=== pipelined_shifter_flat ===
pipelined_shifter_flat/registers.png
Other sequential cells in the stronger grey, the rest of the logic in the fainter grey.
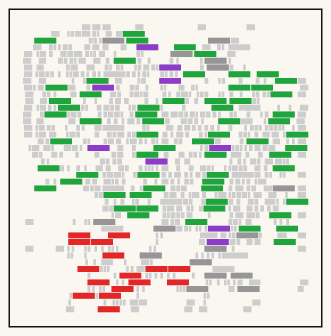

[src/rtl/pipelined_shifter_pkg.sv]
// Mode encodings and mode-decode helpers shared by the shifter datapath.
package shifter_pkg;

    typedef enum logic [2:0] {
        MODE_LSL = 3'd0,
        MODE_ROL = 3'd1,
        MODE_LSR = 3'd2,
        MODE_ASR = 3'd3,
        MODE_ROR = 3'd4
    } mode_e;

    function automatic logic is_left(logic [2:0] mode);
        return (mode == MODE_LSL) || (mode == MODE_ROL);
    endfunction

    function automatic logic is_reserved(logic [2:0] mode);
        return mode > 3'd4;
    endfunction

endpackage

[src/rtl/pipelined_shifter_if.sv]
// Operation/result stream bundle between a producer and the pipelined shifter.
interface pipelined_shifter_if #(
    parameter int WIDTH = 16,
    parameter int TAG_W = 4
);
    localparam int SHW = $clog2(WIDTH);

    logic             in_valid;
    logic             in_ready;
    logic [WIDTH-1:0] in_data;
    logic [SHW-1:0]   in_amount;
    logic [2:0]       in_mode;
    logic [TAG_W-1:0] in_tag;
    logic             out_valid;
    logic             out_ready;
    logic [WIDTH-1:0] out_data;
    logic             out_carry;
    logic             out_zero;
    logic             out_err;
    logic [TAG_W-1:0] out_tag;

    modport master (
        output in_valid, in_data, in_amount, in_mode, in_tag, out_ready,
        input  in_ready, out_valid, out_data, out_carry, out_zero, out_err, out_tag
    );

    modport slave (
        input  in_valid, in_data, in_amount, in_mode, in_tag, out_ready,
        output in_ready, out_valid, out_data, out_carry, out_zero, out_err, out_tag
    );
endinterface

[src/rtl/pipelined_shifter_stage.sv]
// One binary shift stage: conditional shift by DIST plus its pipeline register.
module shifter_stage
    import shifter_pkg::*;
#(
    parameter int WIDTH = 16,
    parameter int DIST  = 1,
    parameter int SHW   = 4,
    parameter int TAG_W = 4
) (
    input  logic             clk,
    input  logic             rst_n,
    input  logic             en,
    input  logic             vldI,
    input  logic [WIDTH-1:0] dataI,
    input  logic [2:0]       modeI,
    input  logic [SHW-1:0]   amtI,
    input  logic [TAG_W-1:0] tagI,
    input  logic             carryI,
    output logic             vldO,
    output logic [WIDTH-1:0] dataO,
    output logic [2:0]       modeO,
    output logic [SHW-1:0]   amtO,
    output logic [TAG_W-1:0] tagO,
    output logic             carryO,
    output logic [WIDTH-1:0] dataNxt
);
    localparam int K = $clog2(DIST);

    logic act;
    logic carryNxt;

    always_comb begin
        act      = amtI[K] && !is_reserved(modeI);
        dataNxt  = dataI;
        carryNxt = carryI;
        if (act) begin
            case (modeI)
                MODE_LSL: dataNxt = dataI << DIST;
                MODE_ROL: dataNxt = (dataI << DIST) | (dataI >> (WIDTH - DIST));
                MODE_LSR: dataNxt = dataI >> DIST;
                MODE_ASR: dataNxt = WIDTH'($signed(dataI) >>> DIST);
                MODE_ROR: dataNxt = (dataI >> DIST) | (dataI << (WIDTH - DIST));
                default:  dataNxt = dataI;
            endcase
            // The last active stage's outgoing edge bit is the overall carry.
            carryNxt = is_left(modeI) ? dataI[WIDTH-DIST] : dataI[DIST-1];
        end
    end

    always_ff @(posedge clk or negedge rst_n) begin
        if (!rst_n) begin
            vldO   <= 1'b0;
            dataO  <= '0;
            modeO  <= '0;
            amtO   <= '0;
            tagO   <= '0;
            carryO <= 1'b0;
        end else if (en) begin
            vldO   <= vldI;
            dataO  <= dataNxt;
            modeO  <= modeI;
            amtO   <= amtI;
            tagO   <= tagI;
            carryO <= carryNxt;
        end
    end
endmodule

[src/rtl/pipelined_shifter.sv]
// Pipelined multi-mode barrel shifter: log2(WIDTH) registered stages, one global advance.
module pipelined_shifter
    import shifter_pkg::*;
#(
    parameter int WIDTH = 16,
    parameter int TAG_W = 4
) (
    input  logic              clk,
    input  logic              rst_n,
    pipelined_shifter_if.slave bus
);
    localparam int SHW = $clog2(WIDTH);

    logic                        adv;
    logic [SHW:0]                vldPipe;
    logic [SHW:0][WIDTH-1:0]     dataPipe;
    logic [SHW:0][2:0]           modePipe;
    logic [SHW:0][SHW-1:0]       amtPipe;
    logic [SHW:0][TAG_W-1:0]     tagPipe;
    logic [SHW:0]                carryPipe;
    logic [SHW-1:0][WIDTH-1:0]   dataNxt;
    logic                        outZero;
    logic                        outErr;
    logic                        unusedBits;

    // Bubbles move with data, so the whole pipe stalls only when the output is blocked.
    assign adv          = !bus.out_valid || bus.out_ready;
    assign bus.in_ready = adv;

    assign vldPipe[0]   = bus.in_valid;
    assign dataPipe[0]  = bus.in_data;
    assign modePipe[0]  = bus.in_mode;
    assign amtPipe[0]   = bus.in_amount;
    assign tagPipe[0]   = bus.in_tag;
    assign carryPipe[0] = 1'b0;

    for (genvar k = 0; k < SHW; k++) begin : gStage
        shifter_stage #(
            .WIDTH(WIDTH), .DIST(1 << k), .SHW(SHW), .TAG_W(TAG_W)
        ) uStage (
            .clk    (clk),
            .rst_n  (rst_n),
            .en     (adv),
            .vldI   (vldPipe[k]),
            .dataI  (dataPipe[k]),
            .modeI  (modePipe[k]),
            .amtI   (amtPipe[k]),
            .tagI   (tagPipe[k]),
            .carryI (carryPipe[k]),
            .vldO   (vldPipe[k+1]),
            .dataO  (dataPipe[k+1]),
            .modeO  (modePipe[k+1]),
            .amtO   (amtPipe[k+1]),
            .tagO   (tagPipe[k+1]),
            .carryO (carryPipe[k+1]),
            .dataNxt(dataNxt[k])
        );
    end

    // Flags are registered alongside the final stage so every output shares its timing.
    always_ff @(posedge clk or negedge rst_n) begin
        if (!rst_n) begin
            outZero <= 1'b0;
            outErr  <= 1'b0;
        end else if (adv) begin
            outZero <= (dataNxt[SHW-1] == '0);
            outErr  <= is_reserved(modePipe[SHW-1]);
        end
    end

    assign bus.out_valid = vldPipe[SHW];
    assign bus.out_data  = dataPipe[SHW];
    assign bus.out_carry = carryPipe[SHW];
    assign bus.out_tag   = tagPipe[SHW];
    assign bus.out_zero  = outZero;
    assign bus.out_err   = outErr;

    assign unusedBits = ^{amtPipe[SHW], modePipe[SHW], dataNxt[SHW-2:0]};
endmodule

[src/flat_wrapper.sv]
// flat-port wrapper written by rule: the top's interface ports become plain ports
module pipelined_shifter_flat import shifter_pkg::*;
#(
    parameter int WIDTH = 16,
    parameter int TAG_W = 4
)
  (clk, rst_n, bus_in_valid, bus_in_data, bus_in_amount, bus_in_mode, bus_in_tag, bus_out_ready, bus_in_ready, bus_out_valid, bus_out_data, bus_out_carry, bus_out_zero, bus_out_err, bus_out_tag);
  pipelined_shifter_if #(.WIDTH(WIDTH), .TAG_W(TAG_W)) bus_i ();
  input  logic clk;
  input  logic rst_n;
  input wire logic [$bits(bus_i.in_valid)-1:0] bus_in_valid;
  input wire logic [$bits(bus_i.in_data)-1:0] bus_in_data;
  input wire logic [$bits(bus_i.in_amount)-1:0] bus_in_amount;
  input wire logic [$bits(bus_i.in_mode)-1:0] bus_in_mode;
  input wire logic [$bits(bus_i.in_tag)-1:0] bus_in_tag;
  input wire logic [$bits(bus_i.out_ready)-1:0] bus_out_ready;
  output wire logic [$bits(bus_i.in_ready)-1:0] bus_in_ready;
  output wire logic [$bits(bus_i.out_valid)-1:0] bus_out_valid;
  output wire logic [$bits(bus_i.out_data)-1:0] bus_out_data;
  output wire logic [$bits(bus_i.out_carry)-1:0] bus_out_carry;
  output wire logic [$bits(bus_i.out_zero)-1:0] bus_out_zero;
  output wire logic [$bits(bus_i.out_err)-1:0] bus_out_err;
  output wire logic [$bits(bus_i.out_tag)-1:0] bus_out_tag;
  assign bus_i.in_valid = bus_in_valid;
  assign bus_i.in_data = bus_in_data;
  assign bus_i.in_amount = bus_in_amount;
  assign bus_i.in_mode = bus_in_mode;
  assign bus_i.in_tag = bus_in_tag;
  assign bus_i.out_ready = bus_out_ready;
  assign bus_in_ready = bus_i.in_ready;
  assign bus_out_valid = bus_i.out_valid;
  assign bus_out_data = bus_i.out_data;
  assign bus_out_carry = bus_i.out_carry;
  assign bus_out_zero = bus_i.out_zero;
  assign bus_out_err = bus_i.out_err;
  assign bus_out_tag = bus_i.out_tag;
  pipelined_shifter #(.WIDTH(WIDTH), .TAG_W(TAG_W)) u_core (.clk(clk), .rst_n(rst_n), .bus(bus_i));
endmodule
[config.mk]
export PLATFORM = sky130hd
export DESIGN_NAME = pipelined_shifter_flat
export DESIGN_NICKNAME = d
export VERILOG_FILES = /design/src/rtl/pipelined_shifter_pkg.sv /design/src/rtl/pipelined_shifter_if.sv /design/src/rtl/pipelined_shifter_stage.sv /design/src/rtl/pipelined_shifter.sv /design/src/flat_wrapper.sv
export SDC_FILE = /design/constraint.sdc
export NUM_CORES = 1
export LEC_CHECK = 0
export CAP_MARGIN = 20
export CORE_AREA = 5 5 121 123
export CTS_BUF_LIST = sky130_fd_sc_hd__clkbuf_4 sky130_fd_sc_hd__clkbuf_8 sky130_fd_sc_hd__clkbuf_16
export DETAILED_ROUTE_END_ITERATION = 12
export DIE_AREA = 0 0 126 128
export PLACE_DENSITY = 0.75
export SYNTH_ARGS = -nofsm -noshare
export SYNTH_HDL_FRONTEND = slang
export SYNTH_SLANG_ARGS = --single-unit
[constraint.sdc]
create_clock -name clk -period 2.4 [get_ports clk]
set_clock_uncertainty 0.1 [all_clocks]
set_input_delay 0.24 -clock clk [delete_from_list [all_inputs] [get_ports clk]]
set_output_delay 0.24 -clock clk [all_outputs]
set_load 0.005 [all_outputs]
=== shiftreg_serializer_8_flat ===
==> src/rtl/shiftreg_serializer_8_if.sv <==
// ----------------------------------------------------------------------------
// shiftreg_serializer_8_if
// Parallel word handshake feeding the serializer's input FIFO.
//   in_valid     : producer has a word this cycle
//   in_ready     : serializer FIFO can take a word this cycle
//   in_data      : parallel word
//   in_msb_first : per-word bit order, travels with the word
// master = producer side, slave = serializer side.
// ----------------------------------------------------------------------------
interface shiftreg_serializer_8_if #(
    parameter int WIDTH = 8
);
    logic             in_valid;
    logic             in_ready;
    logic [WIDTH-1:0] in_data;
    logic             in_msb_first;

    modport master (
        output in_valid,
        output in_data,
        output in_msb_first,
        input  in_ready
    );

    modport slave (
        input  in_valid,
        input  in_data,
        input  in_msb_first,
        output in_ready
    );
endinterface

==> src/rtl/shiftreg_serializer_8.sv <==
// ----------------------------------------------------------------------------
// shiftreg_serializer_8
// Parallel-to-serial output stage. Words arrive over a valid/ready handshake,
// are buffered in a small FIFO and leave one bit per clock, LSB- or MSB-first
// per word, framed by frame_start/frame_end, with GAP idle cycles between
// words.
//   clk         : rising-edge clock
//   clr         : asynchronous active-high reset
//   in_if       : input handshake (valid/ready/data/msb_first)
//   hold        : freezes the serial side; FIFO pushes still allowed
//   ser_out     : serial data bit
//   ser_valid   : ser_out carries a data bit
//   frame_start : first bit of a word
//   frame_end   : last bit of a word
//   busy        : FIFO non-empty or a word/gap in progress
//   fifo_count  : words currently buffered
// ----------------------------------------------------------------------------
module shiftreg_serializer_8 #(
    parameter int WIDTH = 8,
    parameter int DEPTH = 4,
    parameter int GAP   = 1
) (
    input  logic                       clk,
    input  logic                       clr,
    shiftreg_serializer_8_if.slave     in_if,
    input  logic                       hold,
    output logic                       ser_out,
    output logic                       ser_valid,
    output logic                       frame_start,
    output logic                       frame_end,
    output logic                       busy,
    output logic [$clog2(DEPTH+1)-1:0] fifo_count
);
    localparam int CW = $clog2(DEPTH + 1);
    localparam int PW = $clog2(DEPTH);
    localparam int BW = $clog2(WIDTH);
    localparam int GW = (GAP > 1) ? $clog2(GAP) : 1;

    typedef enum logic [1:0] {
        S_IDLE,
        S_SHIFT,
        S_GAP
    } state_t;

    state_t           state;
    logic [WIDTH:0]   mem [DEPTH];
    logic [PW-1:0]    wr_ptr;
    logic [PW-1:0]    rd_ptr;
    logic [CW-1:0]    count;
    logic [WIDTH-1:0] shreg;
    logic             msb_first;
    logic [BW-1:0]    bitcnt;
    logic [GW-1:0]    gapcnt;
    logic             push;
    logic             pop;
    logic [WIDTH:0]   head;

    // Ready depends only on the registered count, so a full FIFO refuses a
    // word even in a cycle where the serializer pops.
    assign in_if.in_ready = (count < CW'(DEPTH));
    assign push           = in_if.in_valid && in_if.in_ready;
    assign head           = mem[rd_ptr];
    assign fifo_count     = count;
    assign busy           = (state != S_IDLE) || (count != '0);

    // A pop happens whenever the serializer is ready to start a new word:
    // from IDLE, straight off the last bit when there is no gap, or at the
    // end of the gap.
    always_comb begin
        pop = 1'b0;
        if (!hold && count != '0) begin
            case (state)
                S_IDLE:  pop = 1'b1;
                S_SHIFT: pop = (bitcnt == '0) && (GAP == 0);
                S_GAP:   pop = (gapcnt == '0);
                default: pop = 1'b0;
            endcase
        end
    end

    // Word storage; the bit-order flag is kept as the top bit of each entry.
    always_ff @(posedge clk) begin
        if (push) begin
            mem[wr_ptr] <= {in_if.in_msb_first, in_if.in_data};
        end
    end

    // FIFO pointers wrap naturally because DEPTH is a power of two.
    always_ff @(posedge clk or posedge clr) begin
        if (clr) begin
            wr_ptr <= '0;
            rd_ptr <= '0;
            count  <= '0;
        end else begin
            if (push) begin
                wr_ptr <= wr_ptr + 1'b1;
            end
            if (pop) begin
                rd_ptr <= rd_ptr + 1'b1;
            end
            case ({push, pop})
                2'b10:   count <= count + 1'b1;
                2'b01:   count <= count - 1'b1;
                default: count <= count;
            endcase
        end
    end

    // Serializer FSM. The shifter holds the bits not yet driven; bitcnt counts
    // how many of them remain after the bit currently on ser_out. hold simply
    // skips the whole update so every register keeps its value.
    always_ff @(posedge clk or posedge clr) begin
        if (clr) begin
            state       <= S_IDLE;
            shreg       <= '0;
            msb_first   <= 1'b0;
            bitcnt      <= '0;
            gapcnt      <= '0;
            ser_out     <= 1'b0;
            ser_valid   <= 1'b0;
            frame_start <= 1'b0;
            frame_end   <= 1'b0;
        end else if (!hold) begin
            if (pop) begin
                state       <= S_SHIFT;
                msb_first   <= head[WIDTH];
                bitcnt      <= BW'(WIDTH - 1);
                ser_valid   <= 1'b1;
                frame_start <= 1'b1;
                frame_end   <= 1'b0;
                if (head[WIDTH]) begin
                    ser_out <= head[WIDTH-1];
                    shreg   <= {head[WIDTH-2:0], 1'b0};
                end else begin
                    ser_out <= head[0];
                    shreg   <= {1'b0, head[WIDTH-1:1]};
                end
            end else begin
                case (state)
                    S_SHIFT: begin
                        if (bitcnt != '0) begin
                            frame_start <= 1'b0;
                            frame_end   <= (bitcnt == BW'(1));
                            bitcnt      <= bitcnt - 1'b1;
                            if (msb_first) begin
                                ser_out <= shreg[WIDTH-1];
                                shreg   <= {shreg[WIDTH-2:0], 1'b0};
                            end else begin
                                ser_out <= shreg[0];
                                shreg   <= {1'b0, shreg[WIDTH-1:1]};
                            end
                        end else begin
                            ser_out     <= 1'b0;
                            ser_valid   <= 1'b0;
                            frame_start <= 1'b0;
                            frame_end   <= 1'b0;
                            if (GAP > 0) begin
                                state  <= S_GAP;
                                gapcnt <= GW'((GAP > 0) ? GAP - 1 : 0);
                            end else begin
                                state <= S_IDLE;
                            end
                        end
                    end
                    S_GAP: begin
                        if (gapcnt != '0) begin
                            gapcnt <= gapcnt - 1'b1;
                        end else begin
                            state <= S_IDLE;
                        end
                    end
                    default: begin
                        state <= S_IDLE;
                    end
                endcase
            end
        end
    end
endmodule

==> src/flat_wrapper.sv <==
// flat-port wrapper written by rule: the top's interface ports become plain ports
module shiftreg_serializer_8_flat 
#(
    parameter int WIDTH = 8,
    parameter int DEPTH = 4,
    parameter int GAP   = 1
)
  (clk, clr, hold, ser_out, ser_valid, frame_start, frame_end, busy, fifo_count, in_if_in_valid, in_if_in_data, in_if_in_msb_first, in_if_in_ready);
  shiftreg_serializer_8_if #(.WIDTH(WIDTH)) in_if_i ();
  input  logic clk;
  input  logic clr;
  input  logic hold;
  output logic ser_out;
  output logic ser_valid;
  output logic frame_start;
  output logic frame_end;
  output logic busy;
  output logic [$clog2(DEPTH+1)-1:0] fifo_count;
  input wire logic [$bits(in_if_i.in_valid)-1:0] in_if_in_valid;
  input wire logic [$bits(in_if_i.in_data)-1:0] in_if_in_data;
  input wire logic [$bits(in_if_i.in_msb_first)-1:0] in_if_in_msb_first;
  output wire logic [$bits(in_if_i.in_ready)-1:0] in_if_in_ready;
  assign in_if_i.in_valid = in_if_in_valid;
  assign in_if_i.in_data = in_if_in_data;
  assign in_if_i.in_msb_first = in_if_in_msb_first;
  assign in_if_in_ready = in_if_i.in_ready;
  shiftreg_serializer_8 #(.WIDTH(WIDTH), .DEPTH(DEPTH), .GAP(GAP)) u_core (.clk(clk), .clr(clr), .in_if(in_if_i), .hold(hold), .ser_out(ser_out), .ser_valid(ser_valid), .frame_start(frame_start), .frame_end(frame_end), .busy(busy), .fifo_count(fifo_count));
endmodule
==> config.mk <==
export PLATFORM = sky130hd
export DESIGN_NAME = shiftreg_serializer_8_flat
export DESIGN_NICKNAME = d
export VERILOG_FILES = /design/src/rtl/shiftreg_serializer_8_if.sv /design/src/rtl/shiftreg_serializer_8.sv /design/src/flat_wrapper.sv
export SDC_FILE = /design/constraint.sdc
export NUM_CORES = 1
export LEC_CHECK = 0
export CORE_MARGIN = 2
export CORE_UTILIZATION = 45
export DETAILED_ROUTE_END_ITERATION = 6
export GPL_ROUTABILITY_DRIVEN = 1
export HOLD_SLACK_MARGIN = 0.15
export PLACE_DENSITY = 0.66
export SETUP_SLACK_MARGIN = 0.5
export SYNTH_ARGS = -nofsm -noshare
export SYNTH_HDL_FRONTEND = slang
export SYNTH_SLANG_ARGS = --single-unit
==> constraint.sdc <==
create_clock -name clk -period 2.91 [get_ports clk]
set_input_delay 0.4365 -clock clk [delete_from_list [all_inputs] [get_ports clk]]
set_output_delay 0.4365 -clock clk [all_outputs]
set_load 0.02 [all_outputs]
=== window_sequencer ===
[src/rtl/lsh_pkg.sv]
// Shared types and constants for the LSH window pipeline: nucleotide encoding,
// sequencer states and the window stride helper.
package lsh_pkg;

    typedef logic [1:0] nuc_t;

    localparam nuc_t NUC_A = 2'b00;
    localparam nuc_t NUC_C = 2'b01;
    localparam nuc_t NUC_G = 2'b10;
    localparam nuc_t NUC_T = 2'b11;

    typedef enum logic [2:0] {
        IDLE,
        FILL,
        HASH,
        COMMIT,
        HRST,
        CALC,
        RESULT
    } seq_state_t;

    // Consecutive windows share KMER_SIZE-1 nucleotides.
    function automatic int unsigned calc_stride(input int unsigned window_size,
                                                input int unsigned kmer_size);
        return window_size - kmer_size + 1;
    endfunction

endpackage

[src/rtl/window_shift_reg.sv]
// Nucleotide window shift register: index 0 is the oldest nucleotide, new data
// enters at the top position.
module window_shift_reg
    import lsh_pkg::*;
#(
    parameter int unsigned WINDOW_SIZE = 128
)
(
    input  logic                     clk,
    input  logic                     rst_n,
    input  logic                     clear,
    input  logic                     shift,
    input  logic [1:0]               din,
    output logic [2*WINDOW_SIZE-1:0] window
);

    always_ff @(posedge clk or negedge rst_n) begin
        if (!rst_n) begin
            window <= '0;
        end else if (clear) begin
            window <= {WINDOW_SIZE{NUC_A}};
        end else if (shift) begin
            window <= {din, window[2*WINDOW_SIZE-1:2]};
        end
    end

endmodule

[src/rtl/window_sequencer.sv]
// Splits a nucleotide stream into overlapping windows, hands each to the hasher
// and issues insert/query/match commands to the stats block.
module window_sequencer
    import lsh_pkg::*;
#(
    parameter int unsigned WINDOW_SIZE = 128,
    parameter int unsigned KMER_SIZE   = 16
)
(
    input  logic                     clk,
    input  logic                     reset_window_sequencer_n,
    input  logic                     start,
    input  logic                     is_reference,
    input  logic                     nuc_valid,
    input  logic [1:0]               nuc_data,
    input  logic                     nuc_last,
    output logic                     nuc_ready,
    output logic [2*WINDOW_SIZE-1:0] window,
    output logic [31:0]              window_id,
    output logic                     ready_for_hashing,
    input  logic                     hashing_is_done,
    output logic                     reset_window_hasher,
    output logic                     reset_stats,
    output logic                     is_insert,
    output logic                     is_query,
    output logic                     calculate_matched_window,
    input  logic signed [31:0]       matched_window_id,
    output logic                     done,
    output logic                     match_found,
    output logic signed [31:0]       result_id
);

    localparam int unsigned STRIDE = calc_stride(WINDOW_SIZE, KMER_SIZE);
    localparam int unsigned CNT_W  = $clog2(WINDOW_SIZE + 1);

    typedef logic [CNT_W-1:0] cnt_t;

    seq_state_t state, next_state;

    cnt_t beat_cnt;
    cnt_t cnt_inc;
    cnt_t fill_target;
    logic is_ref;
    logic last_seen;
    logic first_win;

    logic accept;
    logic beat;
    logic fill_end;
    logic finish_ref;
    logic take_result;
    logic next_window;

    assign cnt_inc     = beat_cnt + cnt_t'(1);
    assign fill_target = first_win ? cnt_t'(WINDOW_SIZE) : cnt_t'(STRIDE);

    always_ff @(posedge clk or negedge reset_window_sequencer_n) begin
        if (!reset_window_sequencer_n) begin
            state <= IDLE;
        end else begin
            state <= next_state;
        end
    end

    always_comb begin
        next_state               = state;
        nuc_ready                = 1'b0;
        ready_for_hashing        = 1'b0;
        reset_window_hasher      = 1'b0;
        reset_stats              = 1'b0;
        is_insert                = 1'b0;
        is_query                 = 1'b0;
        calculate_matched_window = 1'b0;
        accept                   = 1'b0;
        beat                     = 1'b0;
        fill_end                 = 1'b0;
        finish_ref               = 1'b0;
        take_result              = 1'b0;
        next_window              = 1'b0;

        case (state)
            IDLE: begin
                // Gated by reset so the clear pulses stay low while reset is held.
                if (start && reset_window_sequencer_n) begin
                    accept              = 1'b1;
                    reset_window_hasher = 1'b1;
                    reset_stats         = 1'b1;
                    next_state          = FILL;
                end
            end
            FILL: begin
                nuc_ready = 1'b1;
                if (nuc_valid) begin
                    beat = 1'b1;
                    if (nuc_last || cnt_inc == fill_target) begin
                        fill_end   = 1'b1;
                        next_state = HASH;
                    end
                end
            end
            HASH: begin
                ready_for_hashing = 1'b1;
                if (hashing_is_done) begin
                    next_state = COMMIT;
                end
            end
            COMMIT: begin
                if (is_ref) begin
                    is_insert = 1'b1;
                end else begin
                    is_query = 1'b1;
                end
                if (!last_seen) begin
                    next_state = HRST;
                end else if (is_ref) begin
                    finish_ref = 1'b1;
                    next_state = IDLE;
                end else begin
                    next_state = CALC;
                end
            end
            HRST: begin
                reset_window_hasher = 1'b1;
                next_window         = 1'b1;
                next_state          = FILL;
            end
            CALC: begin
                calculate_matched_window = 1'b1;
                next_state               = RESULT;
            end
            RESULT: begin
                take_result = 1'b1;
                next_state  = IDLE;
            end
            default: begin
                next_state = IDLE;
            end
        endcase
    end

    always_ff @(posedge clk or negedge reset_window_sequencer_n) begin
        if (!reset_window_sequencer_n) begin
            beat_cnt    <= '0;
            window_id   <= '0;
            is_ref      <= 1'b0;
            last_seen   <= 1'b0;
            first_win   <= 1'b0;
            done        <= 1'b0;
            match_found <= 1'b0;
            result_id   <= '0;
        end else begin
            // done is registered so it lines up with the latched match result.
            done <= finish_ref || take_result;

            if (accept) begin
                beat_cnt  <= '0;
                window_id <= '0;
                is_ref    <= is_reference;
                last_seen <= 1'b0;
                first_win <= 1'b1;
            end

            if (beat) begin
                beat_cnt <= fill_end ? '0 : cnt_inc;
                if (nuc_last) begin
                    last_seen <= 1'b1;
                end
            end

            if (next_window) begin
                window_id <= window_id + 32'd1;
                first_win <= 1'b0;
            end

            if (finish_ref) begin
                match_found <= 1'b0;
            end

            if (take_result) begin
                result_id   <= matched_window_id;
                match_found <= (matched_window_id != -32'sd1);
            end
        end
    end

    window_shift_reg #(
        .WINDOW_SIZE (WINDOW_SIZE)
    ) u_window_shift_reg (
        .clk    (clk),
        .rst_n  (reset_window_sequencer_n),
        .clear  (accept),
        .shift  (beat),
        .din    (nuc_data),
        .window (window)
    );

endmodule

[config.mk]
export PLATFORM = sky130hd
export DESIGN_NAME = window_sequencer
export DESIGN_NICKNAME = d
export VERILOG_FILES = /design/src/rtl/lsh_pkg.sv /design/src/rtl/window_shift_reg.sv /design/src/rtl/window_sequencer.sv
export SDC_FILE = /design/constraint.sdc
export NUM_CORES = 1
export LEC_CHECK = 0
export CAP_MARGIN = 20
export CORE_MARGIN = 2
export CORE_UTILIZATION = 48
export DETAILED_ROUTE_END_ITERATION = 10
export PLACE_DENSITY = 0.8
export SYNTH_ARGS = -nofsm -noshare
export SYNTH_HDL_FRONTEND = slang
export SYNTH_SLANG_ARGS = --single-unit
export TNS_END_PERCENT = 1
[constraint.sdc]
create_clock -name clk -period 2.81 [get_ports clk]
set_clock_uncertainty 0.1 [all_clocks]
set_input_delay 0.562 -clock clk [delete_from_list [all_inputs] [get_ports clk]]
set_output_delay 0.562 -clock clk [all_outputs]
set_load 0.05 [all_outputs]
=== ex_mem_reg_flat ===
File: config.mk
export PLATFORM = sky130hd
export DESIGN_NAME = ex_mem_reg_flat
export DESIGN_NICKNAME = d
export VERILOG_FILES = /design/src/rtl/ex_mem_if.sv /design/src/rtl/ex_mem_reg.sv /design/src/flat_wrapper.sv
export SDC_FILE = /design/constraint.sdc
export NUM_CORES = 1
export LEC_CHECK = 0
export ABC_AREA = 1
export CORE_MARGIN = 4
export CORE_UTILIZATION = 25
export CTS_BUF_LIST = sky130_fd_sc_hd__clkbuf_8 sky130_fd_sc_hd__clkbuf_16
export DETAILED_ROUTE_END_ITERATION = 10
export GPL_TIMING_DRIVEN = 0
export HOLD_SLACK_MARGIN = 0.06
export SETUP_SLACK_MARGIN = 0.1
export SKIP_CTS_REPAIR_TIMING = 1
export SLEW_MARGIN = 20
export SYNTH_ARGS = -nofsm -noshare
export SYNTH_HDL_FRONTEND = slang
export SYNTH_SLANG_ARGS = --single-unit
File: constraint.sdc
create_clock -name clk -period 1.65 [get_ports clk]
set_input_delay 0.33 -clock clk [delete_from_list [all_inputs] [get_ports clk]]
set_output_delay 0.33 -clock clk [all_outputs]
set_load 0.05 [all_outputs]
File: src/rtl/ex_mem_if.sv
// ex_mem_if: bundle of the EX-side results entering the EX->MEM register
// and the registered MEM-side copies leaving it.
// Build option: EXMEM_HILO_EN adds the HI/LO path and the multi-cycle
// multiply-accumulate loopback (step count and 64-bit partial product).
interface ex_mem_if #(
    parameter int DW = 32,
    parameter int AW = 5
`ifdef EXMEM_HILO_EN
   ,parameter int CW = 2
`endif
);
    // EX stage results
    logic [AW-1:0]   ex_wd;
    logic            ex_wreg;
    logic [DW-1:0]   ex_wdata;
`ifdef EXMEM_HILO_EN
    logic            ex_whilo;
    logic [DW-1:0]   ex_hi;
    logic [DW-1:0]   ex_lo;
    logic [CW-1:0]   ex_cnt;
    logic [2*DW-1:0] ex_hilo_tmp;
`endif

    // Registered copies presented to MEM (and loopback to EX)
    logic            mem_valid;
    logic [AW-1:0]   mem_wd;
    logic            mem_wreg;
    logic [DW-1:0]   mem_wdata;
`ifdef EXMEM_HILO_EN
    logic            mem_whilo;
    logic [DW-1:0]   mem_hi;
    logic [DW-1:0]   mem_lo;
    logic [CW-1:0]   cnt_o;
    logic [2*DW-1:0] hilo_tmp_o;
`endif

`ifdef EXMEM_HILO_EN
    // EX side: drives results, observes the registered slot and loopback
    modport master (
        output ex_wd, ex_wreg, ex_wdata, ex_whilo, ex_hi, ex_lo, ex_cnt, ex_hilo_tmp,
        input  mem_valid, mem_wd, mem_wreg, mem_wdata, mem_whilo, mem_hi, mem_lo,
               cnt_o, hilo_tmp_o
    );
    // Pipeline register side
    modport slave (
        input  ex_wd, ex_wreg, ex_wdata, ex_whilo, ex_hi, ex_lo, ex_cnt, ex_hilo_tmp,
        output mem_valid, mem_wd, mem_wreg, mem_wdata, mem_whilo, mem_hi, mem_lo,
               cnt_o, hilo_tmp_o
    );
`else
    // EX side: drives results, observes the registered slot
    modport master (
        output ex_wd, ex_wreg, ex_wdata,
        input  mem_valid, mem_wd, mem_wreg, mem_wdata
    );
    // Pipeline register side
    modport slave (
        input  ex_wd, ex_wreg, ex_wdata,
        output mem_valid, mem_wd, mem_wreg, mem_wdata
    );
`endif
endinterface

File: src/rtl/ex_mem_reg.sv
// ex_mem_reg: EX->MEM pipeline register with stall, flush and bubble insert.
// All outputs are registered, one cycle of latency from EX to MEM.
// Edge priority: reset, flush, bubble (EX stalled, MEM free), capture
// (EX not stalled), otherwise hold (both stalled).
// Build option: EXMEM_HILO_EN adds HI/LO capture and the multi-cycle
// count / partial-product loopback that EX reads back while it is stalled.
module ex_mem_reg (
    input  logic     clk,
    input  logic     rst,
    input  logic     flush,
    input  logic     stall_ex,
    input  logic     stall_mem,
    ex_mem_if.slave  bus
);
    // Slot occupancy; mem_valid is a direct view of the registered state.
    typedef enum logic {
        EMPTY = 1'b0,
        FULL  = 1'b1
    } slot_state_e;

    slot_state_e state;

    logic do_clear;
    logic do_bubble;
    logic do_capture;

    // Decode the per-edge action. A MEM stall without an EX stall cannot
    // legally happen; it falls into capture so upstream work is never lost.
    always_comb begin
        do_clear   = rst | flush;
        do_bubble  = !do_clear && stall_ex && !stall_mem;
        do_capture = !do_clear && !stall_ex;
    end

    // Slot state and GPR path; bubble and clear both leave a zeroed slot.
    always_ff @(posedge clk) begin
        if (do_clear || do_bubble) begin
            state         <= EMPTY;
            bus.mem_wd    <= '0;
            bus.mem_wreg  <= 1'b0;
            bus.mem_wdata <= '0;
        end else if (do_capture) begin
            state         <= FULL;
            bus.mem_wd    <= bus.ex_wd;
            bus.mem_wreg  <= bus.ex_wreg;
            bus.mem_wdata <= bus.ex_wdata;
        end
        // both stalled: hold everything
    end

    assign bus.mem_valid = (state == FULL);

`ifdef EXMEM_HILO_EN
    // HI/LO path and multi-cycle loopback. The bubble cycle is where EX
    // parks its in-flight step count and partial product; capture retires
    // the op and clears them, and a flush forces the op to restart.
    always_ff @(posedge clk) begin
        if (do_clear) begin
            bus.mem_whilo  <= 1'b0;
            bus.mem_hi     <= '0;
            bus.mem_lo     <= '0;
            bus.cnt_o      <= '0;
            bus.hilo_tmp_o <= '0;
        end else if (do_bubble) begin
            bus.mem_whilo  <= 1'b0;
            bus.mem_hi     <= '0;
            bus.mem_lo     <= '0;
            bus.cnt_o      <= bus.ex_cnt;
            bus.hilo_tmp_o <= bus.ex_hilo_tmp;
        end else if (do_capture) begin
            bus.mem_whilo  <= bus.ex_whilo;
            bus.mem_hi     <= bus.ex_hi;
            bus.mem_lo     <= bus.ex_lo;
            bus.cnt_o      <= '0;
            bus.hilo_tmp_o <= '0;
        end
        // both stalled: hold, loopback included
    end
`endif

endmodule

File: src/flat_wrapper.sv
// flat-port wrapper written by rule: the top's interface ports become plain ports
module ex_mem_reg_flat 
  (clk, rst, flush, stall_ex, stall_mem, bus_ex_wd, bus_ex_wreg, bus_ex_wdata, bus_mem_valid, bus_mem_wd, bus_mem_wreg, bus_mem_wdata);
  ex_mem_if #(.DW(32), .AW(5)) bus_i ();
  input  logic clk;
  input  logic rst;
  input  logic flush;
  input  logic stall_ex;
  input  logic stall_mem;
  input wire logic [$bits(bus_i.ex_wd)-1:0] bus_ex_wd;
  input wire logic [$bits(bus_i.ex_wreg)-1:0] bus_ex_wreg;
  input wire logic [$bits(bus_i.ex_wdata)-1:0] bus_ex_wdata;
  output wire logic [$bits(bus_i.mem_valid)-1:0] bus_mem_valid;
  output wire logic [$bits(bus_i.mem_wd)-1:0] bus_mem_wd;
  output wire logic [$bits(bus_i.mem_wreg)-1:0] bus_mem_wreg;
  output wire logic [$bits(bus_i.mem_wdata)-1:0] bus_mem_wdata;
  assign bus_i.ex_wd = bus_ex_wd;
  assign bus_i.ex_wreg = bus_ex_wreg;
  assign bus_i.ex_wdata = bus_ex_wdata;
  assign bus_mem_valid = bus_i.mem_valid;
  assign bus_mem_wd = bus_i.mem_wd;
  assign bus_mem_wreg = bus_i.mem_wreg;
  assign bus_mem_wdata = bus_i.mem_wdata;
  ex_mem_reg u_core (.clk(clk), .rst(rst), .flush(flush), .stall_ex(stall_ex), .stall_mem(stall_mem), .bus(bus_i));
endmodule

==> notes/layouts.md <==
Pictures saved along the way, in no particular order.

Cell outlines without signal wires.
panel A
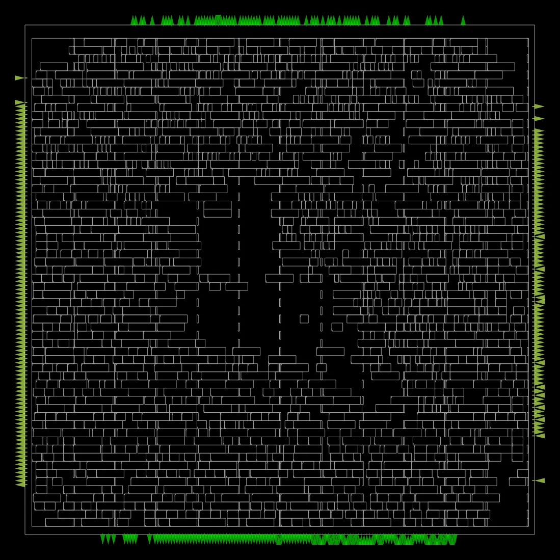
panel B
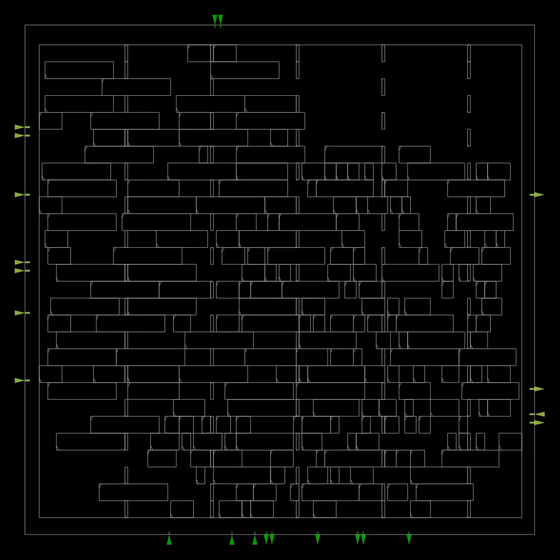
panel C
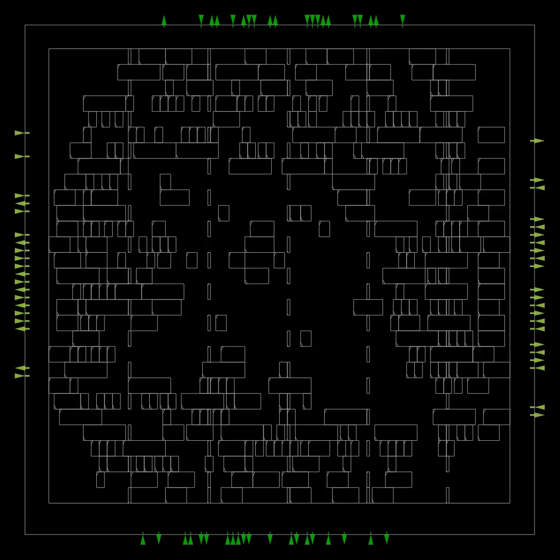
panel D
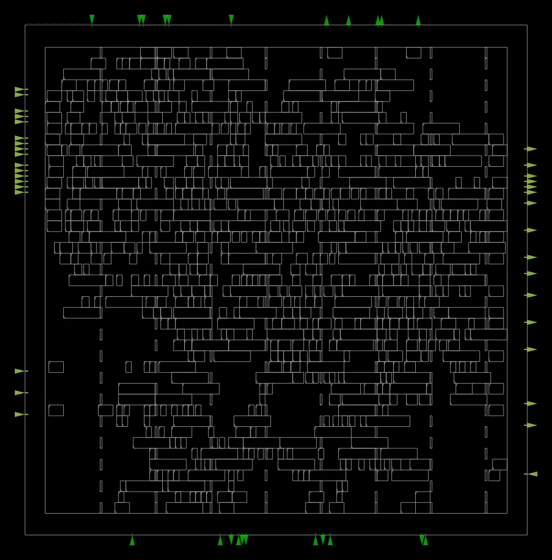
- fewest sequential cells: panel C
- pipelined_shifter_flat = panel D
- shiftreg_serializer_8_flat = panel B
- ex_mem_reg_flat = panel C
- window_sequencer = panel A

pipelined_shifter_flat/density.png
The die is cut into 13 by 13 equal tiles; white is low, dark blue is high, 0 to 100% covered.
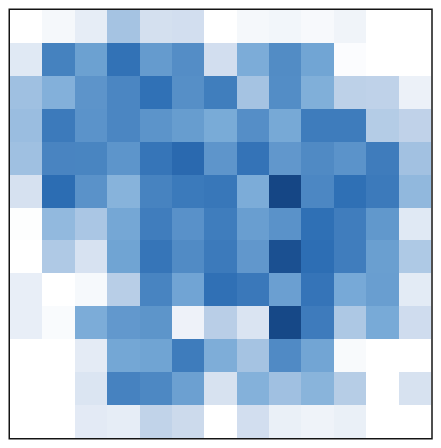
13% of the tiles are nearly empty. The emptiest ninth of the die: lower left. The mean over all tiles is 41%. The densest ninth of the die: centre.

pipelined_shifter_flat/met2.png
Cells faint in the background.
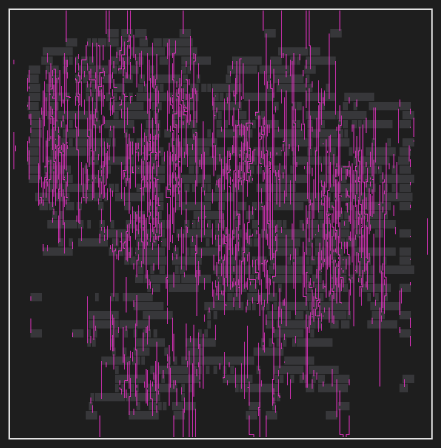
The wires run mostly vertical. 550 nets have wire on it. The layer carries 6,520 um of wire. The longest straight run is 51.2 um.
detailed-route via count: 5,145
total wire length: 13.68 mm
GRT met2 Usage: 0.2742

About pipelined_shifter_flat/registers.png:
Key: green = `u_core.gStage.uStage.dataO` [sequential cells 64]; purple = `u_core.gStage.uStage.modeO` [sequential cells 9]; red = `u_core.gStage.uStage.tagO` [sequential cells 16]
Another 16 sequential cells are not coloured.
Flop area: 2628 um^2
sequential cell area share: 0.3887
Seq group: 3.36 mW
final core utilization: 0.4985

==> flow_summary.yaml, pipelined_shifter_flat <==
# synthesis and place-and-route metrics
layout:
  logic_gate_count: 538
  final-comb-area_um2: 2821
  antenna_cells: 0
  comb_area_frac: 0.4174
  area_dominant_class: "multi-input combinational cells"
cts:
  htreeDepth: 3
synth:
  synth_cell_types: 45
critical_path:
  crit_path_start_kind: "flip-flop"
  crit_type: "reg2reg"
  cp-end-kind: "flip-flop"
global_route:
  antenna_found_initial: 0
power_and_ir_drop:
  intPower_mw: 5.044
  power.density_nw_per_um2: 1249
sta:
  postLayoutSetupSlackWorst_ns: 0.4916
  timing.fmax_mhz: 524.0
floorplan:
  die_w_um: 126
run_status:
  status: "completed"
place:
  place.gp.congestion: 0.8914
pipelined_shifter_flat: worst paths after layout:
check / startpoint / endpoint / slack (ns) / cells past startpoint
max: u_core.gStage[2].uStage.modeO[2]$_DFFE_PN0P_ / u_core.bus.out_zero$_DFFE_PN0P_ / 0.49 / 5
min: rst_n / u_core.gStage[3].uStage.vldO$_DFFE_PN0P_ / 0.31 / 2
max reg2reg: u_core.gStage[2].uStage.modeO[2]$_DFFE_PN0P_ / u_core.bus.out_zero$_DFFE_PN0P_ / 0.49 / 5
min reg2reg: u_core.gStage[3].uStage.tagO[0]$_DFFE_PN0P_ / u_core.gStage[3].uStage.tagO[0]$_DFFE_PN0P_ / 0.36 / 2
max in group asynchronous: rst_n / u_core.gStage[1].uStage.tagO[0]$_DFFE_PN0P_ / 1.25 / 3
min in group clk: bus_in_tag[0] / u_core.gStage[0].uStage.tagO[0]$_DFFE_PN0P_ / 0.32 / 3
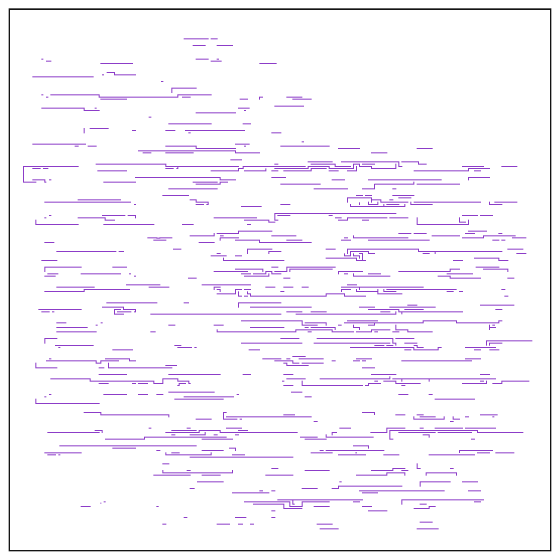
shiftreg_serializer_8_flat/met1.png
212 nets have wire on it. The longest straight run is 20.7 um. The wires run mostly horizontal.
total wire length: 4.432 mm
met1 Use GR: 0.1959
detailed-route via count: 1,566

==> flow_summary.yaml, shiftreg_serializer_8_flat <==
# synthesis and place-and-route metrics
run_status:
  status: "completed"
sta:
  setup_viol: 0
  tightest_slew_ns: 0.5743
critical_path:
  reg2reg_depth: 8
  crit_required_ns: 2.47
  critPathMaxStageDelay_ns: 0.43
  cp-end-kind: "output port"
  worstReg2RegEnd: "u_core.fifo_count[2]$_DFFE_PP0P_"
  slowest_stage: "dfrtp_1"
synth:
  ys.flops: 61
  mux_area_frac: 0.1290
  synth.net_count: 216
  yosysMostFrequentCell: "edfxtp_1"
  top_area_cell: "edfxtp_1"
  ys_chip_area_um2: 2744
  synth_seq_share: 0.6220
  synth-simple-area-share: 0.06430
  synthAoiAreaFrac: 0.07159
  yosysTopAreaCellShare: 0.3940
cts:
  htreeDepth: 3
  cts_root_buf: "clkbuf_8"
  cts.sinks: 61
  postCtsSetupRepairBufs: 0
place:
  port_buffers: 21
  post-place-ws_ns: 0.4299
  dpl.cell_count: 283
floorplan:
  die.size.y_um: 82.09
  io_pins: 22
power_and_ir_drop:
  p_total_mw: 3.330
layout:
  regArea_um2: 1707
  fillers: 503
  syn_to_final_growth_pct: 17.69
global_route:
  antenna_found_initial: 0
job:
  cap_violations: 0
routing:
  drc: 0
==> shiftreg_serializer_8_flat: state kept, by name (all words and copies together), names as in the netlist, 2 cells and up <==
name               flops
u_core.rd_ptr          2
u_core.bitcnt          3
u_core.mem            36
u_core.wr_ptr          2
u_core.fifo_count      3
u_core.shreg           8
u_core.state           2
==> shiftreg_serializer_8_flat: routing by layer <==
metal / up-vias / share of wire / GRT usage / routed length [um]
met5: - / 0 / 0 / 0
met4: 0 / 0.0074 / 0.06333 / 33
met3: 4 / 0.040 / 0.06703 / 179
met2: 22 / 0.51 / 0.2512 / 2247
met1: 777 / 0.44 / 0.1959 / 1972
li1: 763 / - / - / -
==> shiftreg_serializer_8_flat: layout make-up <==
cell class / instances / area share
flip-flops and latches: 61 / 0.5285
multi-input cells: 108 / 0.2855
repair buffers: 26 / 0.07633
clock buffers: 9 / 0.03836
well taps: 75 / 0.02906
clock inverters: 6 / 0.02712
inverters: 13 / 0.01511
==> shiftreg_serializer_8_flat: power by group <==
group / total, mW / internal (mW) / leakage [nW] / switching (mW)
logic: 1.18 / 0.598 / 0.526 / 0.578
registers: 1.36 / 1.16 / 0.620 / 0.197
clock network: 0.799 / 0.477 / 0.0994 / 0.323
ex_mem_reg_flat/met1.png
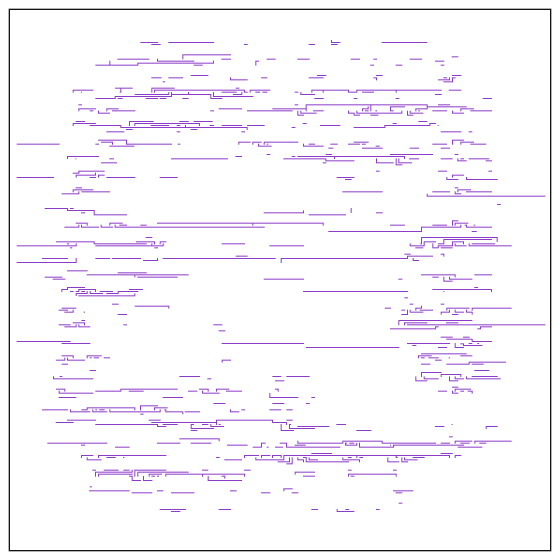
333 nets have wire on it. The wires run mostly horizontal. The longest straight run is 27.1 um. The layer holds 44% of the routed length. The layer carries 1,830 um of wire.

ex_mem_reg_flat/registers.png
Other sequential cells in the stronger grey, the rest of the logic in the fainter grey.
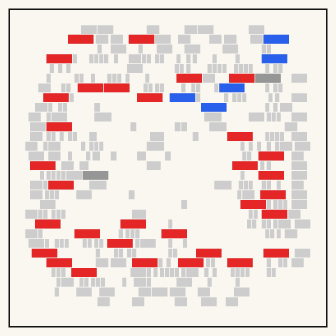
Key: red = `u_core.bus.mem_wdata` [sequential cells 32]; blue = `u_core.bus.mem_wd` [sequential cells 5]

==> flow_summary.yaml, ex_mem_reg_flat <==
# synthesis and place-and-route metrics
critical_path:
  rrSetupSlack_ns: 1.02
  crit_required_ns: 1.32
  reg2reg_depth: 4
  worstReg2RegEnd: "u_core.bus.mem_wd[3]$_SDFFE_PP0P_"
  r2r_start: "u_core.bus.mem_wd[3]$_SDFFE_PP0P_"
synth:
  topCellsByArea: "dfxtp_1, nor2_1, nand2_1"
  synth-edff-count: 0
  top_area_cell: "dfxtp_1"
  ys_chip_area_um2: 1618
  yosys_cells: 250
  ys_async_sr_fraction: 0
layout:
  logic_gate_count: 158
  drive_above_1_share: 0.06805
  final_cell_area_um2: 2710
  comb_area_frac: 0.2221
sta:
  setup_viol: 0
  rsz0062_at_grt: "false"
  tns_ns: 0
global_route:
  antenna_found_initial: 0
cts:
  cts.sinks: 39
  clockBufferDepth: 2
power_and_ir_drop:
  power.density_nw_per_um2: 703.5
floorplan:
  die.size.y_um: 88.45
routing:
  routed_via_density: 3.819
place:
  port_buffers: 81
  dpl.cell_count: 408
min_path:
  hold_path_end: "u_core.bus.mem_valid$_SDFFE_PP0P_"
  whs_path_depth: 1
run_status:
  status: "completed"
-- ex_mem_reg_flat: flip-flops by register name (all words and copies together) (netlist names) --
register	cells
u_core.bus.mem_wd	5
u_core.bus.mem_valid	1
u_core.bus.mem_wreg	1
u_core.bus.mem_wdata	32
-- ex_mem_reg_flat: cells by family after synthesis --
kind of cell | count (synthesis) | synth area share
DFF | 39 | 0.4826
AOI/OAI and AO/OA | 1 | 0.004642
and+or+nand+nor | 157 | 0.3674
buffers and inverters | 53 | 0.1454
-- ex_mem_reg_flat: routing by layer --
metal  up-vias  GRT usage
met5         -          0
met4         0    0.03709
met3         7    0.03818
met2        48     0.1842
met1       656     0.1254
li1        874          -
-- ex_mem_reg_flat: worst register-to-register path, cell delays in order, from the launching register on --
cell	delay, ns
dfxtp_1	0.33
inv_1	0.04
nand2_1	0.05
nand2_1	0.04
nor2_1	0.10
-- ex_mem_reg_flat: power by group through the flow --
stage	registers [mW]	logic, mW	clock network, mW
2_1_floorplan	1.05	0.0887	0
3_3_place_gp	0.988	0.308	0
3_5_place_dp	0.989	0.308	0
4_1_cts	0.967	0.309	0.676
5_1_grt	0.968	0.329	0.714
6_report	0.966	0.302	0.638
window_sequencer/registers.png
Other sequential cells in the stronger grey, the rest of the logic in the fainter grey.
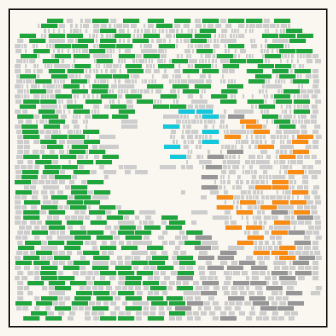
Key: cyan = `beat_cnt` [sequential cells 8]; green = `u_window_shift_reg.window` [sequential cells 256, where spread over the die]; orange = `window_id` [sequential cells 32]
Flop area: 8408 um^2
final core utilization: 0.6863
sequential cell area share: 0.4521
Seq group: 5.78 mW

==> flow_summary.yaml, window_sequencer <==
# synthesis and place-and-route metrics
synth:
  synth_cell_types: 48
  top_area_cell: "dfrtp_1"
  ys_chip_area_um2: 13290
  yosys_most_used_dff: "dfrtp_1"
  synth_cells: 1202
place:
  post-place-ws_ns: 0.2527
  dp_hpwl_mm: 23.43
floorplan:
  io_pins: 370
  core-area_um2: 27100
  die_area_um2: 29030
critical_path:
  slowest_stage: "dfrtp_1"
  cp_data_arrival_time_ns: 2.04
  critical_path_buf_inv_count: 1
  r2r_start: "beat_cnt[0]$_DFFE_PN0P_"
  cp-end-kind: "output port"
  critPathMaxStageDelay_ns: 0.60
  cp-endpoint: "calculate_matched_window"
power_and_ir_drop:
  top_power_group: "registers"
  pwr-share-comb: 0.313
  p_comb_mw: 4.81
  p_total_mw: 15.37
  power.switching_mw: 5.677
  p_leak_nw: 8.138
cts:
  clock_latency_ns: 0.50
  htreeDepth: 2
  clockBufferDepth: 3
  postCtsHoldBufs: 1
  cts_root_buf: "clkbuf_16"
  postCtsSetupRepairBufs: 0
  cts_tree: "done"
sta:
  hold_violations: 0
  period_minus_slack_ns: 2.704
  min_period_over_period: 0.9624
layout:
  fillers: 1986
  n_all_buffers: 390
  antenna_cells: 0
  numSequentialCells: 336
  largest_register_ffs: 256
  layout_top_cell: "clkdlybuf4s50_1"
  comb_area_frac: 0.2433
  final-comb-area_um2: 4524
  finalNonFillerCells: 1940
global_route:
  antenna_found_initial: 0
  grt_usage: 0.2455
  grt_pass1_wl_mm: 57.13
run_status:
  status: "completed"
routing:
  wl_per_cell_um: 18.42
  drc: 0
  antenna_left: 0
  routed_wl_mm: 35.73
window_sequencer: worst register-to-register path, cell delays in order (launching register included):
cell	delay (ns)
dfrtp_1	0.45
ha_1	0.32
and3_1	0.26
a31oi_1	0.13
nor4_1	0.44
mux2i_1	0.22
o21ai_1	0.34
o21ai_0	0.15
window_sequencer: metal layers:
metal / GRT usage / up-vias / wire (um)
met1: 0.3350 / 5306 / 14920
met4: 0.08064 / 0 / 1124
met3: 0.06186 / 69 / 2533
li1: - / 4896 / -
met5: 0 / - / 0
met2: 0.3869 / 383 / 17150
window_sequencer: Yosys cell counts, drive strengths merged (4+ instances only):
| library cell | instances |
|---|---|
| nand2 | 293 |
| nor2 | 19 |
| a21oi | 129 |
| and4 | 4 |
| o31ai | 4 |
| o21ai | 36 |
| mux2 | 33 |
| buf | 10 |
| nor2b | 7 |
| and3 | 9 |
| nand4 | 18 |
| o211ai | 7 |
| nand3 | 20 |
| dfrtp | 336 |
| and2 | 4 |
| mux2i | 16 |
| inv | 9 |
| a22o | 135 |
| nor4 | 6 |
| clkbuf | 77 |
| a31oi | 6 |

=== exc_ctrl ===
exc_ctrl/met2.png
Cells faint in the background.
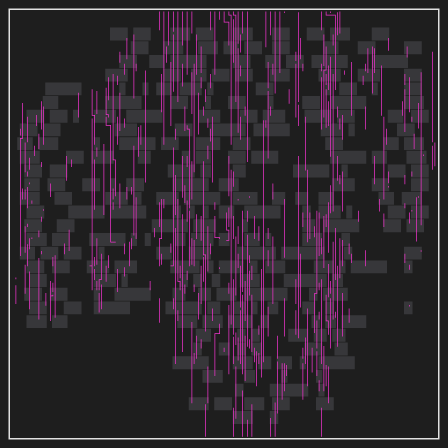

### src/rtl/exc_ctrl.sv
// Precise-exception sequencer: flushes and drains the pipe on an exception, redirects fetch
// to the handler, restores fetch to the saved EPC on RTI, and latches a sticky double fault.
module exc_ctrl #(
  parameter int                ADDR_W       = 16,
  parameter logic [ADDR_W-1:0] HANDLER_ADDR = 'h0002,
  parameter int                DRAIN_CYCLES = 3
) (
  input  logic              clk,
  input  logic              rst,
  input  logic              id_valid,
  input  logic              id_invalidOp,
  input  logic              id_siic,
  input  logic              id_rti,
  input  logic [ADDR_W-1:0] id_pc,
  input  logic [ADDR_W-1:0] id_pc_inc,
  output logic              exc_flush,
  output logic              exc_stall,
  output logic              exc_redirect,
  output logic [ADDR_W-1:0] exc_target,
  output logic [ADDR_W-1:0] epc,
  output logic [1:0]        exc_cause,
  output logic              in_handler,
  output logic              err
);

  typedef enum logic [2:0] {
    S_IDLE, S_DRAIN, S_REDIRECT, S_HANDLER, S_RETURN, S_FAULT
  } state_t;

  localparam logic [3:0] DRAIN_LOAD = 4'(DRAIN_CYCLES - 1);

  state_t            state_q, state_d;
  logic [3:0]        cnt_q, cnt_d;
  logic [ADDR_W-1:0] epc_q, epc_d;
  logic [1:0]        cause_q, cause_d;
  logic              inh_q, inh_d;
  logic              err_q, err_d;
  logic              idle_trig;
  logic              hdl_fault;
  logic              hdl_rti;

  // Reset also masks the same-cycle trigger so no flush/stall leaks out during reset.
  assign idle_trig = ~rst & id_valid & (id_invalidOp | id_siic | id_rti);
  assign hdl_fault = id_valid & (id_invalidOp | id_siic);
  assign hdl_rti   = id_valid & id_rti;

  always_comb begin
    state_d      = state_q;
    cnt_d        = cnt_q;
    epc_d        = epc_q;
    cause_d      = cause_q;
    inh_d        = inh_q;
    err_d        = err_q;
    exc_flush    = 1'b0;
    exc_stall    = 1'b0;
    exc_redirect = 1'b0;
    exc_target   = HANDLER_ADDR;

    case (state_q)
      S_IDLE: begin
        if (idle_trig) begin
          exc_flush = 1'b1;
          exc_stall = 1'b1;
          cnt_d     = DRAIN_LOAD;
          state_d   = S_DRAIN;
          if (id_invalidOp) begin
            epc_d   = id_pc;
            cause_d = 2'b01;
          end else if (id_siic) begin
            epc_d   = id_pc_inc;
            cause_d = 2'b10;
          end else begin
            epc_d   = id_pc;
            cause_d = 2'b11;
          end
        end
      end
      S_DRAIN: begin
        exc_flush = 1'b1;
        exc_stall = 1'b1;
        if (cnt_q == 4'd0) state_d = S_REDIRECT;
        else               cnt_d   = cnt_q - 4'd1;
      end
      S_REDIRECT: begin
        exc_flush    = 1'b1;
        exc_redirect = 1'b1;
        inh_d        = 1'b1;
        state_d      = S_HANDLER;
      end
      S_HANDLER: begin
        // A new exception inside the handler wins over a coincident RTI.
        if (hdl_fault) begin
          exc_flush = 1'b1;
          exc_stall = 1'b1;
          err_d     = 1'b1;
          state_d   = S_FAULT;
        end else if (hdl_rti) begin
          exc_flush = 1'b1;
          state_d   = S_RETURN;
        end
      end
      S_RETURN: begin
        exc_flush    = 1'b1;
        exc_redirect = 1'b1;
        exc_target   = epc_q;
        inh_d        = 1'b0;
        cause_d      = 2'b00;
        state_d      = S_IDLE;
      end
      S_FAULT: begin
        exc_flush = 1'b1;
        exc_stall = 1'b1;
      end
      default: state_d = S_IDLE;
    endcase
  end

  always_ff @(posedge clk) begin
    if (rst) begin
      state_q <= S_IDLE;
      cnt_q   <= 4'd0;
      epc_q   <= '0;
      cause_q <= 2'b00;
      inh_q   <= 1'b0;
      err_q   <= 1'b0;
    end else begin
      state_q <= state_d;
      cnt_q   <= cnt_d;
      epc_q   <= epc_d;
      cause_q <= cause_d;
      inh_q   <= inh_d;
      err_q   <= err_d;
    end
  end

  assign epc        = epc_q;
  assign exc_cause  = cause_q;
  assign in_handler = inh_q;
  assign err        = err_q;

endmodule

### config.mk
export PLATFORM = sky130hd
export DESIGN_NAME = exc_ctrl
export DESIGN_NICKNAME = d
export VERILOG_FILES = /design/src/rtl/exc_ctrl.sv
export SDC_FILE = /design/constraint.sdc
export NUM_CORES = 1
export LEC_CHECK = 0
export CAP_MARGIN = 20
export CELL_PAD_IN_SITES_DETAIL_PLACEMENT = 1
export CELL_PAD_IN_SITES_GLOBAL_PLACEMENT = 2
export CORE_UTILIZATION = 23
export DETAILED_ROUTE_END_ITERATION = 7
export GPL_TIMING_DRIVEN = 0
export PLACE_DENSITY = 0.86
export SYNTH_ARGS = -nofsm -noshare
export SYNTH_HDL_FRONTEND = slang
export SYNTH_SLANG_ARGS = --single-unit
### constraint.sdc
create_clock -name clk -period 1.6 [get_ports clk]
set_input_delay 0.24 -clock clk [delete_from_list [all_inputs] [get_ports clk]]
set_output_delay 0.24 -clock clk [all_outputs]
set_load 0.02 [all_outputs]
=== frame_level_meter ===
**src/rtl/level_meter_pkg.sv**
```systemverilog
// Shared types and width helpers for the frame level meter.
package level_meter_pkg;

    typedef enum logic [1:0] {ACCUM, DIV, SQRT, OUT} meter_state_t;

    function automatic int cnt_w(input int max_frame_log2);
        return max_frame_log2 + 1;
    endfunction

    function automatic int acc_w(input int data_w, input int max_frame_log2);
        return 2 * data_w + max_frame_log2;
    endfunction

endpackage

```
**src/rtl/seq_isqrt.sv**
```systemverilog
// Sequential bitwise integer square root: one root bit per cycle, DATA_W cycles after start.
module seq_isqrt #(
    parameter int DATA_W = 16
) (
    input  logic                  clk,
    input  logic                  rst_n,
    input  logic                  start,
    input  logic [2*DATA_W-1:0]   radicand,
    output logic                  done,
    output logic [DATA_W-1:0]     root
);

    localparam int RW = DATA_W + 2;
    localparam int CW = $clog2(DATA_W);
    localparam logic [CW-1:0] LAST = CW'(DATA_W - 1);

    logic [2*DATA_W-1:0] rad;
    logic [RW-1:0]       rem;
    logic [CW-1:0]       cnt;
    logic                busy;
    logic [RW+1:0]       rem_sh;
    logic [RW+1:0]       trial;
    logic [RW+1:0]       diff;
    logic                ge;

    // Bring down the next radicand digit pair and try the candidate root bit.
    always_comb begin
        rem_sh = {rem, rad[2*DATA_W-1 -: 2]};
        trial  = {2'b00, root, 2'b01};
        diff   = rem_sh - trial;
        ge     = (rem_sh >= trial);
    end

    always_ff @(posedge clk or negedge rst_n) begin
        if (!rst_n) begin
            rad  <= '0;
            rem  <= '0;
            root <= '0;
            cnt  <= '0;
            busy <= 1'b0;
            done <= 1'b0;
        end else if (start) begin
            rad  <= radicand;
            rem  <= '0;
            root <= '0;
            cnt  <= '0;
            busy <= 1'b1;
            done <= 1'b0;
        end else if (busy) begin
            rad  <= {rad[2*DATA_W-3:0], 2'b00};
            rem  <= ge ? RW'(diff) : RW'(rem_sh);
            root <= {root[DATA_W-2:0], ge};
            cnt  <= cnt + CW'(1);
            if (cnt == LAST) begin
                busy <= 1'b0;
                done <= 1'b1;
            end
        end else begin
            done <= 1'b0;
        end
    end

endmodule

```
**src/rtl/frame_level_meter.sv**
```systemverilog
// Per-frame peak / RMS / count meter on an AXI-Stream sample stream.
// Optional threshold flags are built when LEVEL_METER_THRESH_EN is defined.
module frame_level_meter
    import level_meter_pkg::*;
#(
    parameter int DATA_W         = 16,
    parameter int MAX_FRAME_LOG2 = 16
) (
    input  logic                                clk,
    input  logic                                rst_n,
    input  logic                                s_valid,
    output logic                                s_ready,
    input  logic signed [DATA_W-1:0]            s_data,
    input  logic                                s_last,
    output logic                                m_valid,
    input  logic                                m_ready,
    output logic [DATA_W-1:0]                   m_peak,
    output logic [DATA_W-1:0]                   m_rms,
    output logic [cnt_w(MAX_FRAME_LOG2)-1:0]    m_count,
    output logic                                m_trunc
`ifdef LEVEL_METER_THRESH_EN
    ,
    input  logic [DATA_W-1:0]                   thr_peak,
    input  logic [DATA_W-1:0]                   thr_rms,
    output logic                                m_peak_exc,
    output logic                                m_rms_exc
`endif
);

    localparam int CNT_W  = cnt_w(MAX_FRAME_LOG2);
    localparam int ACC_W  = acc_w(DATA_W, MAX_FRAME_LOG2);
    localparam int DIVC_W = $clog2(ACC_W);
    localparam logic [CNT_W-1:0]  FRAME_MAX = {1'b1, {MAX_FRAME_LOG2{1'b0}}};
    localparam logic [DIVC_W-1:0] DIV_LAST  = DIVC_W'(ACC_W - 1);

    // |x| as unsigned; the most negative code maps to 2**(DATA_W-1).
    function automatic logic [DATA_W-1:0] abs_u(input logic signed [DATA_W-1:0] x);
        logic [DATA_W-1:0] u;
        u = x;
        return x[DATA_W-1] ? -u : u;
    endfunction

    meter_state_t state, state_nxt;

    logic [DATA_W-1:0]   peak;
    logic [ACC_W-1:0]    sum_sq;
    logic [CNT_W-1:0]    count;
    logic                trunc;
    logic [CNT_W-1:0]    rem;
    logic [DIVC_W-1:0]   div_cnt;

    logic                beat;
    logic [DATA_W-1:0]   ax;
    logic [2*DATA_W-1:0] sq;
    logic [CNT_W-1:0]    count_inc;
    logic                len_full;
    logic [CNT_W:0]      trial;
    logic [CNT_W:0]      diff;
    logic                ge;
    logic [CNT_W-1:0]    rem_nxt;
    logic [ACC_W-1:0]    quo_nxt;
    logic                sq_start;
    logic                sq_done;
    logic [DATA_W-1:0]   sq_root;

    assign s_ready = (state == ACCUM);
    assign m_valid = (state == OUT);
    assign beat    = s_valid && s_ready;

    // sum_sq doubles as the dividend/quotient shift register during DIV.
    always_comb begin
        ax        = abs_u(s_data);
        sq        = {{DATA_W{1'b0}}, ax} * {{DATA_W{1'b0}}, ax};
        count_inc = count + CNT_W'(1);
        len_full  = (count_inc == FRAME_MAX);
        trial     = {rem, sum_sq[ACC_W-1]};
        diff      = trial - {1'b0, count};
        ge        = (trial >= {1'b0, count});
        rem_nxt   = ge ? CNT_W'(diff) : CNT_W'(trial);
        quo_nxt   = {sum_sq[ACC_W-2:0], ge};
        sq_start  = (state == DIV) && (div_cnt == DIV_LAST);
    end

    seq_isqrt #(
        .DATA_W (DATA_W)
    ) u_isqrt (
        .clk      (clk),
        .rst_n    (rst_n),
        .start    (sq_start),
        .radicand (quo_nxt[2*DATA_W-1:0]),
        .done     (sq_done),
        .root     (sq_root)
    );

    always_ff @(posedge clk or negedge rst_n) begin
        if (!rst_n) state <= ACCUM;
        else        state <= state_nxt;
    end

    always_comb begin
        state_nxt = state;
        case (state)
            ACCUM: if (beat && (s_last || len_full)) state_nxt = DIV;
            DIV:   if (div_cnt == DIV_LAST)          state_nxt = SQRT;
            SQRT:  if (sq_done)                      state_nxt = OUT;
            OUT:   if (m_ready)                      state_nxt = ACCUM;
            default:                                 state_nxt = ACCUM;
        endcase
    end

    always_ff @(posedge clk or negedge rst_n) begin
        if (!rst_n) begin
            peak    <= '0;
            sum_sq  <= '0;
            count   <= '0;
            trunc   <= 1'b0;
            rem     <= '0;
            div_cnt <= '0;
            m_peak  <= '0;
            m_rms   <= '0;
            m_count <= '0;
            m_trunc <= 1'b0;
`ifdef LEVEL_METER_THRESH_EN
            m_peak_exc <= 1'b0;
            m_rms_exc  <= 1'b0;
`endif
        end else begin
            case (state)
                ACCUM: if (beat) begin
                    peak    <= (ax > peak) ? ax : peak;
                    sum_sq  <= sum_sq + {{MAX_FRAME_LOG2{1'b0}}, sq};
                    count   <= count_inc;
                    trunc   <= !s_last && len_full;
                    rem     <= '0;
                    div_cnt <= '0;
                end
                DIV: begin
                    sum_sq  <= quo_nxt;
                    rem     <= rem_nxt;
                    div_cnt <= div_cnt + DIVC_W'(1);
                end
                SQRT: if (sq_done) begin
                    m_peak  <= peak;
                    m_rms   <= sq_root;
                    m_count <= count;
                    m_trunc <= trunc;
`ifdef LEVEL_METER_THRESH_EN
                    m_peak_exc <= (peak > thr_peak);
                    m_rms_exc  <= (sq_root > thr_rms);
`endif
                end
                OUT: if (m_ready) begin
                    peak   <= '0;
                    sum_sq <= '0;
                    count  <= '0;
                    trunc  <= 1'b0;
                end
                default: ;
            endcase
        end
    end

endmodule

```
**config.mk**
```make
export PLATFORM = sky130hd
export DESIGN_NAME = frame_level_meter
export DESIGN_NICKNAME = d
export VERILOG_FILES = /design/src/rtl/level_meter_pkg.sv /design/src/rtl/seq_isqrt.sv /design/src/rtl/frame_level_meter.sv
export SDC_FILE = /design/constraint.sdc
export NUM_CORES = 1
export LEC_CHECK = 0
export CAP_MARGIN = 40
export CORE_AREA = 2 2 235 237
export CTS_CLUSTER_SIZE = 30
export DETAILED_ROUTE_END_ITERATION = 7
export DIE_AREA = 0 0 237 239
export GPL_TIMING_DRIVEN = 0
export SETUP_SLACK_MARGIN = 0.02
export SLEW_MARGIN = 30
export SYNTH_ARGS = -nofsm -noshare
export SYNTH_HDL_FRONTEND = slang
export SYNTH_SLANG_ARGS = --single-unit
```
**constraint.sdc**
```tcl
create_clock -name clk -period 4.92 [get_ports clk]
set_clock_uncertainty 0.05 [all_clocks]
set_input_delay 0.984 -clock clk [delete_from_list [all_inputs] [get_ports clk]]
set_output_delay 0.984 -clock clk [all_outputs]
set_load 0.1 [all_outputs]
```
=== fetch_unit ===
`config.mk`:
```
export PLATFORM = sky130hd
export DESIGN_NAME = fetch_unit
export DESIGN_NICKNAME = d
export VERILOG_FILES = /design/src/rtl/fetch_unit_pkg.sv /design/src/rtl/fetch_buffer.sv /design/src/rtl/fetch_unit.sv
export SDC_FILE = /design/constraint.sdc
export NUM_CORES = 1
export LEC_CHECK = 0
export CORE_UTILIZATION = 46
export CTS_CLUSTER_DIAMETER = 150
export DETAILED_ROUTE_END_ITERATION = 12
export PLACE_DENSITY_LB_ADDON = 0.08
export SETUP_SLACK_MARGIN = 0.5
export SYNTH_ARGS = -nofsm -noshare
export SYNTH_HDL_FRONTEND = slang
export SYNTH_SLANG_ARGS = --single-unit
```
`constraint.sdc`:
```
create_clock -name clk -period 3.2 [get_ports clk]
set_input_delay 0.96 -clock clk [delete_from_list [all_inputs] [get_ports clk]]
set_output_delay 0.96 -clock clk [all_outputs]
set_load 0.03 [all_outputs]
```
`src/rtl/fetch_unit_pkg.sv`:
```
// Shared parameters, state encoding and address helper
// for the instruction fetch unit.
package fetch_unit_pkg;

    localparam int ADDRESS_BUS_WIDTH = 11;
    localparam int INSTRUCTION_WIDTH = 33;
    localparam int NUM_ADDRESS       = 2048;

    typedef enum logic [1:0] {
        ST_IDLE  = 2'd0,
        ST_RUN   = 2'd1,
        ST_DRAIN = 2'd2
    } fetch_state_e;

    // Sequential fetch address with wrap at the top of memory.
    function automatic logic [ADDRESS_BUS_WIDTH-1:0] next_pc(
        input logic [ADDRESS_BUS_WIDTH-1:0] pc
    );
        if (pc == ADDRESS_BUS_WIDTH'(NUM_ADDRESS - 1))
            return '0;
        return pc + 1'b1;
    endfunction

endpackage

```
`src/rtl/fetch_buffer.sv`:
```
// Synchronous FIFO holding fetched {instruction, pc} entries.
// Head is visible combinationally; flush empties it in one cycle.
module fetch_buffer #(
    parameter int WIDTH = 44,
    parameter int DEPTH = 2,
    parameter int CW    = $clog2(DEPTH + 1)
) (
    input  logic             clk,
    input  logic             rst_n,
    input  logic             flush,
    input  logic             push,
    input  logic [WIDTH-1:0] push_data,
    input  logic             pop,
    output logic [WIDTH-1:0] head,
    output logic [CW-1:0]    count,
    output logic             empty
);

    localparam int PW = (DEPTH > 1) ? $clog2(DEPTH) : 1;

    logic [WIDTH-1:0] mem [DEPTH];
    logic [PW-1:0]    rd_ptr;
    logic [PW-1:0]    wr_ptr;

    function automatic logic [PW-1:0] bump(input logic [PW-1:0] p);
        if (p == PW'(DEPTH - 1))
            return '0;
        return p + 1'b1;
    endfunction

    // Storage write; no reset needed since count gates visibility.
    always_ff @(posedge clk) begin
        if (push)
            mem[wr_ptr] <= push_data;
    end

    // Pointer and occupancy tracking.
    always_ff @(posedge clk or negedge rst_n) begin
        if (!rst_n) begin
            rd_ptr <= '0;
            wr_ptr <= '0;
            count  <= '0;
        end else if (flush) begin
            rd_ptr <= '0;
            wr_ptr <= '0;
            count  <= '0;
        end else begin
            if (push)
                wr_ptr <= bump(wr_ptr);
            if (pop)
                rd_ptr <= bump(rd_ptr);
            unique case ({push, pop})
                2'b10:   count <= count + 1'b1;
                2'b01:   count <= count - 1'b1;
                default: count <= count;
            endcase
        end
    end

    assign head  = mem[rd_ptr];
    assign empty = (count == '0);

endmodule

```
`src/rtl/fetch_unit.sv`:
```
// Instruction fetch unit: issues reads to IRAM, buffers tagged
// responses and hands them to decode over a valid/ready pair.
module fetch_unit
    import fetch_unit_pkg::*;
#(
    parameter int RESET_PC  = 1024,
    parameter int BUF_DEPTH = 2
) (
    input  logic                         clk,
    input  logic                         rst_n,
    input  logic                         start,
    input  logic                         halt_req,
    input  logic                         redirect_valid,
    input  logic [ADDRESS_BUS_WIDTH-1:0] redirect_pc,
    output logic [ADDRESS_BUS_WIDTH-1:0] iram_addr,
    output logic                         iram_rnw,
    input  logic [INSTRUCTION_WIDTH-1:0] iram_data,
    output logic                         instr_valid,
    output logic [INSTRUCTION_WIDTH-1:0] instr,
    output logic [ADDRESS_BUS_WIDTH-1:0] instr_pc,
    input  logic                         instr_ready,
    output logic                         busy
);

    localparam int AW = ADDRESS_BUS_WIDTH;
    localparam int IW = INSTRUCTION_WIDTH;
    localparam int EW = IW + AW;
    localparam int CW = $clog2(BUF_DEPTH + 1);
    localparam int OW = CW + 1;

    fetch_state_e   state;
    fetch_state_e   state_next;
    logic [AW-1:0]  fetch_pc;
    logic           in_flight;
    logic [CW-1:0]  count;
    logic           empty;
    logic [EW-1:0]  head;
    logic [OW-1:0]  occupancy;
    logic           issue;
    logic           push;
    logic           pop;
    logic           flush;

    assign occupancy = OW'(count) + OW'(in_flight);

    // State register.
    always_ff @(posedge clk or negedge rst_n) begin
        if (!rst_n)
            state <= ST_IDLE;
        else
            state <= state_next;
    end

    // Next state and per-cycle control; redirect overrides all else.
    always_comb begin
        state_next = state;
        issue      = 1'b0;
        push       = 1'b0;
        pop        = 1'b0;
        flush      = 1'b0;
        unique case (state)
            ST_IDLE: begin
                if (start)
                    state_next = ST_RUN;
            end
            ST_RUN: begin
                if (redirect_valid) begin
                    flush = 1'b1;
                end else begin
                    push = in_flight;
                    pop  = instr_valid && instr_ready;
                    if (halt_req)
                        state_next = ST_DRAIN;
                    else
                        issue = occupancy < OW'(BUF_DEPTH);
                end
            end
            ST_DRAIN: begin
                push = in_flight;
                pop  = instr_valid && instr_ready;
                if (empty && !in_flight)
                    state_next = ST_IDLE;
            end
            default: state_next = ST_IDLE;
        endcase
    end

    // Fetch pointer, memory address and in-flight tracking.
    always_ff @(posedge clk or negedge rst_n) begin
        if (!rst_n) begin
            fetch_pc  <= AW'(RESET_PC);
            iram_addr <= '0;
            in_flight <= 1'b0;
        end else if (state == ST_IDLE && start) begin
            fetch_pc  <= AW'(RESET_PC);
            in_flight <= 1'b0;
        end else if (flush) begin
            fetch_pc  <= redirect_pc;
            in_flight <= 1'b0;
        end else begin
            in_flight <= issue;
            if (issue) begin
                iram_addr <= fetch_pc;
                fetch_pc  <= next_pc(fetch_pc);
            end
        end
    end

    fetch_buffer #(
        .WIDTH (EW),
        .DEPTH (BUF_DEPTH),
        .CW    (CW)
    ) u_buf (
        .clk       (clk),
        .rst_n     (rst_n),
        .flush     (flush),
        .push      (push),
        .push_data ({iram_data, iram_addr}),
        .pop       (pop),
        .head      (head),
        .count     (count),
        .empty     (empty)
    );

    assign instr_valid = !empty;
    assign instr       = instr_valid ? head[EW-1:AW] : '0;
    assign instr_pc    = instr_valid ? head[AW-1:0] : '0;
    assign iram_rnw    = 1'b1;
    assign busy        = (state != ST_IDLE);

endmodule

```
=== doc_export_ctrl ===
File: config.mk
export PLATFORM = sky130hd
export DESIGN_NAME = doc_export_ctrl
export DESIGN_NICKNAME = d
export VERILOG_FILES = /design/src/rtl/doc_export_ctrl.sv
export SDC_FILE = /design/constraint.sdc
export NUM_CORES = 1
export LEC_CHECK = 0
export CAP_MARGIN = 20
export CORE_ASPECT_RATIO = 0.7
export CORE_MARGIN = 4
export CORE_UTILIZATION = 40
export DETAILED_ROUTE_END_ITERATION = 8
export GPL_TIMING_DRIVEN = 1
export PLACE_DENSITY = 0.77
export SYNTH_ARGS = -nofsm -noshare
export SYNTH_HDL_FRONTEND = slang
export SYNTH_SLANG_ARGS = --single-unit
File: constraint.sdc
create_clock -name clk -period 2.3 [get_ports clk]
set_input_delay 0.46 -clock clk [delete_from_list [all_inputs] [get_ports clk]]
set_output_delay 0.46 -clock clk [all_outputs]
set_load 0.02 [all_outputs]
File: src/rtl/doc_export_ctrl.sv
// doc_export_ctrl
// Owns the document RAM's single read/write port. The text editor always
// wins the port when it writes; otherwise, during an export, the controller
// reads each visible cell row by row and streams the characters to a UART
// transmitter over a valid/ready handshake, with an optional 8'h0A after
// every row.
//
// Ports:
//   clk, rst              clock, asynchronous active-high reset
//   start, abort          export request (ignored while busy), synchronous cancel
//   editor_a/d/we         editor address {row[3:0], col[4:0]}, data, write enable
//   doc_a/d/we            document port (combinational arbitration)
//   doc_spo               document read data (asynchronous read)
//   tx_data/valid/ready   byte stream to the UART
//   busy                  export in progress (high in every state but IDLE)
//   done                  one-cycle pulse when an export completes
module doc_export_ctrl #(
    parameter int unsigned ROWS         = 15,
    parameter int unsigned COLS         = 20,
    parameter bit          EMIT_NEWLINE = 1'b1,
    parameter logic [7:0]  BLANK_CHAR   = 8'h20
) (
    input  logic       clk,
    input  logic       rst,
    input  logic       start,
    input  logic       abort,
    input  logic [8:0] editor_a,
    input  logic [7:0] editor_d,
    input  logic       editor_we,
    output logic [8:0] doc_a,
    output logic [7:0] doc_d,
    output logic       doc_we,
    input  logic [7:0] doc_spo,
    output logic [7:0] tx_data,
    output logic       tx_valid,
    input  logic       tx_ready,
    output logic       busy,
    output logic       done
);

    typedef enum logic [2:0] {
        ST_IDLE    = 3'd0,
        ST_READ    = 3'd1,
        ST_SEND    = 3'd2,
        ST_NEWLINE = 3'd3,
        ST_DONE    = 3'd4
    } state_t;

    localparam logic [3:0] ROW_LAST = 4'(ROWS - 1);
    localparam logic [4:0] COL_LAST = 5'(COLS - 1);
    localparam logic [7:0] NEWLINE_CHAR = 8'h0A;

    state_t     state_r;
    logic [3:0] row_r;
    logic [4:0] col_r;
    logic [7:0] tx_data_r;
    logic       tx_valid_r;
    logic       busy_r;
    logic       done_r;

    logic       hs_s;
    logic [8:0] doc_a_s;
    logic [7:0] doc_d_s;
    logic       doc_we_s;

    // Empty cells are stored as 8'h00 and exported as a printable blank.
    function automatic logic [7:0] blank_sub(input logic [7:0] b);
        return (b == 8'h00) ? BLANK_CHAR : b;
    endfunction

    assign hs_s = tx_valid_r & tx_ready;

    // Port arbitration: editor writes pass through unconditionally; the
    // export only drives the address while reading and the editor is idle.
    always_comb begin
        doc_d_s  = editor_d;
        doc_we_s = editor_we;
        doc_a_s  = editor_a;
        if ((state_r == ST_READ) && !editor_we) begin
            doc_a_s = {row_r, col_r};
        end else begin
            doc_a_s = editor_a;
        end
    end

    assign doc_a  = doc_a_s;
    assign doc_d  = doc_d_s;
    assign doc_we = doc_we_s;

    // Export sequencer with registered stream and status outputs.
    always_ff @(posedge clk or posedge rst) begin
        if (rst) begin
            state_r    <= ST_IDLE;
            row_r      <= 4'd0;
            col_r      <= 5'd0;
            tx_data_r  <= 8'h00;
            tx_valid_r <= 1'b0;
            busy_r     <= 1'b0;
            done_r     <= 1'b0;
        end else if (abort) begin
            // Cancel beats every transition, including a start in IDLE.
            state_r    <= ST_IDLE;
            tx_valid_r <= 1'b0;
            busy_r     <= 1'b0;
            done_r     <= 1'b0;
        end else begin
            case (state_r)
                ST_IDLE: begin
                    done_r <= 1'b0;
                    if (start) begin
                        row_r   <= 4'd0;
                        col_r   <= 5'd0;
                        busy_r  <= 1'b1;
                        state_r <= ST_READ;
                    end
                end
                ST_READ: begin
                    // An editor write owns the port this cycle, so the read
                    // data is not ours; retry next cycle.
                    if (!editor_we) begin
                        tx_data_r  <= blank_sub(doc_spo);
                        tx_valid_r <= 1'b1;
                        state_r    <= ST_SEND;
                    end
                end
                ST_SEND: begin
                    if (hs_s) begin
                        if (col_r < COL_LAST) begin
                            col_r      <= col_r + 5'd1;
                            tx_valid_r <= 1'b0;
                            state_r    <= ST_READ;
                        end else if (EMIT_NEWLINE) begin
                            col_r     <= 5'd0;
                            tx_data_r <= NEWLINE_CHAR;
                            state_r   <= ST_NEWLINE;
                        end else if (row_r < ROW_LAST) begin
                            col_r      <= 5'd0;
                            row_r      <= row_r + 4'd1;
                            tx_valid_r <= 1'b0;
                            state_r    <= ST_READ;
                        end else begin
                            tx_valid_r <= 1'b0;
                            done_r     <= 1'b1;
                            state_r    <= ST_DONE;
                        end
                    end
                end
                ST_NEWLINE: begin
                    if (hs_s) begin
                        tx_valid_r <= 1'b0;
                        if (row_r == ROW_LAST) begin
                            done_r  <= 1'b1;
                            state_r <= ST_DONE;
                        end else begin
                            row_r   <= row_r + 4'd1;
                            state_r <= ST_READ;
                        end
                    end
                end
                ST_DONE: begin
                    // busy stays high through DONE and falls with the return to IDLE.
                    done_r  <= 1'b0;
                    busy_r  <= 1'b0;
                    state_r <= ST_IDLE;
                end
                default: begin
                    state_r    <= ST_IDLE;
                    tx_valid_r <= 1'b0;
                    busy_r     <= 1'b0;
                    done_r     <= 1'b0;
                end
            endcase
        end
    end

    assign tx_data  = tx_data_r;
    assign tx_valid = tx_valid_r;
    assign busy     = busy_r;
    assign done     = done_r;

endmodule


==> layout pictures side by side <==
Cell outlines without signal wires.
Plate I
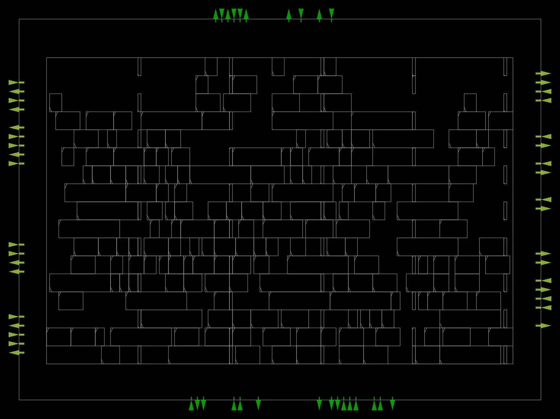
Plate II
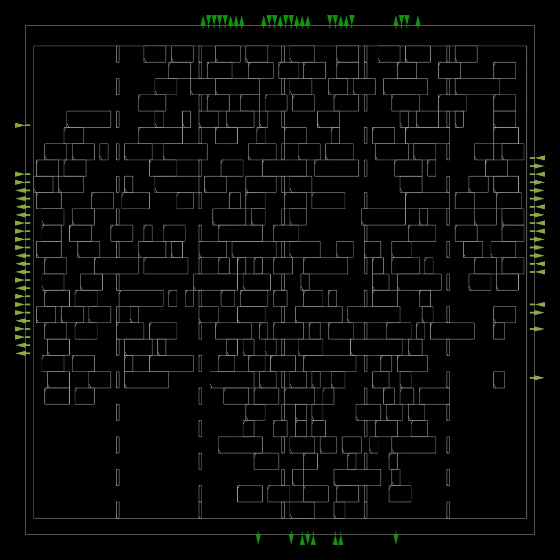
Plate III
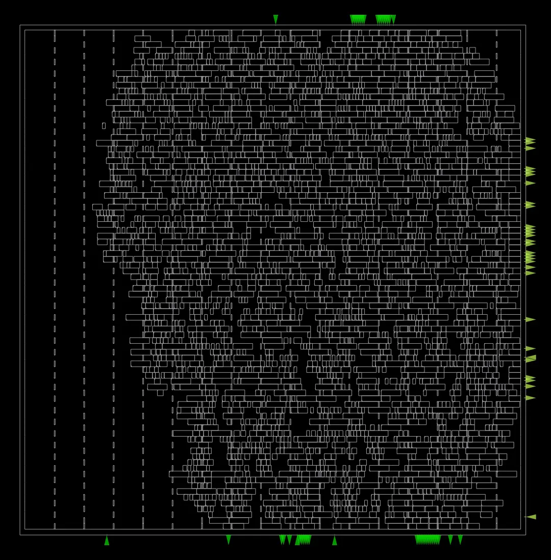
Plate IV
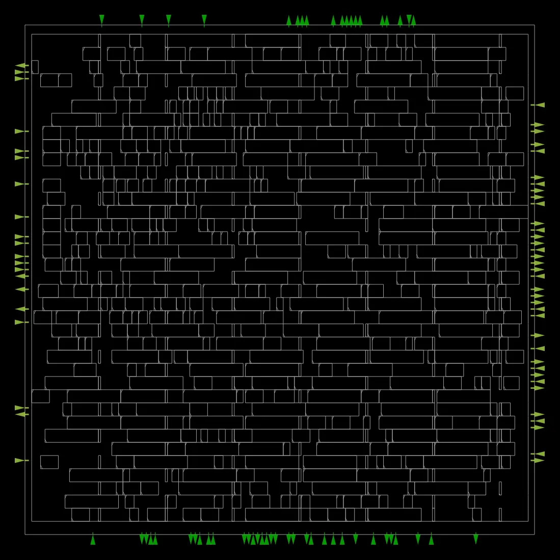
- lowest utilization: Plate II
fetch_unit -> Plate IV
frame_level_meter -> Plate III
exc_ctrl -> Plate II
doc_export_ctrl -> Plate I

doc_export_ctrl/density.png
The die is cut into 8 by 6 equal tiles; white is low, dark blue is high, 0 to 100% covered.
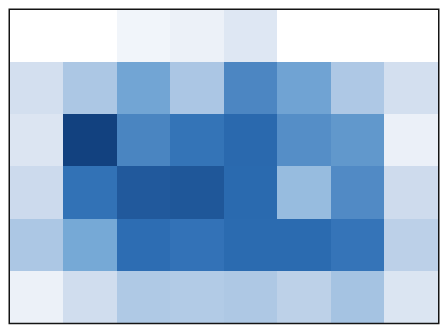
The fullest tile reaches 93%. The mean over all tiles is 41%. 17% of the tiles are over 75% full.
Starting Density: 0.4306
final core utilization: 0.5848
area of the core: 3254 um^2

==> flow_summary.yaml, doc_export_ctrl <==
# synthesis and place-and-route metrics
sta:
  tightest_slew_ns: 0.4172
floorplan:
  io_pins: 60
  die_area_um2: 4529
layout:
  antenna_cells: 0
cts:
  cts_tree: "done"
  cts_buffers: 3
  cts_root_buf: "clkbuf_8"
  postCtsSetupRepairBufs: 0
synth:
  syn_area_um2: 1401
  ys.flops: 23
  mux_area_frac: 0.1420
  synth-xor-area-share: 0
critical_path:
  crit_required_ns: 1.84
  crit_path_start_kind: "input port"
min_path:
  hold_path_end: "tx_data[0]$_DFFE_PP0P_"
routing:
  top_layer_used: "met4"
place:
  place.gp.congestion: 0.9160
job:
  warning_count: 27
run_status:
  status: "completed"
==> doc_export_ctrl: flip-flops by register name, indices dropped and copies added, names as in the netlist <==
name      flops
tx_data       8
col_r         5
row_r         4
state_r       3
busy          1
done          1
tx_valid      1
==> doc_export_ctrl: cell type report <==
type | count | area (um^2)
Clock buffer | 3 | 41.29
Clock inverter | 1 | 5.005
Fill cell | 291 | 1351
Inverter | 6 | 22.52
Multi-Input combinational cell | 101 | 719.4
Sequential cell | 23 | 575.6
Tap cell | 47 | 58.81
Timing Repair Buffer | 54 | 480.5
==> doc_export_ctrl: critical path: cells and delay by family <==
kind          cells  cell delay (ns)
buf+inv           3             0.71
simple gates      2             0.27
mux               1             0.33
==> doc_export_ctrl: through the flow <==
stage / std cells / hold slack, ns / setup WS, ns / instance area, um^2
3_5_place_dp: 231 / 0.4976 / -0.4023 / 1897
5_1_grt: 235 / 0.5465 / 0.01688 / 1903
2_1_floorplan: 143 / 0.4619 / 0.4249 / 1401
6_report: 235 / 0.5080 / 0.06605 / 1903
3_3_place_gp: 231 / 0.4890 / -0.3759 / 1897
4_1_cts: 235 / 0.5177 / 0.03179 / 1903
frame_level_meter/density.png
The die is cut into 24 by 24 equal tiles; white is low, dark blue is high, 0 to 100% covered.
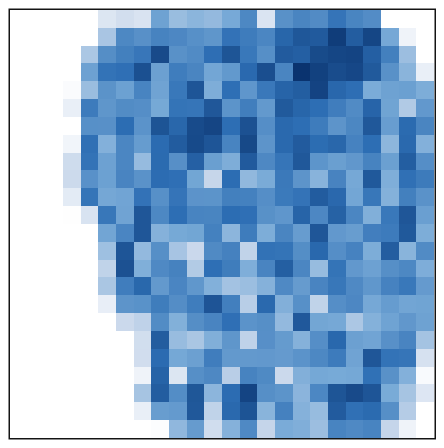
17% of the tiles are over 75% full. The mean over all tiles is 47%. The emptiest ninth of the die: lower left. 22% of the tiles are nearly empty.
area of the core: 54,340 um^2
Starting Density: 0.3939
final core utilization: 0.5068

frame_level_meter/registers.png
Other sequential cells in the stronger grey, the rest of the logic in the fainter grey.
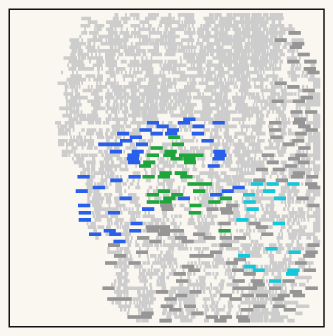
Key: blue = `sum_sq` [sequential cells 48]; green = `u_isqrt.rad` [sequential cells 32, where centre]; cyan = `u_isqrt.rem` [sequential cells 18]
Flop area: 5731 um^2

==> flow_summary.yaml, frame_level_meter <==
# synthesis and place-and-route metrics
run_status:
  status: "finished with violations"
  violations: "negative setup slack"
layout:
  layout_top_cell: "inv_1"
  finalNonFillerCells: 3452
global_route:
  antenna_found_initial: 2
  use_met1: 0.2992
sta:
  tightest_slew_ns: 0.8692
  setup_viol: 42
  postLayoutSetupSlackWorst_ns: -3.289
  hold_violations: 0
  rsz0062_at_grt: "true"
critical_path:
  slowest_stage: "or4_4"
  crit_type: "in2reg"
  crit_required_ns: 5.30
place:
  place.gp.congestion: 0.8857
synth:
  ys_chip_area_um2: 21400
  top_cells_by_count: "inv_1, nand2_1, dfrtp_1, fa_1, o21ai_0"
  synth_cells: 2449
min_path:
  hold_path.class: "in2async"
routing:
  wl_met3_mm: 3.413
  routed-via-count: 18750
  top_layer_used: "met5"
cts:
  cts_tree: "done"
  cts_buffers: 28
## frame_level_meter: state kept, by name (all words and copies together) (netlist names), 2 cells and up
name,cells
state,2
u_isqrt.rad,32
m_rms,16
sum_sq,48
count,17
m_count,17
peak,16
m_peak,16
u_isqrt.rem,18
u_isqrt.cnt,4
rem,17
u_isqrt.root,16
div_cnt,6
## frame_level_meter: what timing repair did
action	4_1_cts	5_1_grt
setup buffers	62	55
endpoints found under the setup margin	61	54
pin swaps	87	118
resized	184	201
gates cloned	1	0
## frame_level_meter: worst max-delay path, delay by kind of cell
kind | cells | cell delay [ns]
AND/OR/NAND/NOR | 8 | 2.26
adder cells (fa/ha/maj) | 7 | 3.25
AND-OR/OR-AND | 6 | 1.15
buffers and inverters | 9 | 0.93
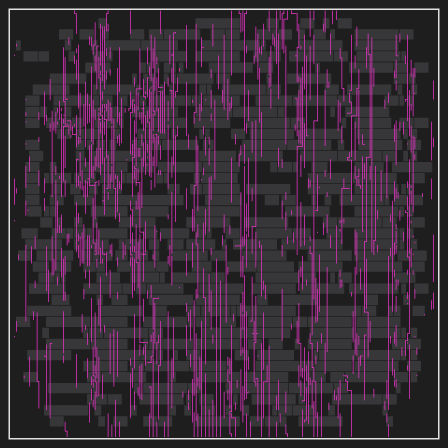
fetch_unit/met2.png
Cells faint in the background.
The layer holds 49% of the routed length. 453 nets have wire on it. The longest straight run is 52.7 um. The wires run mostly vertical.
GRT met2 Usage: 0.3120
detailed-route via count: 3,276

==> flow_summary.yaml, fetch_unit <==
# synthesis and place-and-route metrics
routing:
  wl_per_cell_um: 15.80
critical_path:
  rrSetupSlack_ns: 1.05
  path_delay_family: "buffers and inverters"
  worstReg2RegEnd: "u_buf.mem[0][42]$_DFFE_PP_"
  crit_required_ns: 2.24
synth:
  synth-simple-area-share: 0.1076
  ys_async_sr_fraction: 0.2479
floorplan:
  core-area_um2: 10320
  io_pins: 108
run_status:
  status: "completed"
sta:
  whs_ns: 0.4946
layout:
  n_all_buffers: 122
  area_dominant_class: "flip-flops and latches"
  final-comb-area_um2: 1431
cts:
  clock_latency_ns: 0.50
==> fetch_unit: placed cells by master, fill, tap and decap left out, types with 3 or more instances in the layout <==
cell type | Yosys | layout
inv_1 | 12 | 12
clkbuf_1 | 9 | 3
buf_12 | 0 | 6
o211ai_1 | 3 | 3
bufinv_16 | 0 | 4
nor2_1 | 48 | 46
clkdlybuf4s50_1 | 0 | 60
dfrtp_2 | 0 | 3
edfxtp_1 | 88 | 88
nand4_1 | 4 | 4
o21ai_0 | 13 | 13
mux2i_1 | 44 | 44
clkdlybuf4s15_2 | 0 | 4
clkinv_2 | 0 | 5
xnor2_1 | 3 | 3
a31oi_1 | 6 | 6
clkbuf_2 | 0 | 14
dlygate4sd2_1 | 0 | 8
nand2_1 | 30 | 30
buf_2 | 4 | 20
dfrtp_1 | 28 | 25
nand3_1 | 8 | 8
a21oi_1 | 8 | 8
xor2_1 | 3 | 3
ha_1 | 5 | 5
buf_4 | 1 | 7
clkbuf_16 | 0 | 17
nor3_1 | 3 | 3
==> fetch_unit: metal layers <==
metal  global-route usage  vias up  wire length (um)
met4              0.07847        0                61
met3              0.04947        4               562
li1                     -     1588                 -
met2               0.3120      104              4937
met1               0.2454     1580              4487
met5                    0        -                 0
exc_ctrl/registers.png
Other sequential cells in the stronger grey, the rest of the logic in the fainter grey.
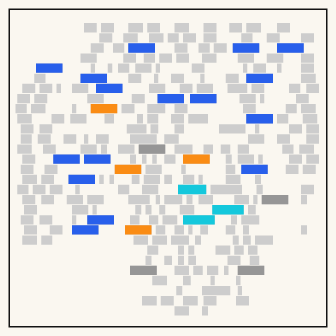
Key: cyan = `state_q` [sequential cells 3]; blue = `epc` [sequential cells 16]; orange = `cnt_q` [sequential cells 4, where centre]

## Picture notes: exc_ctrl/met2.png
The layer holds 48% of the routed length. 264 nets have wire on it. The layer carries 2,380 um of wire. The wires run mostly vertical.

==> flow_summary.yaml, exc_ctrl <==
# synthesis and place-and-route metrics
floorplan:
  fp-utilization: 0.2441
  tap_cells: 77
  core-area_um2: 6495
  die_area_um2: 7228
synth:
  mux_area_frac: 0.1081
  yosys_cells: 164
  ys.flops: 27
  yosys_most_used_dff: "dfxtp_1"
  syn_avg_cell_area_um2: 9.666
  synth_seq_share: 0.3410
  synth_cell_types: 36
routing:
  wl_met3_um: 244
  routed_via_density: 4.721
  drc: 0
  wl_per_cell_um: 14.91
  routed-via-count: 1572
min_path:
  whs_path_depth: 3
  hold_path_end: "exc_cause[1]$_SDFFE_PP0P_"
  hold_path.class: "in2reg"
layout:
  clkbuf_count: 3
  drive_above_1_share: 0.3867
  final-comb-area_um2: 1020
  fin_nets: 297
  non_clock_inverter_count: 3
  final_cell_area_um2: 2725
  comb_area_frac: 0.3742
  area_dominant_class: "multi-input combinational cells"
critical_path:
  path_delay_family: "buffers and inverters"
  critical_path.most_common_cell: "buf_6"
  cp_data_arrival_time_ns: 1.44
sta:
  period_minus_slack_ns: 1.681
  fin_skew_ns: 0.009965
  setup_viol: 17
  min_period_over_period: 1.051
  postLayoutSetupSlackWorst_ns: -0.08140
  rsz0062_at_grt: "true"
  tightest_slew_ns: 0.6474
  whs_ns: 0.3212
global_route:
  top_usage_layer: "met2"
  gr-usage-met2: 0.2522
  use_met3: 0.02529
run_status:
  violations: "negative setup slack"
  status: "finished with violations"
job:
  cap_violations: 0
place:
  dpl.cell_count: 317
[exc_ctrl: state kept, by name, summed over array words and instances, names as in the netlist]
register    flops
epc            16
err             1
exc_cause       2
state_q         3
cnt_q           4
in_handler      1
[exc_ctrl: timing repair]
action | in CTS | in global routing
endpoints found under the setup margin | 45 | 27
hold buffers | 0 | 0
setup buffers | 12 | 1
gates cloned | 1 | 0
pin swaps | 13 | 1
gates resized | 159 | 12
[exc_ctrl: placed cells by master, fill, tap and decap left out, types with 2 or more instances in the layout]
cell type,count
ha_1,2
nor2_4,2
mux2i_1,16
buf_2,5
buf_4,12
nor3_1,4
buf_12,2
or3_4,2
a21oi_1,8
or3b_1,2
nand2b_1,4
inv_1,3
buf_6,22
and2_4,15
nand2b_4,2
nand2_1,4
o21ai_0,4
dfxtp_1,24
dfxtp_4,2
buf_8,3
a211oi_2,17
clkdlybuf4s50_1,52
nor2_1,21
clkbuf_8,3


==> screenshots <==
The metal 1 layer.
(a)
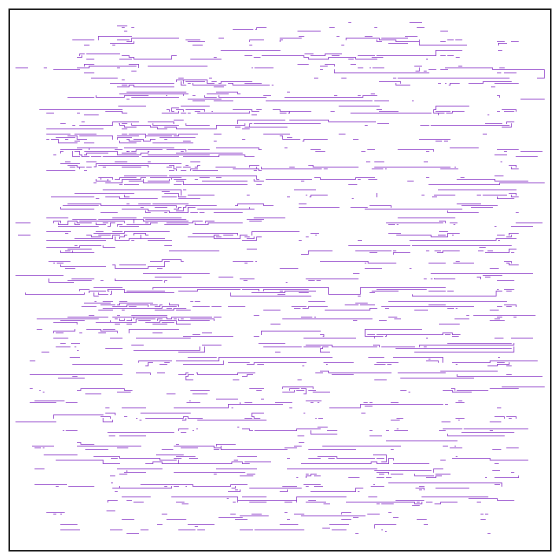
(b)
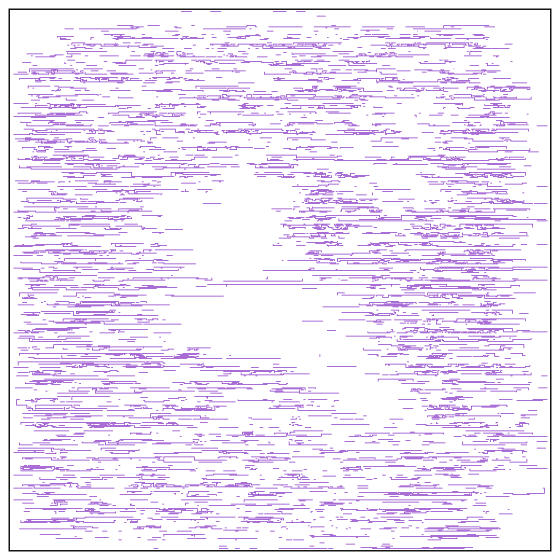
(c)
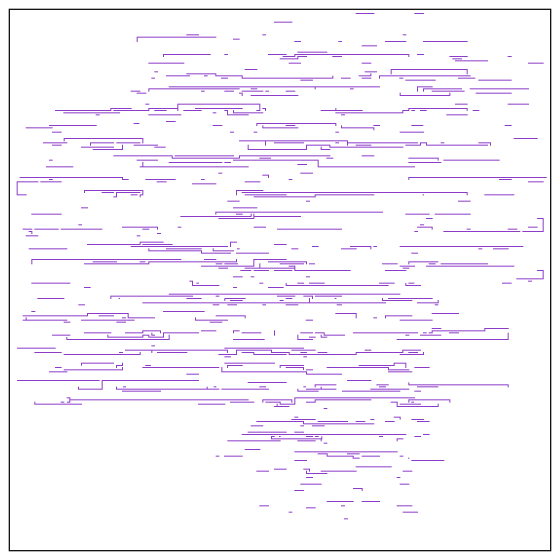
(d)
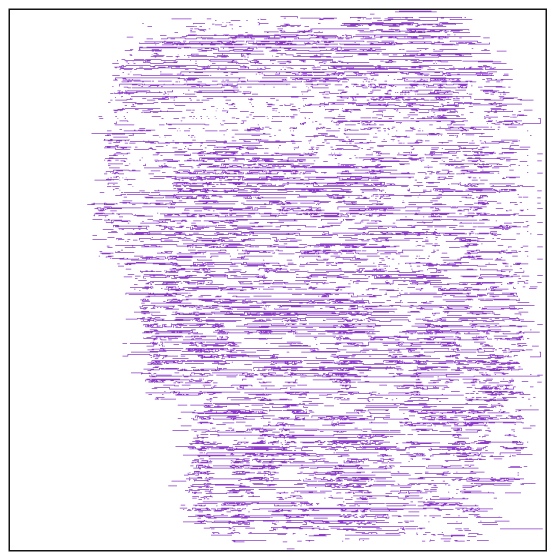
(e)
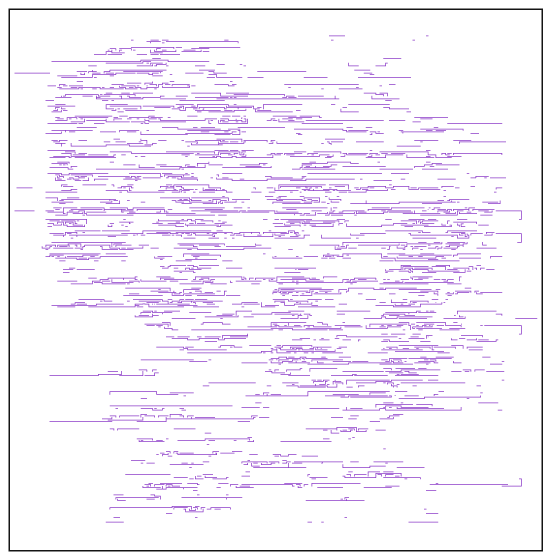
(f)
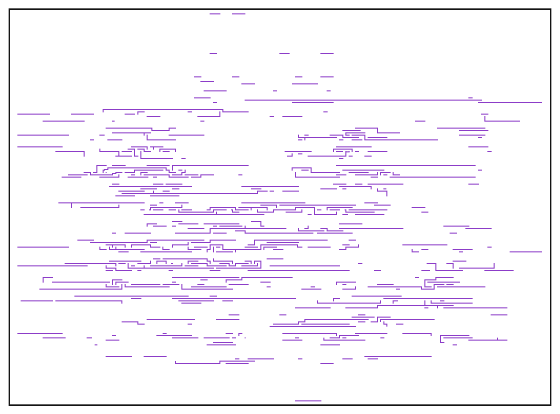
(c) comes from exc_ctrl.
(a) comes from fetch_unit.
(f) comes from doc_export_ctrl.
(d) comes from frame_level_meter.
(e) comes from pipelined_shifter_flat.
(b) comes from window_sequencer.

Key to (c):
The layer holds 46% of the routed length. 253 nets have wire on it. The wires run mostly horizontal. The layer carries 2,270 um of wire. The longest straight run is 38.2 um.


==> notes/layouts.md <==
Pictures saved along the way, in no particular order.

Local utilization.
image #1
The die is cut into 8 by 8 equal tiles; white is low, dark blue is high, 0 to 100% covered.
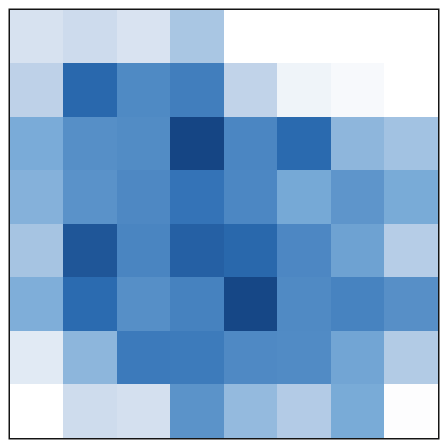
image #2
The die is cut into 9 by 9 equal tiles; white is low, dark blue is high, 0 to 100% covered.
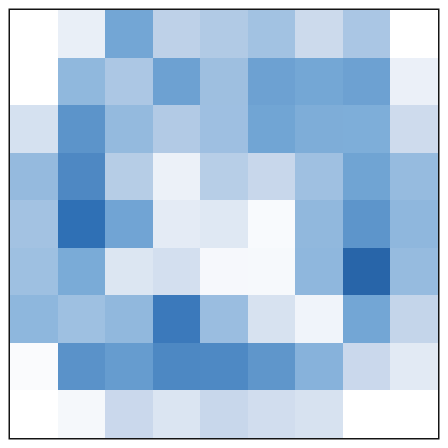
image #3
The die is cut into 17 by 17 equal tiles; white is low, dark blue is high, 0 to 100% covered.
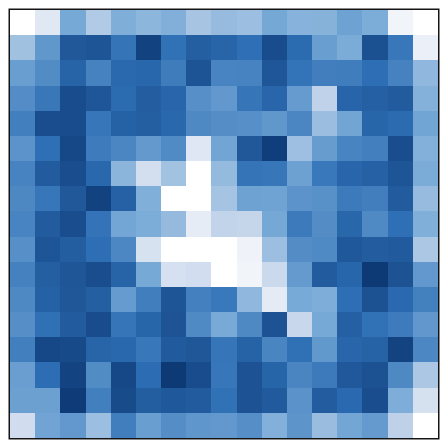
image #4
The die is cut into 9 by 9 equal tiles; white is low, dark blue is high, 0 to 100% covered.
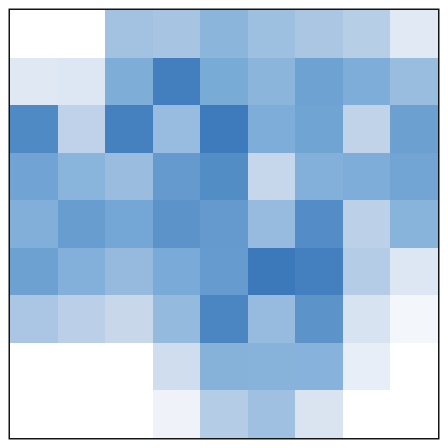
image #5
The die is cut into 11 by 11 equal tiles; white is low, dark blue is high, 0 to 100% covered.
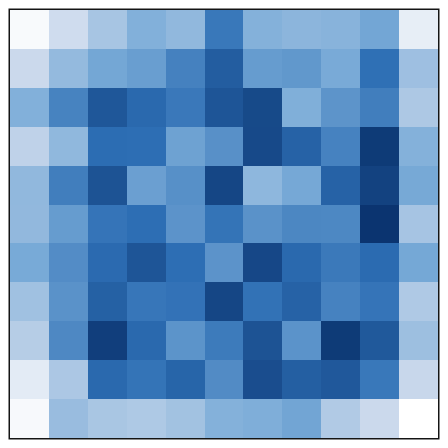
| from | picture |
|---|---|
| exc_ctrl | image #4 |
| window_sequencer | image #3 |
| fetch_unit | image #5 |
| ex_mem_reg_flat | image #2 |
| shiftreg_serializer_8_flat | image #1 |

Key to image #3:
35% of the tiles are over 75% full. The emptiest ninth of the die: centre. The fullest tile reaches 97%. 3.5% of the tiles are nearly empty. The mean over all tiles is 63%.

Power is estimated from default activity; no workload was simulated.
